# ---- clk_div_ctrl ----
clk_div_ctrl, selected gate families:
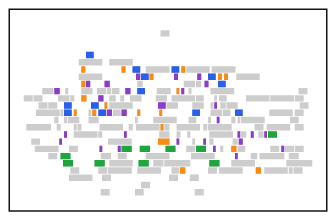

### src/rtl/clk_div_pkg.sv
// Shared definitions for the clock-divider controller.
//   state_t   : controller FSM states
//   DIV_MIN   : smallest legal divide ratio
//   DIV_W_DEF : default ratio/counter width
//   fsm_next  : next-state function for the controller FSM
package clk_div_pkg;

  localparam int unsigned DIV_W_DEF = 8;
  localparam int unsigned DIV_MIN   = 2;

  typedef enum logic [1:0] {
    IDLE = 2'd0,
    RUN  = 2'd1,
    PEND = 2'd2,
    STOP = 2'd3
  } state_t;

  // acc_ok: a legal ratio is accepted this cycle; bnd: last cycle of the period.
  function automatic state_t fsm_next(input state_t s, input logic en,
                                      input logic acc_ok, input logic bnd);
    state_t n;
    n = s;
    case (s)
      IDLE: if (en) n = RUN;
      // A new ratio wins over a stop request; PEND then lands in IDLE if en is low.
      RUN:  if (acc_ok) n = PEND;
            else if (!en) n = STOP;
      PEND: if (bnd) n = en ? RUN : IDLE;
      STOP: if (en) n = RUN;
            else if (bnd) n = IDLE;
      default: n = IDLE;
    endcase
    return n;
  endfunction

endpackage

### src/rtl/clk_div_core.sv
// Period counter, boundary detect and clk_out/tick generation.
// Ports:
//   clk_in, rst_n : clock, async active-low reset
//   run           : counter advances when high, held at 0 when low
//   load/load_div : replace the ratio in effect (takes effect next cycle)
//   cur_div       : ratio in effect
//   boundary_c    : combinational, last cycle of the current period
//   clk_out       : divided clock, low floor(N/2) then high ceil(N/2)
//   tick          : one-cycle pulse in the cycle after each boundary
module clk_div_core
  import clk_div_pkg::*;
#(
  parameter int unsigned DIV_W       = DIV_W_DEF,
  parameter int unsigned DIV_DEFAULT = 2
) (
  input  logic             clk_in,
  input  logic             rst_n,
  input  logic             run,
  input  logic             load,
  input  logic [DIV_W-1:0] load_div,
  output logic [DIV_W-1:0] cur_div,
  output logic             boundary_c,
  output logic             clk_out,
  output logic             tick
);

  logic [DIV_W-1:0] cnt;

  // cur_div >= 2 always, so the subtraction cannot underflow.
  assign boundary_c = run && (cnt == (cur_div - DIV_W'(1)));

  // Counter, output clock and tick registers.
  always_ff @(posedge clk_in or negedge rst_n) begin
    if (!rst_n) begin
      cnt     <= '0;
      cur_div <= DIV_W'(DIV_DEFAULT);
      clk_out <= 1'b0;
      tick    <= 1'b0;
    end else begin
      if (!run || boundary_c) cnt <= '0;
      else                    cnt <= cnt + DIV_W'(1);
      clk_out <= run && (cnt >= (cur_div >> 1));
      tick    <= boundary_c;
      if (load) cur_div <= load_div;
    end
  end

endmodule

### src/rtl/clk_div_ctrl.sv
// Run-time controller for a programmable integer clock divider: start/stop
// sequencing and glitch-free ratio changes applied only at period boundaries.
// Optional feature macro: CLK_DIV_CTRL_PERIOD_CNT_EN adds a 16-bit period_cnt
// output counting ticks since the last ratio change.
// Ports:
//   clk_in, rst_n        : clock, async active-low reset
//   en                   : run request (level)
//   cfg_valid/cfg_div    : offered ratio; cfg_ready accepts it
//   cfg_err              : one-cycle pulse after an illegal (N<2) ratio is accepted
//   cur_div              : ratio in effect
//   clk_out, tick        : divided clock and end-of-period pulse
//   busy                 : controller not idle
module clk_div_ctrl
  import clk_div_pkg::*;
#(
  parameter int unsigned DIV_W       = DIV_W_DEF,
  parameter int unsigned DIV_DEFAULT = 2
) (
  input  logic             clk_in,
  input  logic             rst_n,
  input  logic             en,
  input  logic             cfg_valid,
  input  logic [DIV_W-1:0] cfg_div,
  output logic             cfg_ready,
  output logic             cfg_err,
  output logic [DIV_W-1:0] cur_div,
  output logic             clk_out,
  output logic             tick,
  output logic             busy
`ifdef CLK_DIV_CTRL_PERIOD_CNT_EN
  ,
  output logic [15:0]      period_cnt
`endif
);

  state_t           state;
  state_t           state_nxt;
  logic [DIV_W-1:0] pend_div;
  logic             boundary;
  logic             legal;
  logic             accept;
  logic             acc_ok;
  logic             acc_bad;
  logic             load;
  logic [DIV_W-1:0] load_div;

  assign legal    = (cfg_div >= DIV_W'(DIV_MIN));
  assign accept   = cfg_valid && cfg_ready;
  assign acc_ok   = accept && legal;
  assign acc_bad  = accept && !legal;

  // Idle accepts apply immediately; running accepts wait in PEND for the boundary.
  assign load     = ((state == IDLE) && acc_ok) || ((state == PEND) && boundary);
  assign load_div = (state == PEND) ? pend_div : cfg_div;

  assign state_nxt = fsm_next(state, en, acc_ok, boundary);

  // FSM state and registered status outputs.
  always_ff @(posedge clk_in or negedge rst_n) begin
    if (!rst_n) begin
      state     <= IDLE;
      pend_div  <= '0;
      cfg_err   <= 1'b0;
      cfg_ready <= 1'b1;
      busy      <= 1'b0;
    end else begin
      state     <= state_nxt;
      cfg_ready <= (state_nxt == IDLE) || (state_nxt == RUN);
      busy      <= (state_nxt != IDLE);
      cfg_err   <= acc_bad;
      if ((state == RUN) && acc_ok) pend_div <= cfg_div;
    end
  end

  clk_div_core #(
    .DIV_W       (DIV_W),
    .DIV_DEFAULT (DIV_DEFAULT)
  ) u_core (
    .clk_in     (clk_in),
    .rst_n      (rst_n),
    .run        (state != IDLE),
    .load       (load),
    .load_div   (load_div),
    .cur_div    (cur_div),
    .boundary_c (boundary),
    .clk_out    (clk_out),
    .tick       (tick)
  );

`ifdef CLK_DIV_CTRL_PERIOD_CNT_EN
  // Ticks since the last ratio change; wraps naturally at 16 bits.
  always_ff @(posedge clk_in or negedge rst_n) begin
    if (!rst_n)    period_cnt <= '0;
    else if (load) period_cnt <= '0;
    else if (tick) period_cnt <= period_cnt + 16'd1;
  end
`endif

endmodule

### config.mk
export PLATFORM = sky130hd
export DESIGN_NAME = clk_div_ctrl
export DESIGN_NICKNAME = d
export VERILOG_FILES = /design/src/rtl/clk_div_pkg.sv /design/src/rtl/clk_div_core.sv /design/src/rtl/clk_div_ctrl.sv
export SDC_FILE = /design/constraint.sdc
export NUM_CORES = 1
export LEC_CHECK = 0
export ABC_AREA = 0
export ABC_CLOCK_PERIOD_IN_PS = 4000
export CAP_MARGIN = 20
export CORE_ASPECT_RATIO = 0.6
export CORE_MARGIN = 5
export CORE_UTILIZATION = 25
export DETAILED_ROUTE_END_ITERATION = 10
export GPL_TIMING_DRIVEN = 0
export PLACE_DENSITY = 0.48
export SLEW_MARGIN = 20
export SYNTH_ARGS = -nofsm -noshare
export SYNTH_HDL_FRONTEND = slang
export SYNTH_HIERARCHICAL = 1
export SYNTH_SLANG_ARGS = --single-unit
### constraint.sdc
create_clock -name clk_in -period 4 [get_ports clk_in]
set_input_delay 0.8 -clock clk_in [delete_from_list [all_inputs] [get_ports clk_in]]
set_output_delay 0.8 -clock clk_in [all_outputs]
set_load 0.01 [all_outputs]
# ---- mem_access_unit ----
## src/rtl/mem_pkg.sv

```systemverilog
// Shared definitions for the data memory and its load/store front-end.
package mem_pkg;

  localparam int ADDR_W = 8;
  localparam int DATA_W = 8;

  typedef enum logic [1:0] {
    IDLE = 2'd0,
    WAIT = 2'd1,
    RESP = 2'd2
  } mau_state_t;

  typedef struct packed {
    logic              write;
    logic [ADDR_W-1:0] addr;
    logic [DATA_W-1:0] wdata;
  } mem_req_t;

endpackage

```

## src/rtl/mem_access_unit.sv

```systemverilog
// Load/store front-end: one request at a time, drives the data memory pins
// directly and returns load data on a backpressured response channel.
//
// state | meaning
// IDLE  | ready for any request
// WAIT  | load issued, memory read data arrives this cycle
// RESP  | load data held on rsp_rdata until consumed
module mem_access_unit #(
  parameter int ADDR_W = 8,
  parameter int DATA_W = 8,
  parameter int CNT_W  = 8
) (
  input  logic              clk,
  input  logic              rst_n,
  input  logic              req_valid,
  output logic              req_ready,
  input  logic              req_write,
  input  logic [ADDR_W-1:0] req_addr,
  input  logic [DATA_W-1:0] req_wdata,
  output logic              rsp_valid,
  input  logic              rsp_ready,
  output logic [DATA_W-1:0] rsp_rdata,
  output logic              mem_wen,
  output logic              mem_ren,
  output logic [ADDR_W-1:0] mem_addr,
  output logic [DATA_W-1:0] mem_wdata,
  input  logic [DATA_W-1:0] mem_rdata,
  output logic [CNT_W-1:0]  load_count,
  output logic [CNT_W-1:0]  store_count
);

  import mem_pkg::*;

  mau_state_t        r_state;
  logic              r_rsp_valid;
  logic [DATA_W-1:0] r_rdata;
  logic [CNT_W-1:0]  r_load_count;
  logic [CNT_W-1:0]  r_store_count;

  mem_req_t          w_req;
  logic              w_req_ready;
  logic              w_accept;

  assign w_req.write = req_write;
  assign w_req.addr  = req_addr;
  assign w_req.wdata = req_wdata;

  // rst_n gates ready so the memory sees no strobes while reset is held
  assign w_req_ready = rst_n & ((r_state == IDLE) | ((r_state == RESP) & rsp_ready));
  assign w_accept    = req_valid & w_req_ready;

  assign req_ready   = w_req_ready;
  assign mem_wen     = w_accept & w_req.write;
  assign mem_ren     = w_accept & ~w_req.write;
  assign mem_addr    = w_req.addr;
  assign mem_wdata   = w_req.wdata;

  assign rsp_valid   = r_rsp_valid;
  assign rsp_rdata   = r_rdata;
  assign load_count  = r_load_count;
  assign store_count = r_store_count;

  always_ff @(posedge clk or negedge rst_n) begin
    if (!rst_n) begin
      r_state       <= IDLE;
      r_rsp_valid   <= 1'b0;
      r_rdata       <= '0;
      r_load_count  <= '0;
      r_store_count <= '0;
    end else begin
      if (w_accept) begin
        if (w_req.write) r_store_count <= r_store_count + CNT_W'(1);
        else             r_load_count  <= r_load_count + CNT_W'(1);
      end

      case (r_state)
        IDLE: begin
          if (w_accept && !w_req.write) r_state <= WAIT;
        end
        WAIT: begin
          r_rdata     <= mem_rdata;
          r_rsp_valid <= 1'b1;
          r_state     <= RESP;
        end
        RESP: begin
          if (rsp_ready) begin
            r_rsp_valid <= 1'b0;
            if (w_accept && !w_req.write) r_state <= WAIT;
            else                          r_state <= IDLE;
          end
        end
        default: begin
          r_rsp_valid <= 1'b0;
          r_state     <= IDLE;
        end
      endcase
    end
  end

endmodule
```

## config.mk

```make
export PLATFORM = sky130hd
export DESIGN_NAME = mem_access_unit
export DESIGN_NICKNAME = d
export VERILOG_FILES = /design/src/rtl/mem_pkg.sv /design/src/rtl/mem_access_unit.sv
export SDC_FILE = /design/constraint.sdc
export NUM_CORES = 1
export LEC_CHECK = 0
export CORE_MARGIN = 10
export CORE_UTILIZATION = 49
export DETAILED_ROUTE_END_ITERATION = 16
export DONT_BUFFER_PORTS = 1
export PLACE_DENSITY = 0.72
export SLEW_MARGIN = 5
export SYNTH_ARGS = -nofsm -noshare
export SYNTH_HDL_FRONTEND = slang
export SYNTH_SLANG_ARGS = --single-unit
```

## constraint.sdc

```tcl
create_clock -name clk -period 1.5 [get_ports clk]
set_input_delay 0.225 -clock clk [delete_from_list [all_inputs] [get_ports clk]]
set_output_delay 0.225 -clock clk [all_outputs]
set_load 0.1 [all_outputs]
```

# ---- fetch_pc_ctrl ----
<file path="config.mk">
export PLATFORM = sky130hd
export DESIGN_NAME = fetch_pc_ctrl
export DESIGN_NICKNAME = d
export VERILOG_FILES = /design/src/rtl/fetch_pc_ctrl.sv
export SDC_FILE = /design/constraint.sdc
export NUM_CORES = 1
export LEC_CHECK = 0
export ABC_CLOCK_PERIOD_IN_PS = 2240
export CAP_MARGIN = 20
export CORE_MARGIN = 1
export CORE_UTILIZATION = 43
export CTS_CLUSTER_SIZE = 12
export DETAILED_ROUTE_END_ITERATION = 12
export PLACE_DENSITY_LB_ADDON = 0.12
export SETUP_SLACK_MARGIN = 0.5
export SYNTH_ARGS = -nofsm -noshare
export SYNTH_HDL_FRONTEND = slang
export SYNTH_SLANG_ARGS = --single-unit
</file>
<file path="constraint.sdc">
create_clock -name clk -period 2.24 [get_ports clk]
set_input_delay 0.448 -clock clk [delete_from_list [all_inputs] [get_ports clk]]
set_output_delay 0.448 -clock clk [all_outputs]
set_load 0.02 [all_outputs]
</file>
<file path="src/rtl/fetch_pc_ctrl.sv">
// fetch_pc_ctrl: program counter and fetch control for the fetch stage.
// Produces the fetch address plus instruction-memory read-enable/flush and
// tracks the (pc, valid) pair matching the word the memory is presenting.
module fetch_pc_ctrl #(
   parameter logic [31:0] RESET_PC = 32'h0000_0000
) (
   input  logic        clk,
   input  logic        rst,
   input  logic        stall,
   input  logic        redirect_valid,
   input  logic [31:0] redirect_target,
   input  logic        halt_req,
   output logic [31:0] pc,
   output logic        imem_read_en,
   output logic        imem_flush,
   output logic [31:0] if_pc,
   output logic        if_valid,
   output logic        misaligned_fault,
   output logic        halted,
   output logic [31:0] fetch_count
);

   localparam logic [0:0] RUN  = 1'b0;
   localparam logic [0:0] HALT = 1'b1;

   logic [0:0]  state_q, state_d;
   logic [31:0] pc_q, pc_d;
   logic [31:0] ifPc_q, ifPc_d;
   logic        ifValid_q, ifValid_d;
   logic        fault_q, fault_d;
   logic [31:0] fetchCount_q, fetchCount_d;
   logic        targetMisaligned;

   assign targetMisaligned = (redirect_target[1:0] != 2'b00);

   // Next-state selection: redirect beats stall beats advance; HALT only clears if_valid
   always_comb begin
      state_d      = state_q;
      pc_d         = pc_q;
      ifPc_d       = ifPc_q;
      ifValid_d    = ifValid_q;
      fault_d      = fault_q;
      fetchCount_d = fetchCount_q;
      if (state_q == HALT) begin
         ifValid_d = 1'b0;
      end else begin
         if (redirect_valid) begin
            pc_d      = {redirect_target[31:2], 2'b00};
            ifPc_d    = pc_q;
            ifValid_d = 1'b0;
            if (targetMisaligned) begin
               fault_d = 1'b1;
               state_d = HALT;
            end
         end else if (!stall) begin
            pc_d         = pc_q + 32'd4;
            ifPc_d       = pc_q;
            ifValid_d    = 1'b1;
            fetchCount_d = fetchCount_q + 32'd1;
         end
         if (halt_req) begin
            state_d = HALT;
         end
      end
   end

   // State registers with synchronous active-high reset
   always_ff @(posedge clk) begin
      if (rst) begin
         state_q      <= RUN;
         pc_q         <= RESET_PC;
         ifPc_q       <= 32'd0;
         ifValid_q    <= 1'b0;
         fault_q      <= 1'b0;
         fetchCount_q <= 32'd0;
      end else begin
         state_q      <= state_d;
         pc_q         <= pc_d;
         ifPc_q       <= ifPc_d;
         ifValid_q    <= ifValid_d;
         fault_q      <= fault_d;
         fetchCount_q <= fetchCount_d;
      end
   end

   // Memory controls: read only on a clean advance, flush on redirect or while halted
   always_comb begin
      imem_read_en = !rst && (state_q == RUN) && !stall && !redirect_valid;
      imem_flush   = !rst && ((state_q == HALT) || redirect_valid);
   end

   assign pc               = pc_q;
   assign if_pc            = ifPc_q;
   assign if_valid         = ifValid_q;
   assign misaligned_fault = fault_q;
   assign halted           = (state_q == HALT);
   assign fetch_count      = fetchCount_q;

endmodule

</file>
fetch_pc_ctrl, sizing map:
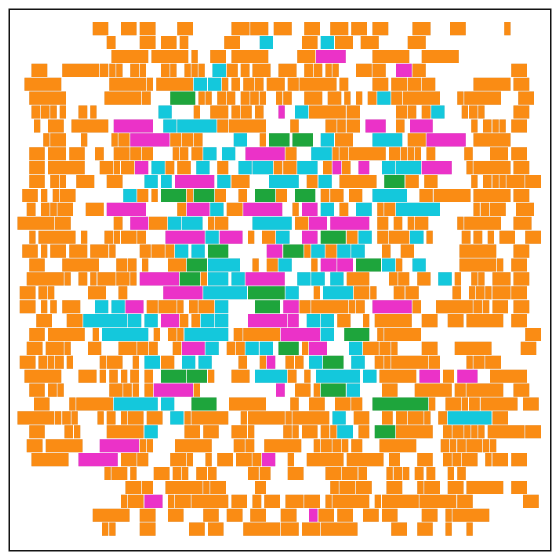
legend:
  magenta:
    size: _2 cells
    cells: 49
    most_used: dfxtp_2
  cyan:
    size: _3 and _4 cells
    cells: 93
    most_used: buf_4
  orange:
    size: _0 and _1 cells
    cells: 605
  green:
    size: _6 and larger
    cells: 25
    most_used: buf_6
Area growth, synth to finish: 49.70%
post-route setup slack: 0.2081 ns
Design Area, Final: 6915 sq um

==> ci_impl_report.md, fetch_pc_ctrl <==
## Implementation flow summary

| Metric | Value |
|---|---|
| Pleak | 0.003016 uW |
| Die area | 11160 sq um |
| Fill cell count | between 900 and 1000 |
| Count of tool warnings | 29 |
| Max Slew Vio Count | 0 |
| Run status | finished, final reports clean |
| Cell area after synthesis | about 4600 sq um |
| Slew headroom | 0.5750 |
| Cell taking the most area after synthesis | dfxtp_1 |
| Post-CTS Resized | about 140 |
| CTS clock-pin slew for the worst setup and hold paths | ~0.09 ns |
| Crit. End Element | register |
| # H-tree levels | 3 |
| Wire per inst | approximately 16 microns |
| Largest net degree at the start of global routing | 60 |
| Final clock skew | between 0.01 and 0.015 ns |
| Worst path depth | 5 |
| Buf/Inv on CP | 0 |
| HP Start | if_pc[20]$_SDFFE_PP0P_ |
| Most instantiated cells after synthesis | dfxtp_1, nand2_1, a21oi_1 |
| Vias in the first global route | 4638 |
| Yosys chip area | around 4600 sq um |
| Post-synth ARST share | 0 |
| Critical path's most frequent cell | or4_4 |
==> fetch_pc_ctrl: sequential cells by signal (all words and copies together), names as in the netlist <==
register and count:
if_pc 30, fetch_count 32, if_valid 1, misaligned_fault 1, pc 30, halted 1
==> fetch_pc_ctrl: cell families (layout without fill, tap and decap cells) <==
kind of cell / after synthesis / in the layout / synth area share
multiplexers: 6 / 6 / 0.01381
XOR/XNOR: 28 / 28 / 0.05309
adder cells (fa/ha/maj): 2 / 2 / 0.005416
flip-flops: 95 / 95 / 0.4117
other: 1 / 4 / 0.0008118
AND/OR/NAND/NOR: 275 / 275 / 0.2966
buffers and inverters: 54 / 236 / 0.05336
AND-OR/OR-AND: 126 / 126 / 0.1652
==> fetch_pc_ctrl: cell type report <==
cell class / count / share of cell area
inverter: 8 / 0.004342
timing repair buffer: 213 / 0.2689
tap: 136 / 0.02461
clock inverter: 5 / 0.008504
clock buffer: 10 / 0.01845
sequential: 95 / 0.2804
multi-input combinational: 441 / 0.3948
==> fetch_pc_ctrl: report_power, final <==
part           switching [uW]  leakage, uW  internal, uW  total [uW]
Clock                     615    0.0000966           514        1130
Sequential               61.5     0.000782          1750        1810
Combinational             372      0.00214           289         661
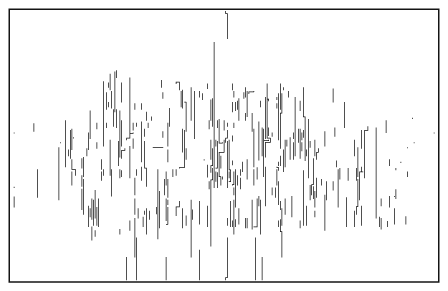
clk_div_ctrl: M2 wires
longest straight run: 40.5 microns
share of all routed wire: 34%
main direction: vertical
Routed WL: 4440 microns
met2 Use GR: 0.1263
Vias: 1347

clk_div_ctrl, sizing map:
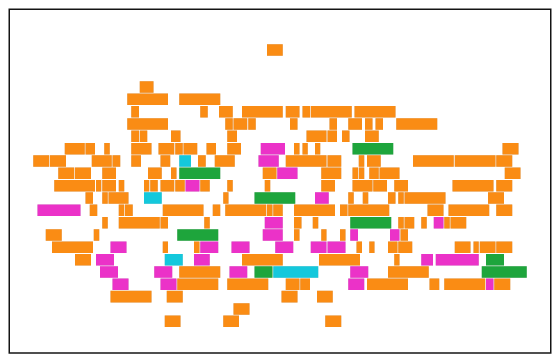
legend:
  magenta:
    size: _2 cells
    cells: 29
    most_used: mux2_2
  orange:
    size: _0 and _1 cells
    cells: 161
    most_used: dfrtp_1
  cyan:
    size: _3 and _4 cells
    cells: 4
    most_used: or4_4
  green:
    size: _6 and larger
    cells: 8
    most_used: clkbuf_16
post-route setup slack: 0.5753 ns
buffers outside the clock class: 29
Area growth, synth to finish: 29.08%
Design Area, Final: 2305 sq um

Notes on 'selected gate families' of clk_div_ctrl above:
legend:
  green:
    family: multiplexers
    cells: 10
  blue:
    family: XOR/XNOR gates
    cells: 13
  purple:
    family: NAND gates
    cells: 29
  orange:
    family: NOR gates
    cells: 19
Post-Layout Cell Count: 289
Top cell excl fill/tap: dfrtp_1
multi-input logic portion of the cell area: 0.4088

==> ci_impl_report.md, clk_div_ctrl <==
## Implementation flow summary

| Metric | Value |
|---|---|
| Run status | finished, final reports clean |
| Max Slew Vio Count | 0 |
| Top Registers | pend_div: 8 flops, u_core/cnt: 8 flops, u_core/cur_div: 8 flops |
| Sequential Area | 778.2 sq um |
| Synth flops | 31 |
| Vias in the first global route | between 1000 and 1500 |
| Seq pwr | 604 uW |
| Logic family by area | simple AND/OR/NAND/NOR gates |
| Place WS | about 0.29 ns |
| Worst EP arrival | around 3.6 ns |
| Unique cell types | 42 |
| Util after Layout | 0.3379 |
| TritonCTS buffer count | 5 |
| Final clock skew | between 0.003 and 0.004 ns |
| Slew headroom | 0.4285 |
| Gpl congestion | 0.7562 |
| Worst-Margin Slew | between 0.8 and 0.9 ns |
| Post-place instance area | roughly 2200 sq um |
| Placed cell count | 281 |
| Wire per inst | between 15 and 20 microns |
| Synth Area in Compound Gates | 0.1493 |
| Reg-to-Reg End | u_core/cur_div[2]$_DFFE_PN0P_ |
| Synth Instances | 169 |
| Worst path depth | 8 |
| Buf/Inv on CP | 1 |
| Worst path cell trace | or4_4 -> nor4_2 -> a211oi_2 -> a2111oi_2 -> nand2_1 -> o32ai_1 -> clkbuf_1 -> o21ai_0 |
==> clk_div_ctrl: what timing repair did <==
item,CTS,global route
gates resized,0,1
endpoints found under the setup margin,0,1
hold buffers,0,0
==> clk_div_ctrl: routing by layer <==
metal / part of all wire / global-route usage / vias up
li1: - / - / 674
met1: 0.60 / 0.1739 / 642
met2: 0.34 / 0.1263 / 29
met3: 0.054 / 0.03412 / 2
met4: 0.0043 / 0.02696 / 0
met5: 0 / 0 / -
==> clk_div_ctrl: cells in the final DEF, fill, tap and decap left out, drive strengths merged, types with 4 or more instances in the layout <==
cell type	Yosys	routed
xor2	7	7
o21ai	9	9
ha	9	9
nor2	6	6
clkdlybuf4s50	0	23
nand2	16	16
xnor2	6	6
nand3	6	6
buf	2	4
a22o	7	7
mux2	9	9
nor3	8	8
dfrtp	29	29
clkbuf	2	8
inv	11	11
==> clk_div_ctrl: area by class of cell <==
class | count | area share
Multi-Input combinational cell | 123 | 0.4088
Sequential cell | 31 | 0.3377
Timing Repair Buffer | 25 | 0.1140
Clock buffer | 6 | 0.05592
Tap cell | 87 | 0.04723
Inverter | 11 | 0.01792
Buffer | 4 | 0.01303
Clock inverter | 2 | 0.005429
mem_access_unit, selected gate families:
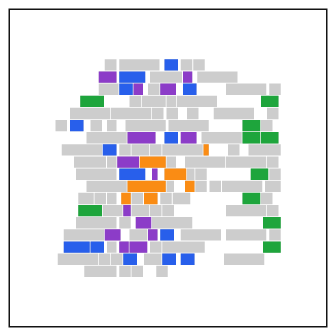
legend:
  blue:
    family: XOR/XNOR gates
    cells: 14
  orange:
    family: NOR gates
    cells: 7
    where: center
  purple:
    family: NAND gates
    cells: 14
  green:
    family: multiplexers
    cells: 10
Post-Layout Cell Count: 160
multi-input logic portion of the cell area: 0.3260
Top cell excl fill/tap: buf_4

mem_access_unit, cells colored by class:
Scale bar: 20 microns. Fill, decap, tap and diode cells in gray.
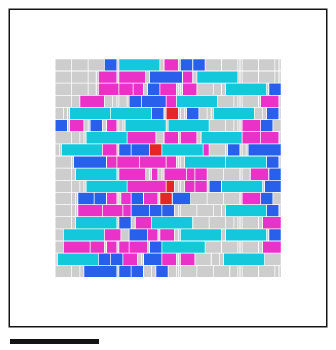
legend:
  cyan:
    class: flops
    cells: 27
    share_of_their_area: 41%
  red:
    class: clock drivers and dummy loads
    cells: 4
    share_of_their_area: 1.7%
  blue:
    class: other buffers and delay cells
    cells: 43
    share_of_their_area: 24%
  magenta:
    class: combinational and other logic
    cells: 56
    share_of_their_area: 33%
Row Count: 18
Design Area, Final: 1700 sq um
sequential cell area share: 0.3981
Util after Layout: 0.6864

==> ci_impl_report.md, mem_access_unit <==
## Implementation flow summary

| Metric | Value |
|---|---|
| Run status | complete, but fails checks |
| Failing checks | negative setup slack |
| Clk_buf instances | 3 |
| Setup-failing EPs final | 13 |
| Pleak | between 0.0008 and 0.0009 uW |
| Crit. End Element | output pin |
| Synth flops | 27 |
| GRT Total Usage | 0.1096 |
| Post-synth ARST share | 1.000 |
| DRT antenna net count | 0 |
| Vias | roughly 840 |
| Clock power share | 0.089 |
| Port-buffer cells | 0 |
| FF-to-FF Start | r_state[0]$_DFFE_PN0P_ |
| Worst skew pair latency | 0.32 ns |
| Non-clock buffers, area share | 0.2377 |
| Cell area after synthesis | between 1000 and 1500 sq um |
| Registers | 27 |
| # H-tree levels | 1 |
| Adder share | 0.01980 |
| Max VDD drop | about 0.0025 V |
| Post-route setup slack | -0.1692 ns |
| # Taps | 30 |
| Most instantiated cells after synthesis | dfrtp_1, buf_4, xnor2_1 |
| GR Overflow Total | 0 |
| First-pass GRT wire length | about 4500 microns |
## mem_access_unit: metal layers
layer  vias to the layer above  GRT usage  part of all wire
met2                        47     0.1592              0.45
li1                        388          -                 -
met4                         0    0.05161             0.013
met3                         6    0.06137              0.12
met1                       403     0.1279              0.42
met5                         -          0                 0
## mem_access_unit: final timing paths
check                                        endpoint  slack (ns)  cells after the start
max                                           mem_ren       -0.17                      4
min reg2reg                store_count[7]$_DFFE_PN0P_        0.50                      1
max in group asynchronous   load_count[7]$_DFFE_PN0P_        1.01                      2
min                          rsp_rdata[7]$_DFFE_PN0P_        0.05                      1
max reg2reg                 load_count[7]$_DFFE_PN0P_       -0.14                      8
min in group asynchronous    rsp_rdata[3]$_DFFE_PN0P_        0.32                      2
## mem_access_unit: registers in the layout, indices dropped and copies added, names as in the netlist
| signal | cells |
|---|---|
| load_count | 8 |
| r_state | 2 |
| rsp_rdata | 8 |
| rsp_valid | 1 |
| store_count | 8 |
## mem_access_unit: per-stage QoR
stage,util,hold WS (ns)
floorplan,-,-0.07059
global placement,0.5899,-0.06964
detailed placement,0.5899,-0.06953
CTS,0.6399,0.03764
global route,0.6864,0.01702
finish,0.6864,0.04623

==> layout pictures side by side <==
The clock network.
(a)
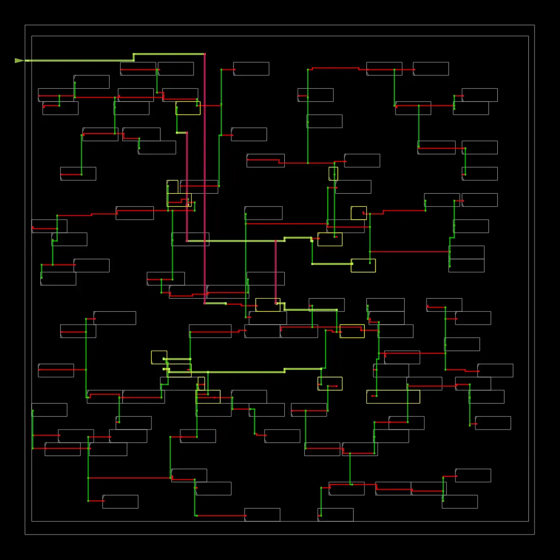
(b)
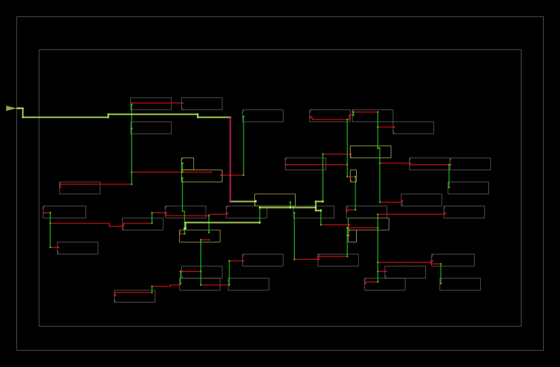
(c)
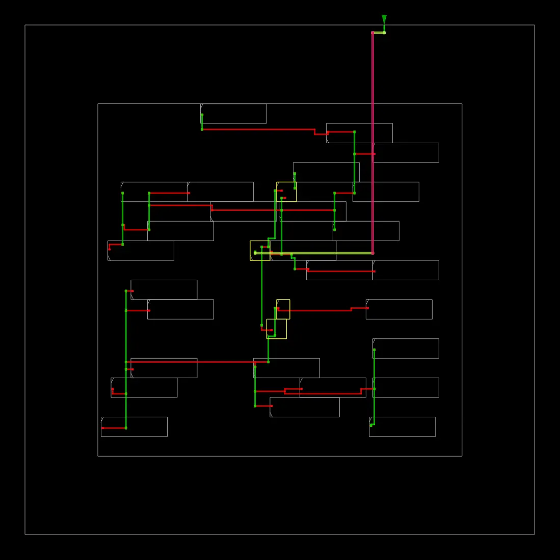
For fetch_pc_ctrl, see (a).
For mem_access_unit, see (c).
For clk_div_ctrl, see (b).


# ---- fb_scanout ----
==> config.mk <==
export PLATFORM = sky130hd
export DESIGN_NAME = fb_scanout
export DESIGN_NICKNAME = d
export VERILOG_FILES = /design/src/rtl/fb_pkg.sv /design/src/rtl/delay_line.sv /design/src/rtl/fb_scanout.sv
export SDC_FILE = /design/constraint.sdc
export NUM_CORES = 1
export LEC_CHECK = 0
export CORE_MARGIN = 2
export CORE_UTILIZATION = 45
export CTS_CLUSTER_SIZE = 25
export DETAILED_ROUTE_END_ITERATION = 8
export GPL_ROUTABILITY_DRIVEN = 0
export GPL_TIMING_DRIVEN = 0
export PLACE_DENSITY = 0.71
export SLEW_MARGIN = 20
export SYNTH_ARGS = -nofsm -noshare
export SYNTH_HDL_FRONTEND = slang
export SYNTH_SLANG_ARGS = --single-unit
==> constraint.sdc <==
create_clock -name clk -period 11.85 [get_ports clk]
set_clock_uncertainty 0.05 [all_clocks]
set_input_delay 2.9625 -clock clk [delete_from_list [all_inputs] [get_ports clk]]
set_output_delay 2.9625 -clock clk [all_outputs]
set_load 0.01 [all_outputs]
==> src/rtl/fb_pkg.sv <==
// Shared framebuffer constants and types for the scanout path.
package fb_pkg;

    localparam int H_RES    = 800;
    localparam int V_RES    = 480;
    localparam int FB_DEPTH = H_RES * V_RES;
    localparam int FB_ADDRW = $clog2(FB_DEPTH);
    localparam int PIX_W    = 4;

    // Palette stage maps this index to background; scanout passes it through.
    localparam logic [PIX_W-1:0] TRANSPARENT_IDX = 4'hF;

    typedef enum logic {
        IDLE,
        PENDING
    } swap_state_t;

endpackage

==> src/rtl/delay_line.sv <==
// Fixed-depth shift register with synchronous reset; used to align
// control/sync bits with the framebuffer read pipeline.
module delay_line
    import fb_pkg::*;
#(
    parameter int WIDTH = 1,
    parameter int DEPTH = 1
) (
    input  logic             clk,
    input  logic             rst,
    input  logic [WIDTH-1:0] d_i,
    output logic [WIDTH-1:0] q_o
);

    logic [DEPTH-1:0][WIDTH-1:0] stage_q;

    // Shift one stage per clock; reset flushes every stage.
    always_ff @(posedge clk) begin
        if (rst) begin
            stage_q <= '0;
        end else begin
            stage_q[0] <= d_i;
            for (int i = 1; i < DEPTH; i++) begin
                stage_q[i] <= stage_q[i-1];
            end
        end
    end

    assign q_o = stage_q[DEPTH-1];

endmodule

==> src/rtl/fb_scanout.sv <==
// Framebuffer scanout: issues BRAM reads ahead of the beam, returns colour
// indices aligned with delayed de/hsync/vsync, and swaps front/back buffers
// at the start of vblank when the renderer asks.
module fb_scanout #(
    parameter int CORDW  = 10,
    parameter int H_RES  = fb_pkg::H_RES,
    parameter int V_RES  = fb_pkg::V_RES,
    parameter int PIX_W  = fb_pkg::PIX_W,
    parameter int PACKED = 0,
    parameter int RD_LAT = 1,
    parameter int ADDRW  = 19
) (
    input  logic                        clk,
    input  logic                        rst,
    input  logic [CORDW-1:0]            sx,
    input  logic [CORDW-1:0]            sy,
    input  logic                        de,
    input  logic                        hsync,
    input  logic                        vsync,
    input  logic                        swap_req,
    output logic [ADDRW-1:0]            fb_addr,
    output logic                        fb_en,
    output logic                        fb_sel,
    input  logic [PIX_W*(PACKED+1)-1:0] fb_rdata,
    output logic                        swap_ack,
    output logic [PIX_W-1:0]            pix,
    output logic                        de_o,
    output logic                        hsync_o,
    output logic                        vsync_o
);
    import fb_pkg::*;

    localparam int L   = RD_LAT + 2;
    localparam int AW1 = ADDRW + 1;
    localparam logic [CORDW-1:0] H_RES_C = CORDW'(H_RES);
    localparam logic [CORDW-1:0] V_RES_C = CORDW'(V_RES);

    // ---------------- stage A: address generation ----------------
    logic           act;
    logic [AW1-1:0] lin;
    logic [AW1-1:0] word;
    logic [ADDRW-1:0] fb_addr_q, fb_addr_d;
    logic             fb_en_q, fb_en_d;

    assign act  = de && (sx < H_RES_C) && (sy < V_RES_C);
    assign lin  = AW1'(sx) + AW1'(sy) * AW1'(H_RES);
    assign word = (PACKED != 0) ? (lin >> 1) : lin;

    // Next read address: follow the beam while active, otherwise hold.
    always_comb begin
        fb_en_d   = act;
        fb_addr_d = fb_addr_q;
        if (act) fb_addr_d = word[ADDRW-1:0];
    end

    // Stage A register.
    always_ff @(posedge clk) begin
        if (rst) begin
            fb_addr_q <= '0;
            fb_en_q   <= 1'b0;
        end else begin
            fb_addr_q <= fb_addr_d;
            fb_en_q   <= fb_en_d;
        end
    end

    assign fb_addr = fb_addr_q;
    assign fb_en   = fb_en_q;

    // ---------------- alignment delay lines ----------------
    logic act_d, odd_d;

    // act and pixel parity arrive together with fb_rdata.
    delay_line #(.WIDTH(2), .DEPTH(L-1)) u_act_dly (
        .clk (clk),
        .rst (rst),
        .d_i ({act, sx[0]}),
        .q_o ({act_d, odd_d})
    );

    // Sync signals see the full pipeline latency.
    delay_line #(.WIDTH(3), .DEPTH(L)) u_sync_dly (
        .clk (clk),
        .rst (rst),
        .d_i ({de, hsync, vsync}),
        .q_o ({de_o, hsync_o, vsync_o})
    );

    // ---------------- stage B: pixel select ----------------
    logic [PIX_W-1:0] nib;
    logic [PIX_W-1:0] pix_q, pix_d;

    generate
        if (PACKED != 0) begin : g_packed
            assign nib = odd_d ? fb_rdata[2*PIX_W-1:PIX_W] : fb_rdata[PIX_W-1:0];
        end else begin : g_flat
            assign nib = fb_rdata;
        end
    endgenerate

    // Blank pixels are forced to index 0; index 15 is not special here.
    always_comb begin
        pix_d = '0;
        if (act_d) pix_d = nib;
    end

    // Stage B register.
    always_ff @(posedge clk) begin
        if (rst) pix_q <= '0;
        else     pix_q <= pix_d;
    end

    assign pix = pix_q;

    // ---------------- buffer swap FSM ----------------
    swap_state_t state_q, state_d;
    logic        boundary, toggle;
    logic        fb_sel_q, fb_sel_d;
    logic        swap_ack_q, swap_ack_d;

    // First pixel slot of the first vblank line; no active pixel is in flight.
    assign boundary = (sx == '0) && (sy == V_RES_C);

    // Next-state: latch a request, toggle once at the next boundary.
    always_comb begin
        state_d    = state_q;
        toggle     = 1'b0;
        case (state_q)
            IDLE: begin
                if (swap_req) begin
                    if (boundary) toggle  = 1'b1;
                    else          state_d = PENDING;
                end
            end
            PENDING: begin
                if (boundary) begin
                    toggle  = 1'b1;
                    state_d = IDLE;
                end
            end
            default: state_d = IDLE;
        endcase
        fb_sel_d   = fb_sel_q ^ toggle;
        swap_ack_d = toggle;
    end

    // Swap state register.
    always_ff @(posedge clk) begin
        if (rst) begin
            state_q    <= IDLE;
            fb_sel_q   <= 1'b0;
            swap_ack_q <= 1'b0;
        end else begin
            state_q    <= state_d;
            fb_sel_q   <= fb_sel_d;
            swap_ack_q <= swap_ack_d;
        end
    end

    assign fb_sel   = fb_sel_q;
    assign swap_ack = swap_ack_q;

    // Bits that only matter for some parameter settings.
    logic unused_bits;
    assign unused_bits = ^{word[ADDRW], odd_d};

endmodule

# ---- memory_stage_flat ----
[src/rtl/memory_stage_if.sv]
// Data-memory request/acknowledge bus between the memory stage (master) and data memory (slave).
interface memory_stage_if #(
  parameter int DATA_WIDTH = 32
);
  logic                  dmemReq;
  logic                  dmemWe;
  logic [DATA_WIDTH-1:0] dmemAddr;
  logic [DATA_WIDTH-1:0] dmemWdata;
  logic [3:0]            dmemBe;
  logic [DATA_WIDTH-1:0] dmemRdata;
  logic                  dmemAck;

  modport master (
    output dmemReq, dmemWe, dmemAddr, dmemWdata, dmemBe,
    input  dmemRdata, dmemAck
  );

  modport slave (
    input  dmemReq, dmemWe, dmemAddr, dmemWdata, dmemBe,
    output dmemRdata, dmemAck
  );
endinterface

[src/rtl/memory_stage.sv]
// Memory pipeline stage: data-memory load/store over req/ack, load formatting, write-back select into the M/W register.
// Aligned accesses take >=3 cycles (IDLE, REQ.., DONE) with stallM holding E/M; TIMEOUT REQ cycles without ack abort with busErrW.
module memory_stage #(
  parameter int DATA_WIDTH = 32,
  parameter int ROM_WIDTH  = 12,
  parameter int RF_WIDTH   = 5,
  parameter int TIMEOUT    = 15
) (
  input  logic                  clk,
  input  logic                  rst_n,
  input  logic                  regWriteM,
  input  logic [1:0]            resultSelM,
  input  logic                  memWriteM,
  input  logic [2:0]            memCtrlM,
  input  logic [DATA_WIDTH-1:0] aluResultM,
  input  logic [DATA_WIDTH-1:0] memDinM,
  input  logic [RF_WIDTH-1:0]   regAddr3M,
  input  logic [ROM_WIDTH-1:0]  pcM,
  input  logic [DATA_WIDTH-1:0] immExtM,
  memory_stage_if.master        dmem,
  output logic                  stallM,
  output logic                  regWriteW,
  output logic [RF_WIDTH-1:0]   regAddr3W,
  output logic [DATA_WIDTH-1:0] regDin3W,
  output logic                  busErrW,
  output logic                  misalignW
);

  typedef enum logic [1:0] {IDLE, REQ, DONE} state_t;
  localparam int CW = $clog2(TIMEOUT + 1);

  state_t                state, stateNext;
  logic [CW-1:0]         cnt;
  logic [DATA_WIDTH-1:0] loadBuf;
  logic                  errFlag;

  logic [1:0]            off;
  logic                  memOp, misal, accessGo;
  logic                  ackHit, timeoutHit, capture;
  logic [DATA_WIDTH-1:0] shifted, loadFmt, result;
  logic [ROM_WIDTH-1:0]  pcPlus4;

  assign off        = aluResultM[1:0];
  assign memOp      = memWriteM | (resultSelM == 2'b01);
  assign misal      = ((memCtrlM[1:0] == 2'b01) & off[0]) |
                      ((memCtrlM == 3'b010) & (off != 2'b00));
  assign accessGo   = memOp & ~misal;
  assign ackHit     = (state == REQ) & dmem.dmemAck;
  assign timeoutHit = (state == REQ) & ~dmem.dmemAck & (cnt == CW'(TIMEOUT - 1));

  // State register
  always_ff @(posedge clk or negedge rst_n) begin
    if (!rst_n) state <= IDLE;
    else        state <= stateNext;
  end

  // Next-state logic
  always_comb begin
    stateNext = state;
    case (state)
      IDLE:    if (accessGo) stateNext = REQ;
      REQ:     if (ackHit || timeoutHit) stateNext = DONE;
      DONE:    stateNext = IDLE;
      default: stateNext = IDLE;
    endcase
  end

  // Outputs; stallM is forced low while reset is asserted so E/M is released at once
  always_comb begin
    dmem.dmemReq = 1'b0;
    dmem.dmemWe  = 1'b0;
    stallM       = 1'b0;
    capture      = 1'b0;
    case (state)
      IDLE: begin
        stallM  = accessGo & rst_n;
        capture = ~accessGo;
      end
      REQ: begin
        dmem.dmemReq = 1'b1;
        dmem.dmemWe  = memWriteM;
        stallM       = rst_n;
      end
      DONE:    capture = 1'b1;
      default: capture = 1'b0;
    endcase
  end

  // Bus address, lane-replicated store data and byte enables come straight from the frozen E/M register
  always_comb begin
    dmem.dmemAddr = {aluResultM[DATA_WIDTH-1:2], 2'b00};
    case (memCtrlM[1:0])
      2'b00: begin
        dmem.dmemWdata = {4{memDinM[7:0]}};
        dmem.dmemBe    = 4'b0001 << off;
      end
      2'b01: begin
        dmem.dmemWdata = {2{memDinM[15:0]}};
        dmem.dmemBe    = off[1] ? 4'b1100 : 4'b0011;
      end
      default: begin
        dmem.dmemWdata = memDinM;
        dmem.dmemBe    = 4'b1111;
      end
    endcase
  end

  assign shifted = loadBuf >> {off, 3'b000};
  assign pcPlus4 = pcM + ROM_WIDTH'(4);

  always_comb begin
    case (memCtrlM)
      3'b000:  loadFmt = {{(DATA_WIDTH-8){shifted[7]}}, shifted[7:0]};
      3'b001:  loadFmt = {{(DATA_WIDTH-16){shifted[15]}}, shifted[15:0]};
      3'b100:  loadFmt = {{(DATA_WIDTH-8){1'b0}}, shifted[7:0]};
      3'b101:  loadFmt = {{(DATA_WIDTH-16){1'b0}}, shifted[15:0]};
      default: loadFmt = shifted;
    endcase
    case (resultSelM)
      2'b00:   result = aluResultM;
      2'b01:   result = loadFmt;
      2'b10:   result = {{(DATA_WIDTH-ROM_WIDTH){1'b0}}, pcPlus4};
      default: result = immExtM;
    endcase
  end

  // Access bookkeeping: cycle counter, captured read data, timeout flag
  always_ff @(posedge clk or negedge rst_n) begin
    if (!rst_n) begin
      cnt     <= '0;
      loadBuf <= '0;
      errFlag <= 1'b0;
    end else begin
      cnt <= (state == REQ) ? cnt + CW'(1) : '0;
      if (ackHit)          loadBuf <= dmem.dmemRdata;
      else if (timeoutHit) loadBuf <= '0;
      if (timeoutHit)          errFlag <= 1'b1;
      else if (state == DONE)  errFlag <= 1'b0;
    end
  end

  // M/W register; a bubble clears the control flags but leaves address/data as they were
  always_ff @(posedge clk or negedge rst_n) begin
    if (!rst_n) begin
      regWriteW <= 1'b0;
      regAddr3W <= '0;
      regDin3W  <= '0;
      busErrW   <= 1'b0;
      misalignW <= 1'b0;
    end else if (capture) begin
      regWriteW <= regWriteM & ~(memOp & misal);
      regAddr3W <= regAddr3M;
      regDin3W  <= result;
      busErrW   <= (state == DONE) & errFlag;
      misalignW <= memOp & misal;
    end else begin
      regWriteW <= 1'b0;
      busErrW   <= 1'b0;
      misalignW <= 1'b0;
    end
  end

endmodule

[src/flat_wrapper.sv]
// flat-port wrapper written by rule: the top's interface ports become plain ports
module memory_stage_flat 
#(
  parameter int DATA_WIDTH = 32,
  parameter int ROM_WIDTH  = 12,
  parameter int RF_WIDTH   = 5,
  parameter int TIMEOUT    = 15
)
  (clk, rst_n, regWriteM, resultSelM, memWriteM, memCtrlM, aluResultM, memDinM, regAddr3M, pcM, immExtM, stallM, regWriteW, regAddr3W, regDin3W, busErrW, misalignW, dmem_dmemReq, dmem_dmemWe, dmem_dmemAddr, dmem_dmemWdata, dmem_dmemBe, dmem_dmemRdata, dmem_dmemAck);
  memory_stage_if #(.DATA_WIDTH(DATA_WIDTH)) dmem_i ();
  input  logic clk;
  input  logic rst_n;
  input  logic regWriteM;
  input  logic [1:0] resultSelM;
  input  logic memWriteM;
  input  logic [2:0] memCtrlM;
  input  logic [DATA_WIDTH-1:0] aluResultM;
  input  logic [DATA_WIDTH-1:0] memDinM;
  input  logic [RF_WIDTH-1:0] regAddr3M;
  input  logic [ROM_WIDTH-1:0] pcM;
  input  logic [DATA_WIDTH-1:0] immExtM;
  output logic stallM;
  output logic regWriteW;
  output logic [RF_WIDTH-1:0] regAddr3W;
  output logic [DATA_WIDTH-1:0] regDin3W;
  output logic busErrW;
  output logic misalignW;
  output wire logic [$bits(dmem_i.dmemReq)-1:0] dmem_dmemReq;
  output wire logic [$bits(dmem_i.dmemWe)-1:0] dmem_dmemWe;
  output wire logic [$bits(dmem_i.dmemAddr)-1:0] dmem_dmemAddr;
  output wire logic [$bits(dmem_i.dmemWdata)-1:0] dmem_dmemWdata;
  output wire logic [$bits(dmem_i.dmemBe)-1:0] dmem_dmemBe;
  input wire logic [$bits(dmem_i.dmemRdata)-1:0] dmem_dmemRdata;
  input wire logic [$bits(dmem_i.dmemAck)-1:0] dmem_dmemAck;
  assign dmem_dmemReq = dmem_i.dmemReq;
  assign dmem_dmemWe = dmem_i.dmemWe;
  assign dmem_dmemAddr = dmem_i.dmemAddr;
  assign dmem_dmemWdata = dmem_i.dmemWdata;
  assign dmem_dmemBe = dmem_i.dmemBe;
  assign dmem_i.dmemRdata = dmem_dmemRdata;
  assign dmem_i.dmemAck = dmem_dmemAck;
  memory_stage #(.DATA_WIDTH(DATA_WIDTH), .ROM_WIDTH(ROM_WIDTH), .RF_WIDTH(RF_WIDTH), .TIMEOUT(TIMEOUT)) u_core (.clk(clk), .rst_n(rst_n), .regWriteM(regWriteM), .resultSelM(resultSelM), .memWriteM(memWriteM), .memCtrlM(memCtrlM), .aluResultM(aluResultM), .memDinM(memDinM), .regAddr3M(regAddr3M), .pcM(pcM), .immExtM(immExtM), .dmem(dmem_i), .stallM(stallM), .regWriteW(regWriteW), .regAddr3W(regAddr3W), .regDin3W(regDin3W), .busErrW(busErrW), .misalignW(misalignW));
endmodule
[config.mk]
export PLATFORM = sky130hd
export DESIGN_NAME = memory_stage_flat
export DESIGN_NICKNAME = d
export VERILOG_FILES = /design/src/rtl/memory_stage_if.sv /design/src/rtl/memory_stage.sv /design/src/flat_wrapper.sv
export SDC_FILE = /design/constraint.sdc
export NUM_CORES = 1
export LEC_CHECK = 0
export ABC_AREA = 1
export CAP_MARGIN = 10
export CORE_UTILIZATION = 35
export CTS_CLUSTER_DIAMETER = 40
export DETAILED_ROUTE_END_ITERATION = 12
export DONT_BUFFER_PORTS = 1
export PLACE_DENSITY = 0.59
export SYNTH_ARGS = -nofsm -noshare
export SYNTH_HDL_FRONTEND = slang
export SYNTH_SLANG_ARGS = --single-unit
[constraint.sdc]
create_clock -name clk -period 1.3 [get_ports clk]
set_input_delay 0.26 -clock clk [delete_from_list [all_inputs] [get_ports clk]]
set_output_delay 0.26 -clock clk [all_outputs]
set_load 0.01 [all_outputs]
# ---- sevenseg_scan ----
[config.mk]
export PLATFORM = sky130hd
export DESIGN_NAME = sevenseg_scan
export DESIGN_NICKNAME = d
export VERILOG_FILES = /design/src/rtl/sevenseg_scan.sv
export SDC_FILE = /design/constraint.sdc
export NUM_CORES = 1
export LEC_CHECK = 0
export CORE_AREA = 2 2 101 103
export DETAILED_ROUTE_END_ITERATION = 7
export DIE_AREA = 0 0 103 105
export MAX_ROUTING_LAYER = met4
export PLACE_DENSITY = 0.66
export RECOVER_POWER = 100
export SYNTH_ARGS = -nofsm -noshare
export SYNTH_HDL_FRONTEND = slang
export SYNTH_SLANG_ARGS = --single-unit
[constraint.sdc]
create_clock -name clk -period 3.58 [get_ports clk]
set_input_delay 0.716 -clock clk [delete_from_list [all_inputs] [get_ports clk]]
set_output_delay 0.716 -clock clk [all_outputs]
set_load 0.02 [all_outputs]
[src/rtl/sevenseg_scan.sv]
// sevenseg_scan: multiplexed 8-digit hex display scanner with tear-free frame updates
module sevenseg_scan #(
  parameter int CLK_DIV = 100000,
  parameter bit LZB = 1'b0
) (
  input  logic        clk,
  input  logic        rst,
  input  logic [31:0] data,
  input  logic        load,
  input  logic [7:0]  digit_en,
  output logic [3:0]  digit,
  output logic [7:0]  an,
  output logic        frame
);
  localparam int PW = $clog2(CLK_DIV);
  logic [PW-1:0] pc;
  logic [2:0]    idx;
  logic [31:0]   pend, disp, hi;
  logic          tick, bound, blank;
  assign tick  = pc == PW'(CLK_DIV - 1);
  assign bound = tick && idx == 3'd7;
  // prescaler, scan index, pending capture and frame-boundary swap into disp
  always_ff @(posedge clk or posedge rst) begin
    if (rst) begin
      pc    <= '0;
      idx   <= '0;
      pend  <= '0;
      disp  <= '0;
      frame <= 1'b0;
    end else begin
      pc    <= tick ? '0 : pc + 1'b1;
      idx   <= tick ? idx + 3'd1 : idx;
      pend  <= load ? data : pend;
      disp  <= bound ? (load ? data : pend) : disp;
      frame <= bound;
    end
  end
  // current nibble plus leading-zero blanking decides which anode is pulled low
  always_comb begin
    hi    = disp >> {idx, 2'b00};
    digit = hi[3:0];
    blank = LZB && idx != 3'd0 && hi == 32'd0;
    an    = (digit_en[idx] && !blank) ? ~(8'h01 << idx) : 8'hFF;
  end
endmodule

# ---- cd_cfg_arbiter ----
### config.mk
export PLATFORM = sky130hd
export DESIGN_NAME = cd_cfg_arbiter
export DESIGN_NICKNAME = d
export VERILOG_FILES = /design/src/rtl/cd_cfg_arbiter_pkg.sv /design/src/rtl/cd_cfg_arbiter_rr_arbiter.sv /design/src/rtl/cd_cfg_arbiter.sv
export SDC_FILE = /design/constraint.sdc
export NUM_CORES = 1
export LEC_CHECK = 0
export ABC_AREA = 1
export CAP_MARGIN = 0
export CORE_MARGIN = 2
export CORE_UTILIZATION = 45
export CTS_BUF_LIST = sky130_fd_sc_hd__clkbuf_4 sky130_fd_sc_hd__clkbuf_8
export DETAILED_ROUTE_END_ITERATION = 12
export PLACE_DENSITY = 0.84
export SLEW_MARGIN = 20
export SYNTH_ARGS = -nofsm -noshare
export SYNTH_HDL_FRONTEND = slang
export SYNTH_HIERARCHICAL = 1
export SYNTH_SLANG_ARGS = --single-unit
### constraint.sdc
create_clock -name clk -period 1.98 [get_ports clk]
set_input_delay 0.594 -clock clk [delete_from_list [all_inputs] [get_ports clk]]
set_output_delay 0.594 -clock clk [all_outputs]
set_load 0.01 [all_outputs]
### src/rtl/cd_cfg_arbiter_pkg.sv
// Shared constants, FSM state type and address legality / data masking helper
// for the CD configuration-port arbiter.
package cd_cfg_pkg;

    localparam logic [3:0] CD_ADDR_VGA  = 4'b0100;
    localparam logic [3:0] CD_ADDR_UART = 4'b1000;
    localparam int         CD_W_VGA     = 3;
    localparam int         CD_W_UART    = 2;

    typedef enum logic [2:0] {
        ST_IDLE     = 3'd0,
        ST_CHECK    = 3'd1,
        ST_ISSUE    = 3'd2,
        ST_ACK      = 3'd3,
        ST_GAP_WAIT = 3'd4
    } cd_state_e;

    typedef struct packed {
        logic       legal;
        logic [7:0] data;
    } cd_chk_t;

    // Unused data bits are forced to zero so CD never sees stray upper bits.
    function automatic cd_chk_t cd_check(input logic [3:0] addr, input logic [7:0] data);
        cd_chk_t r;
        r.legal = 1'b0;
        r.data  = 8'h00;
        case (addr)
            CD_ADDR_VGA: begin
                r.legal = 1'b1;
                r.data  = {5'b00000, data[CD_W_VGA-1:0]};
            end
            CD_ADDR_UART: begin
                r.legal = 1'b1;
                r.data  = {6'b000000, data[CD_W_UART-1:0]};
            end
            default: begin
                r.legal = 1'b0;
                r.data  = 8'h00;
            end
        endcase
        return r;
    endfunction

endpackage

### src/rtl/cd_cfg_arbiter_rr_arbiter.sv
// Purely combinational round-robin selector: first active request strictly
// after the pointer wins, wrapping modulo N.
module rr_arbiter #(
    parameter int N  = 3,
    parameter int IW = 2
) (
    input  logic [N-1:0]  req_i,
    input  logic [IW-1:0] ptr_i,
    output logic [N-1:0]  gnt_o,
    output logic [IW-1:0] gnt_id_o,
    output logic          any_o
);

    // Scan N slots starting one past the pointer.
    always_comb begin
        logic [IW-1:0] idx;
        gnt_o    = '0;
        gnt_id_o = '0;
        any_o    = 1'b0;
        idx      = '0;
        for (int k = 1; k <= N; k++) begin
            idx = IW'((int'(ptr_i) + k) % N);
            if (!any_o && req_i[idx]) begin
                any_o      = 1'b1;
                gnt_o[idx] = 1'b1;
                gnt_id_o   = idx;
            end else begin
                any_o = any_o;
            end
        end
    end

endmodule

### src/rtl/cd_cfg_arbiter.sv
// Round-robin arbiter sharing the CD clock-divider config port between N requesters.
// Optional macro CD_CFG_TIMEOUT_EN adds an abort when c_ready never arrives.
module cd_cfg_arbiter
    import cd_cfg_pkg::*;
#(
    parameter int N        = 3,
    parameter int MIN_HOLD = 78,
    parameter int GAP      = 4,
    parameter int TIMEOUT  = 1024
) (
    input  logic                                 clk,
    input  logic                                 rst_n,
    input  logic [N-1:0]                         req_valid,
    input  logic [4*N-1:0]                       req_addr,
    input  logic [8*N-1:0]                       req_data,
    output logic [N-1:0]                         req_done,
    output logic [N-1:0]                         req_err,
    output logic                                 c_valid,
    output logic [3:0]                           c_addr,
    output logic [7:0]                           c_data,
    input  logic                                 c_ready,
    output logic                                 busy,
    output logic [((N > 1) ? $clog2(N) : 1)-1:0] grant_id
);

    localparam int IW = (N > 1) ? $clog2(N) : 1;
    localparam int HW = $clog2(MIN_HOLD + 1);
    localparam int GW = $clog2(GAP + 1);

    if (N < 2 || N > 8) begin : g_bad_n
        $error("cd_cfg_arbiter: N must be in 2..8");
    end
    if (MIN_HOLD < 1 || GAP < 1 || TIMEOUT < 1) begin : g_bad_cfg
        $error("cd_cfg_arbiter: MIN_HOLD, GAP and TIMEOUT must be >= 1");
    end

    cd_state_e     state_q;
    logic [IW-1:0] rr_ptr_q, id_q, grant_id_q;
    logic [3:0]    addr_q, c_addr_q;
    logic [7:0]    data_q, c_data_q;
    logic [HW-1:0] hold_cnt_q, hold_cnt_d;
    logic [GW-1:0] gap_cnt_q;
    logic          c_valid_q, busy_q;
    logic [N-1:0]  req_done_q, req_err_q;

    logic [N-1:0]  arb_gnt;
    logic [IW-1:0] arb_id;
    logic          arb_any;
    logic [3:0]    sel_addr;
    logic [7:0]    sel_data;
    cd_chk_t       chk;
    logic          hold_done, gap_last;

    rr_arbiter #(.N(N), .IW(IW)) u_rr (
        .req_i    (req_valid),
        .ptr_i    (rr_ptr_q),
        .gnt_o    (arb_gnt),
        .gnt_id_o (arb_id),
        .any_o    (arb_any)
    );

    // One-hot AND-OR mux of the granted requester's address and data.
    always_comb begin
        sel_addr = 4'h0;
        sel_data = 8'h00;
        for (int i = 0; i < N; i++) begin
            sel_addr = sel_addr | (req_addr[4*i +: 4] & {4{arb_gnt[i]}});
            sel_data = sel_data | (req_data[8*i +: 8] & {8{arb_gnt[i]}});
        end
    end

    // Legality check on latched values plus counter next-state and exit conditions.
    always_comb begin
        chk        = cd_check(addr_q, data_q);
        hold_cnt_d = (int'(hold_cnt_q) < MIN_HOLD) ? hold_cnt_q + HW'(1'b1) : hold_cnt_q;
        hold_done  = (int'(hold_cnt_q) >= MIN_HOLD - 1) && c_ready;
        gap_last   = int'(gap_cnt_q) >= GAP - 1;
    end

`ifdef CD_CFG_TIMEOUT_EN
    localparam int TW = $clog2(TIMEOUT + 1);
    logic [TW-1:0] to_cnt_q;
    logic          to_expired;

    // Timeout fires on the TIMEOUT-th ISSUE cycle without completion.
    always_comb begin
        to_expired = int'(to_cnt_q) >= TIMEOUT - 1;
    end
`endif

    // Main FSM; every output is a register so CD sees glitch-free levels.
    always_ff @(posedge clk or negedge rst_n) begin
        if (!rst_n) begin
            state_q    <= ST_IDLE;
            rr_ptr_q   <= IW'(N - 1);
            id_q       <= '0;
            grant_id_q <= '0;
            addr_q     <= 4'h0;
            data_q     <= 8'h00;
            hold_cnt_q <= '0;
            gap_cnt_q  <= '0;
            c_valid_q  <= 1'b0;
            c_addr_q   <= 4'h0;
            c_data_q   <= 8'h00;
            busy_q     <= 1'b0;
            req_done_q <= '0;
            req_err_q  <= '0;
`ifdef CD_CFG_TIMEOUT_EN
            to_cnt_q   <= '0;
`endif
        end else begin
            req_done_q <= '0;
            req_err_q  <= '0;
            case (state_q)
                ST_IDLE: begin
                    if (arb_any) begin
                        addr_q     <= sel_addr;
                        data_q     <= sel_data;
                        id_q       <= arb_id;
                        grant_id_q <= arb_id;
                        rr_ptr_q   <= arb_id;
                        busy_q     <= 1'b1;
                        state_q    <= ST_CHECK;
                    end else begin
                        busy_q <= 1'b0;
                    end
                end
                ST_CHECK: begin
                    if (chk.legal) begin
                        c_valid_q  <= 1'b1;
                        c_addr_q   <= addr_q;
                        c_data_q   <= chk.data;
                        hold_cnt_q <= '0;
`ifdef CD_CFG_TIMEOUT_EN
                        to_cnt_q   <= '0;
`endif
                        state_q    <= ST_ISSUE;
                    end else begin
                        req_err_q[id_q] <= 1'b1;
                        gap_cnt_q       <= '0;
                        state_q         <= ST_GAP_WAIT;
                    end
                end
                ST_ISSUE: begin
                    // Done is raised on the exit edge so it is visible during ACK.
                    if (hold_done) begin
                        c_valid_q        <= 1'b0;
                        c_addr_q         <= 4'h0;
                        c_data_q         <= 8'h00;
                        req_done_q[id_q] <= 1'b1;
                        state_q          <= ST_ACK;
                    end
`ifdef CD_CFG_TIMEOUT_EN
                    else if (to_expired) begin
                        c_valid_q       <= 1'b0;
                        c_addr_q        <= 4'h0;
                        c_data_q        <= 8'h00;
                        req_err_q[id_q] <= 1'b1;
                        gap_cnt_q       <= '0;
                        state_q         <= ST_GAP_WAIT;
                    end
`endif
                    else begin
                        hold_cnt_q <= hold_cnt_d;
`ifdef CD_CFG_TIMEOUT_EN
                        to_cnt_q   <= to_cnt_q + TW'(1'b1);
`endif
                    end
                end
                ST_ACK: begin
                    gap_cnt_q <= '0;
                    state_q   <= ST_GAP_WAIT;
                end
                ST_GAP_WAIT: begin
                    if (gap_last) begin
                        busy_q  <= 1'b0;
                        state_q <= ST_IDLE;
                    end else begin
                        gap_cnt_q <= gap_cnt_q + GW'(1'b1);
                    end
                end
                default: begin
                    c_valid_q <= 1'b0;
                    c_addr_q  <= 4'h0;
                    c_data_q  <= 8'h00;
                    busy_q    <= 1'b0;
                    state_q   <= ST_IDLE;
                end
            endcase
        end
    end

    assign req_done = req_done_q;
    assign req_err  = req_err_q;
    assign c_valid  = c_valid_q;
    assign c_addr   = c_addr_q;
    assign c_data   = c_data_q;
    assign busy     = busy_q;
    assign grant_id = grant_id_q;

endmodule
memory_stage_flat, sizing map:
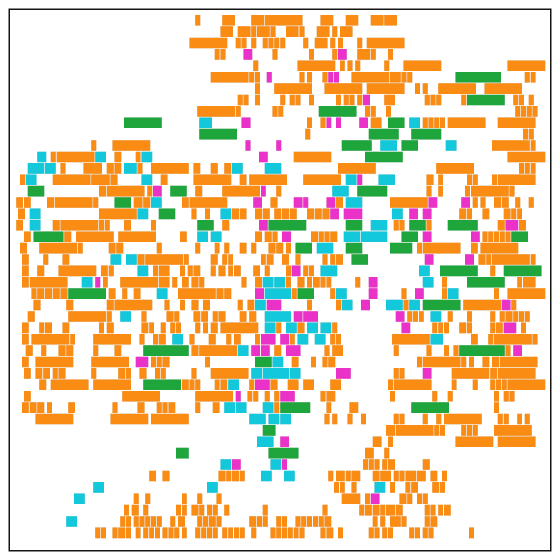
legend:
  cyan:
    size: _3 and _4 cells
    cells: 80
    most_used: buf_4
  orange:
    size: _0 and _1 cells
    cells: 677
    most_used: nand2_1
  green:
    size: _6 and larger
    cells: 43
    most_used: buf_6
  magenta:
    size: _2 cells
    cells: 63
    most_used: nand2_2
buffers outside the clock class: 85
Design Area, Final: 6753 sq um
Area growth, synth to finish: 19.77%
post-route setup slack: -0.1513 ns

==> ci_impl_report.md, memory_stage_flat <==
## Implementation flow summary

| Metric | Value |
|---|---|
| Worst EP arrival | ~1.2 ns |
| Vias in the first global route | 4942 |
| Avg Inst Size Synth | about 6.6 sq um |
| Registers | between 70 and 80 |
| Initial antenna violation count | 0 |
| CP required | ~1.0 ns |
| Sequential cell area share | 0.2928 |
| Post-route setup slack | -0.1513 ns |
| # H-tree levels | 3 |
| Wire per inst | roughly 18 microns |
| Failing checks | negative hold slack, negative setup slack |
| Init Core Util | 0.3562 |
| TritonCTS buffer count | 9 |
| Crit path from | u_core.state[1]$_DFFE_PN0P_ |
| Reg-to-Reg End | u_core.regDin3W[20]$_DFFE_PN0P_ |
| Vias | 5524 |
| Gpl congestion | between 0.9 and 1 |
| Hold_ws | -0.3994 ns |
| Sequential Area | a little under 2000 sq um |
| First-pass GRT wire length | ~28000 microns |
| Number of flops mapped to enable cells by yosys | 0 |
| Setup-failing EPs final | ~70 |
| Routed WL | between 15000 and 20000 microns |
| Run status | complete, but fails checks |
| CTS max path bufs | 2 |
| HP Class | in -> async |
| Final hold vios | between 70 and 80 |
[memory_stage_flat: where the power goes]
group	switching, uW	total, uW	internal, uW
clock	1070	2950	1880
combinational	2930	5440	2510
sequential	1060	4630	3570
total	5060	13000	7960
[memory_stage_flat: critical path: stages, from the launching register on]
cell and delay [ns]:
dfrtp_1 0.40, nor2_4 0.16, buf_6 0.15, inv_4 0.04, nor2_4 0.09
[memory_stage_flat: kinds of logic after synthesis]
logic type                 after synthesis  synth area share
and+or+nand+nor                        516            0.3926
buffers and inverters                  154            0.1494
AOI/OAI and AO/OA                       97            0.1001
DFF                                     79            0.3506
adders and majority gates                3          0.006658
other                                    1         0.0006651
[memory_stage_flat: registers in the layout (all words and copies together), names as in the netlist]
register,cells
u_core.state,2
u_core.cnt,4
u_core.misalignW,1
u_core.regWriteW,1
u_core.regAddr3W,5
u_core.busErrW,1
u_core.loadBuf,32
u_core.regDin3W,32
u_core.errFlag,1
[memory_stage_flat: routing by layer]
metal / vias to the layer above / global-route usage / wire length (microns)
li1: 2692 / - / -
met1: 2608 / 0.3062 / 8421
met2: 214 / 0.3447 / 8970
met3: 10 / 0.05655 / 1428
met4: 0 / 0.04844 / 136
met5: - / 0 / 0
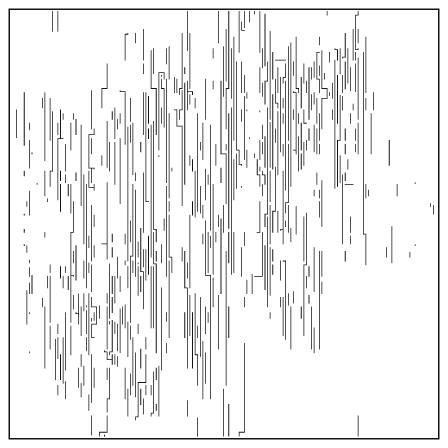
cd_cfg_arbiter: M2 wires
main direction: vertical
wire length on this layer: 2680 microns
met2 Use GR: 0.3080
Routed WL: 5408 microns
Vias: 2181

cd_cfg_arbiter, selected gate families:
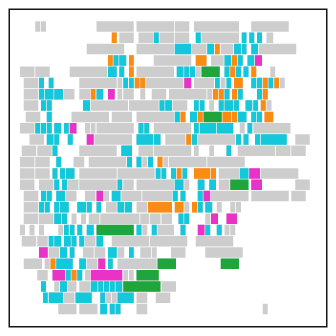
legend:
  orange:
    family: NOR gates
    cells: 35
  cyan:
    family: NAND gates
    cells: 160
    where: all over the die
  green:
    family: adder and majority cells
    cells: 8
  magenta:
    family: inverting AOI/OAI gates
    cells: 16
Post-Layout Cell Count: 455
multi-input logic portion of the cell area: 0.3832
Top cell excl fill/tap: nand2_1

==> ci_impl_report.md, cd_cfg_arbiter <==
## Implementation flow summary

| Metric | Value |
|---|---|
| Run status | complete, but fails checks |
| Failing checks | negative setup slack |
| Die area | between 5000 and 6000 sq um |
| Row Count | 26 |
| Gpl congestion | 0.8383 |
| Post-route setup slack | -0.08219 ns |
| Setup-failing EPs final | 11 |
| Port-buffer cells | ~43 |
| Reg-to-Reg End | data_q[0]$_DFFE_PN0P_ |
| Pleak | about 0.0016 uW |
| Total negative slack | -0.6447 ns |
| Overall Power | 4497 uW |
| Top cells, area | dfrtp_1, nand2_1, nand3_1, inv_1, nor2_1 |
| Crit path from | rr_ptr_q[1]$_DFFE_PN1P_ |
| Place WS | -0.3398 ns |
## cd_cfg_arbiter: through the flow
step	std cells	util
floorplan	319	-
global placement	439	0.5844
detailed placement	439	0.5844
CTS	449	0.6139
global route	455	0.6365
finish	455	0.6365
## cd_cfg_arbiter: placed cells by master (no fill, tap or decap), drive strengths merged, types with 2 or more instances in the layout
master and n:
nor2 33, inv 40, buf 23, ha 8
dfrtp 37, clkinvlp 2, clkbuf 7, nand4 5
nand3 33, clkdlybuf4s50 38, conb 5, o21a 5
a21boi 2, dlymetal6s2s 3, o21ai 10, nand2 121
## cd_cfg_arbiter: cell type report
type                    count  area [sq um]
repair buffers             66         666.9
flip-flops and latches     38         953.4
clock inverters             3         45.04
inverters                  41         157.7
well taps                  70         87.58
fillers                   392          1833
clock buffers               5         68.82
multi-input cells         232          1230
## cd_cfg_arbiter: sequential cells by signal, indices dropped and copies added (netlist names)
name        count
addr_q          4
req_done        3
req_err         3
state_q         3
c_data          3
busy            1
c_addr          4
gap_cnt_q       3
rr_ptr_q        2
c_valid         1
hold_cnt_q      7
grant_id        1
data_q          3
## cd_cfg_arbiter: where the power goes
part	internal (uW)	switching (uW)	total (uW)
sequential	1000	177	1180
clock	375	287	662
combinational	1250	1400	2650
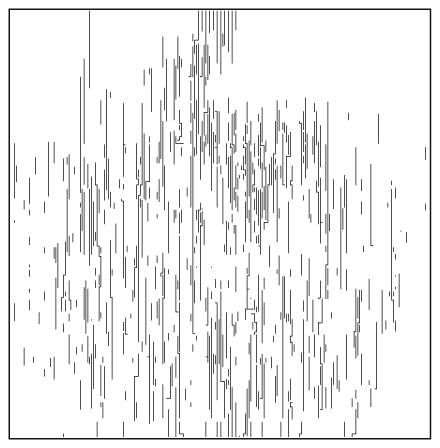
sevenseg_scan: M2 wires
share of all routed wire: 48%
nets with wire on the layer: 332
Vias: 2302
Routed WL: 7366 microns
met2 Use GR: 0.2259

==> ci_impl_report.md, sevenseg_scan <==
## Implementation flow summary

| Metric | Value |
|---|---|
| Max Slew Vio Count | 78 |
| Setup crit end | an[3] |
| Layout cells sized above 1 | 0.2358 |
| Crit path from | digit_en[0] |
| Post-Syn Nets | around 320 |
| Placed wire-length estimate | approximately 5200 microns |
| Number of flops mapped to enable cells by yosys | 0 |
| Failing checks | max-capacitance violations, max-slew violations |
| Run status | complete, but fails checks |
| TritonCTS clock tree | built |
| CP Max Fanout | 5 |
| Buf/Inv on CP | 2 |
| Final clock skew | ~0.0075 ns |
| Crit. End Element | output pin |
| Power per cell area | between 300 and 400 nW/um^2 |
| Fmax | just under 300 MHz |
| MaxCap Viol Count | 2 |
| Top cells, area | dfrtp_1, mux2_2, mux4_2, nand2_1, ha_1 |
| Pleak | slightly below 0.002 uW |
| Setup bufs post-CTS | 0 |
| Unique cell types | 40 |
| DRT antenna net count | 0 |
| Adder share | 0.02301 |
| DR vias/cell | around 5 |
| Height of the die | 105 microns |
| Nets | roughly 380 |
==> sevenseg_scan: where the power goes <==
| group | internal (uW) | switching (uW) |
|---|---|---|
| Clock | 256 | 320 |
| Sequential | 1010 | 16.1 |
| Combinational | 96.6 | 62.4 |
| Total | 1370 | 398 |
==> sevenseg_scan: layout make-up <==
class / instances / area (sq um) / share of cell area
Sequential cell: 85 / 2127 / 0.4591
Multi-Input combinational cell: 171 / 1569 / 0.3386
Timing Repair Buffer: 60 / 594.3 / 0.1283
Tap cell: 133 / 166.4 / 0.03592
Clock buffer: 10 / 137.6 / 0.02971
Inverter: 6 / 23.77 / 0.005131
Clock inverter: 3 / 15.01 / 0.003241
==> sevenseg_scan: stage by stage <==
stage	instance area (sq um)	hold WS [ns]	total power (uW)	instances	setup slack (ns)
finish	4633	0.4832	1764	468	0.1761
global route	4633	0.5074	1845	468	0.09314
floorplan	3806	0.4547	1138	272	0.6705
global placement	4512	0.4753	1212	455	0.2151
CTS	4664	0.4997	1791	468	0.2228
detailed placement	4512	0.4826	1217	455	0.2267
==> sevenseg_scan: sequential cells by signal, indices dropped and copies added (netlist names) <==
signal	count
disp	32
frame	1
idx	3
pc	17
pend	32
fb_scanout, sizing map:
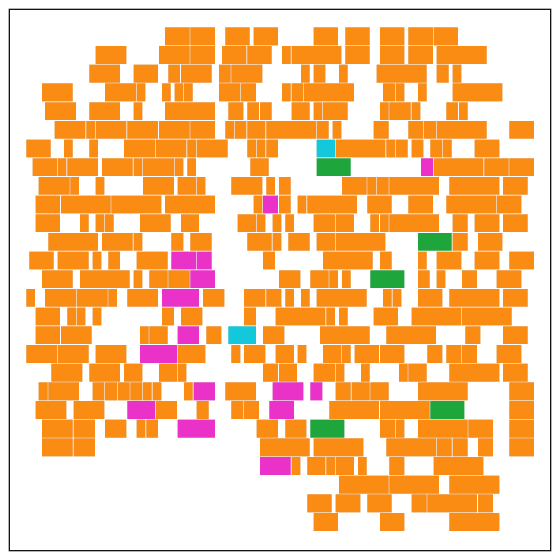
legend:
  green:
    size: _6 and larger
    cells: 5
    most_used: clkbuf_8
  magenta:
    size: _2 cells
    cells: 15
  cyan:
    size: _3 and _4 cells
    cells: 2
  orange:
    size: _0 and _1 cells
    cells: 323
    most_used: clkdlybuf4s50_1
buffers outside the clock class: 65
Area growth, synth to finish: 30.19%
post-route setup slack: 5.303 ns
Design Area, Final: 3264 sq um

==> ci_impl_report.md, fb_scanout <==
## Implementation flow summary

| Metric | Value |
|---|---|
| Clock root cell | clkbuf_8 |
| Reg-to-Reg End | fb_sel$_SDFF_PP0_ |
| Fmax | 152.7 MHz |
| Clock power share | 0.217 |
| Worst Hold Depth | 1 |
| Number of flops mapped to enable cells by yosys | 0 |
| M3 GR Usage | 0.02874 |
| GRT Total Usage | 0.1789 |
| Post-Layout Cell Count | about 420 |
| MaxCap Viol Count | 0 |
| Critical path's most frequent cell | inv_1 |
| Cell Int Power | between 200 and 300 uW |
| Crit path from | sy[4] |
| # Taps | 72 |
| Worst path depth | 16 |
| Unrepaired setup endpoints after global routing | false |
| Yosys chip area | roughly 2500 sq um |
| Placed wire-length estimate | about 4300 microns |
| Setup bufs post-CTS | 0 |
| Slowest cell on crit path | clkdlybuf4s50_1 |
| Sequential Area | ~740 sq um |
| Synth flops | 37 |
| Post-Syn Nets | 356 |
| CTS max path bufs | 2 |
| Run status | finished, final reports clean |
| # H-tree levels | 2 |
| Biggest Area Class | combinational gates |
| Cts hold-fix bufs | 0 |
| Critical Path Start Type | input pin |
| Most instantiated cells after synthesis | ha_1, dfxtp_1, inv_1 |
| Worst-Margin Slew | approximately 0.52 ns |
| Post-CTS Resized | 0 |
| Row Count | 27 |
| Sequential cell area share | 0.2269 |
| Power per cell area | between 100 and 150 nW/um^2 |
| Synth Instances | 279 |
| Wire per inst | 12.55 microns |
| GR Overflow Total | 0 |
==> fb_scanout: per-stage QoR <==
stage | setup WS (ns) | hold slack [ns] | total power (uW) | cell area (sq um)
floorplan | 5.784 | 0.3638 | 257.4 | 2507
global placement | 5.012 | 0.3690 | 301.9 | 3178
detailed placement | 4.990 | 0.3795 | 304.3 | 3178
CTS | 5.281 | 0.3927 | 388.5 | 3264
global route | 5.037 | 0.4123 | 414.7 | 3264
finish | 5.303 | 0.3894 | 385.3 | 3264
==> fb_scanout: kinds of logic (layout without fill, tap and decap cells) <==
family	after synthesis	count (layout)	synth area share
AND/OR/NAND/NOR	91	91	0.1961
AND-OR/OR-AND	49	49	0.1437
adder cells (fa/ha/maj)	47	47	0.2525
buffers and inverters	40	106	0.05988
flip-flops	37	37	0.2954
XOR/XNOR	15	15	0.05239
==> fb_scanout: power groups by stage <==
| stage | Combinational (uW) | Clock [uW] | Sequential [uW] |
|---|---|---|---|
| 2_1_floorplan | 118 | 0 | 139 |
| 3_3_place_gp | 165 | 0 | 136 |
| 3_5_place_dp | 167 | 0 | 137 |
| 4_1_cts | 169 | 85.6 | 134 |
| 5_1_grt | 188 | 92.3 | 135 |
| 6_report | 168 | 83.5 | 134 |

## Gallery

Cells colored by class.
panel A
Scale bar: 20 microns. Fill, decap, tap and diode cells in gray.
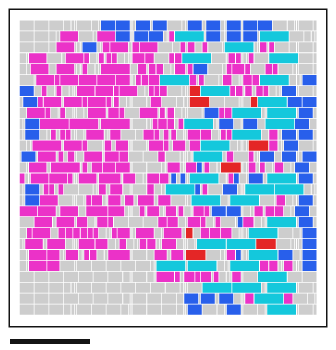
panel B
Scale bar: 20 microns. Fill, decap, tap and diode cells in gray.
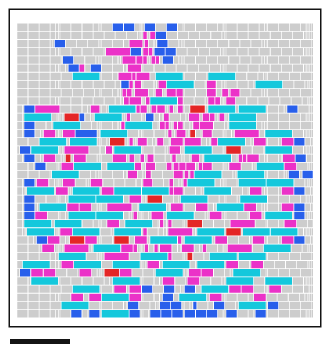
panel C
Scale bar: 20 microns. Fill, decap, tap and diode cells in gray.
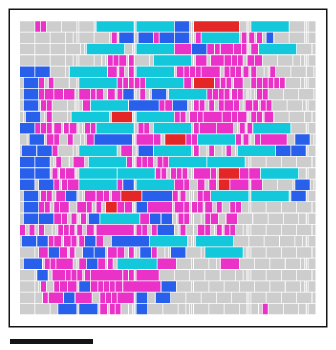
panel D
Scale bar: 50 microns. Fill, decap, tap and diode cells in gray.
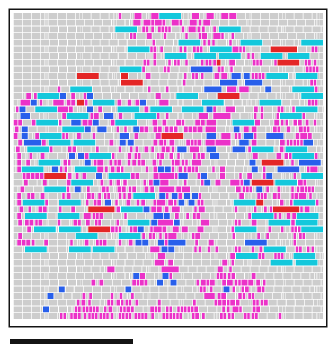
- cd_cfg_arbiter = panel C
- fb_scanout = panel A
- memory_stage_flat = panel D
- sevenseg_scan = panel B

Key to panel A:
legend:
  blue:
    class: other buffers and delay cells
    cells: 65
    share_of_their_area: 19%
  magenta:
    class: combinational and other logic
    cells: 235
    share_of_their_area: 55%
  red:
    class: clock drivers and dummy loads
    cells: 8
    share_of_their_area: 2.7%
  cyan:
    class: flops
    cells: 37
    share_of_their_area: 23%



==> notes/layouts.md <==
Pictures saved along the way, in no particular order.

M2 wires.
picture 1
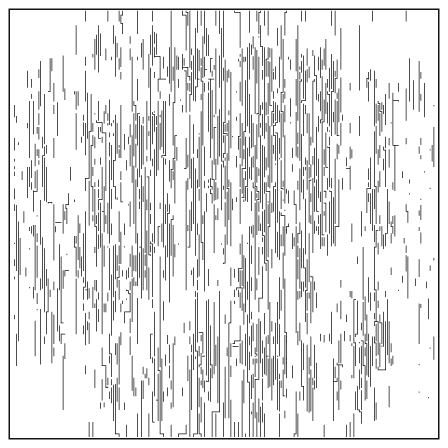
picture 2
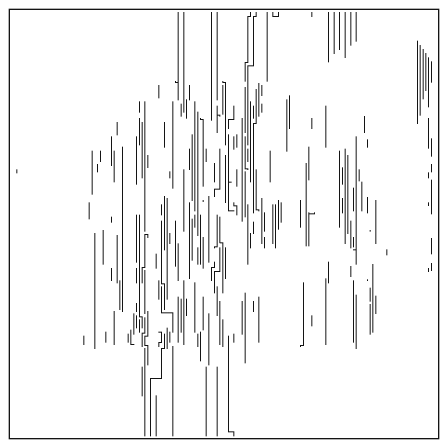
picture 3
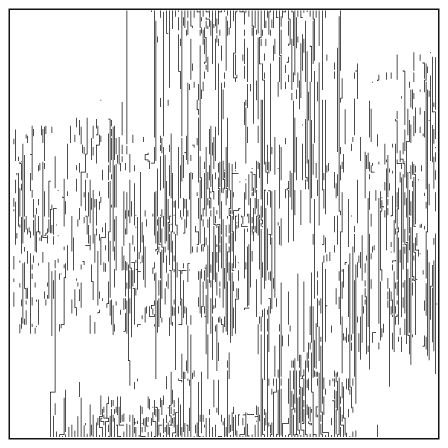
picture 4
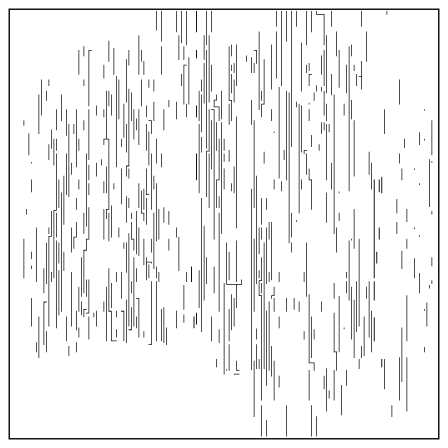
| picture | from |
|---|---|
| picture 2 | mem_access_unit |
| picture 1 | fetch_pc_ctrl |
| picture 3 | memory_stage_flat |
| picture 4 | fb_scanout |

Key to picture 3:
main direction: vertical
nets with wire on the layer: 803
share of all routed wire: 47%
wire length on this layer: 8970 microns


==> notes/layouts.md <==
Pictures saved along the way, in no particular order.

Sizing map.
Plate I
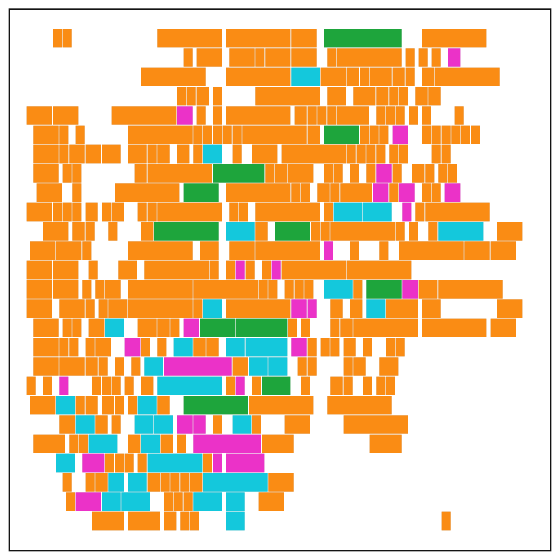
Plate II
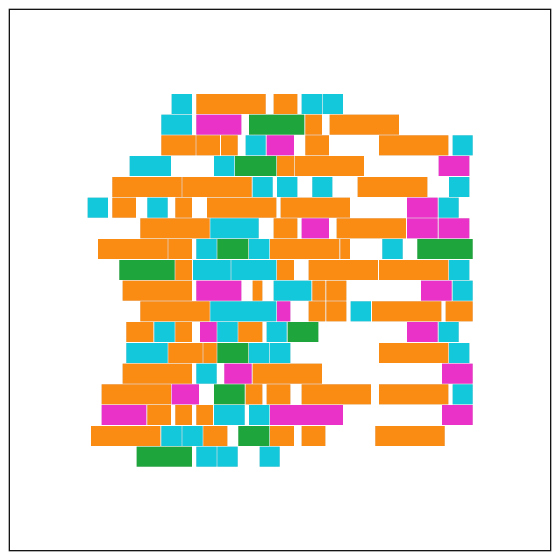
Plate III
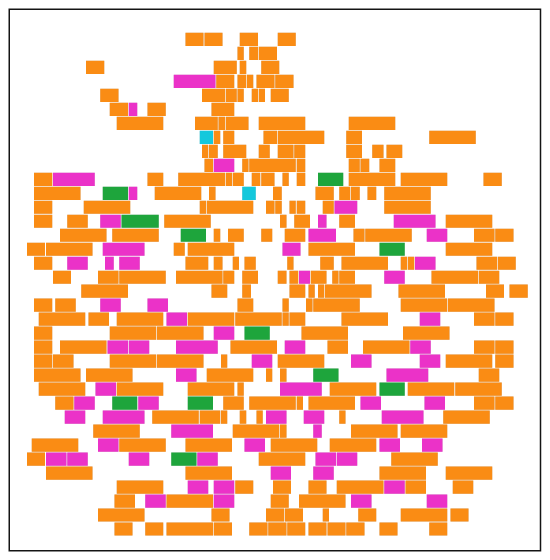
Plate I comes from cd_cfg_arbiter.
Plate III comes from sevenseg_scan.
Plate II comes from mem_access_unit.
The one with the fewest cells is Plate II.

Power figures rest on the tool's default switching activity, not on a simulated workload.
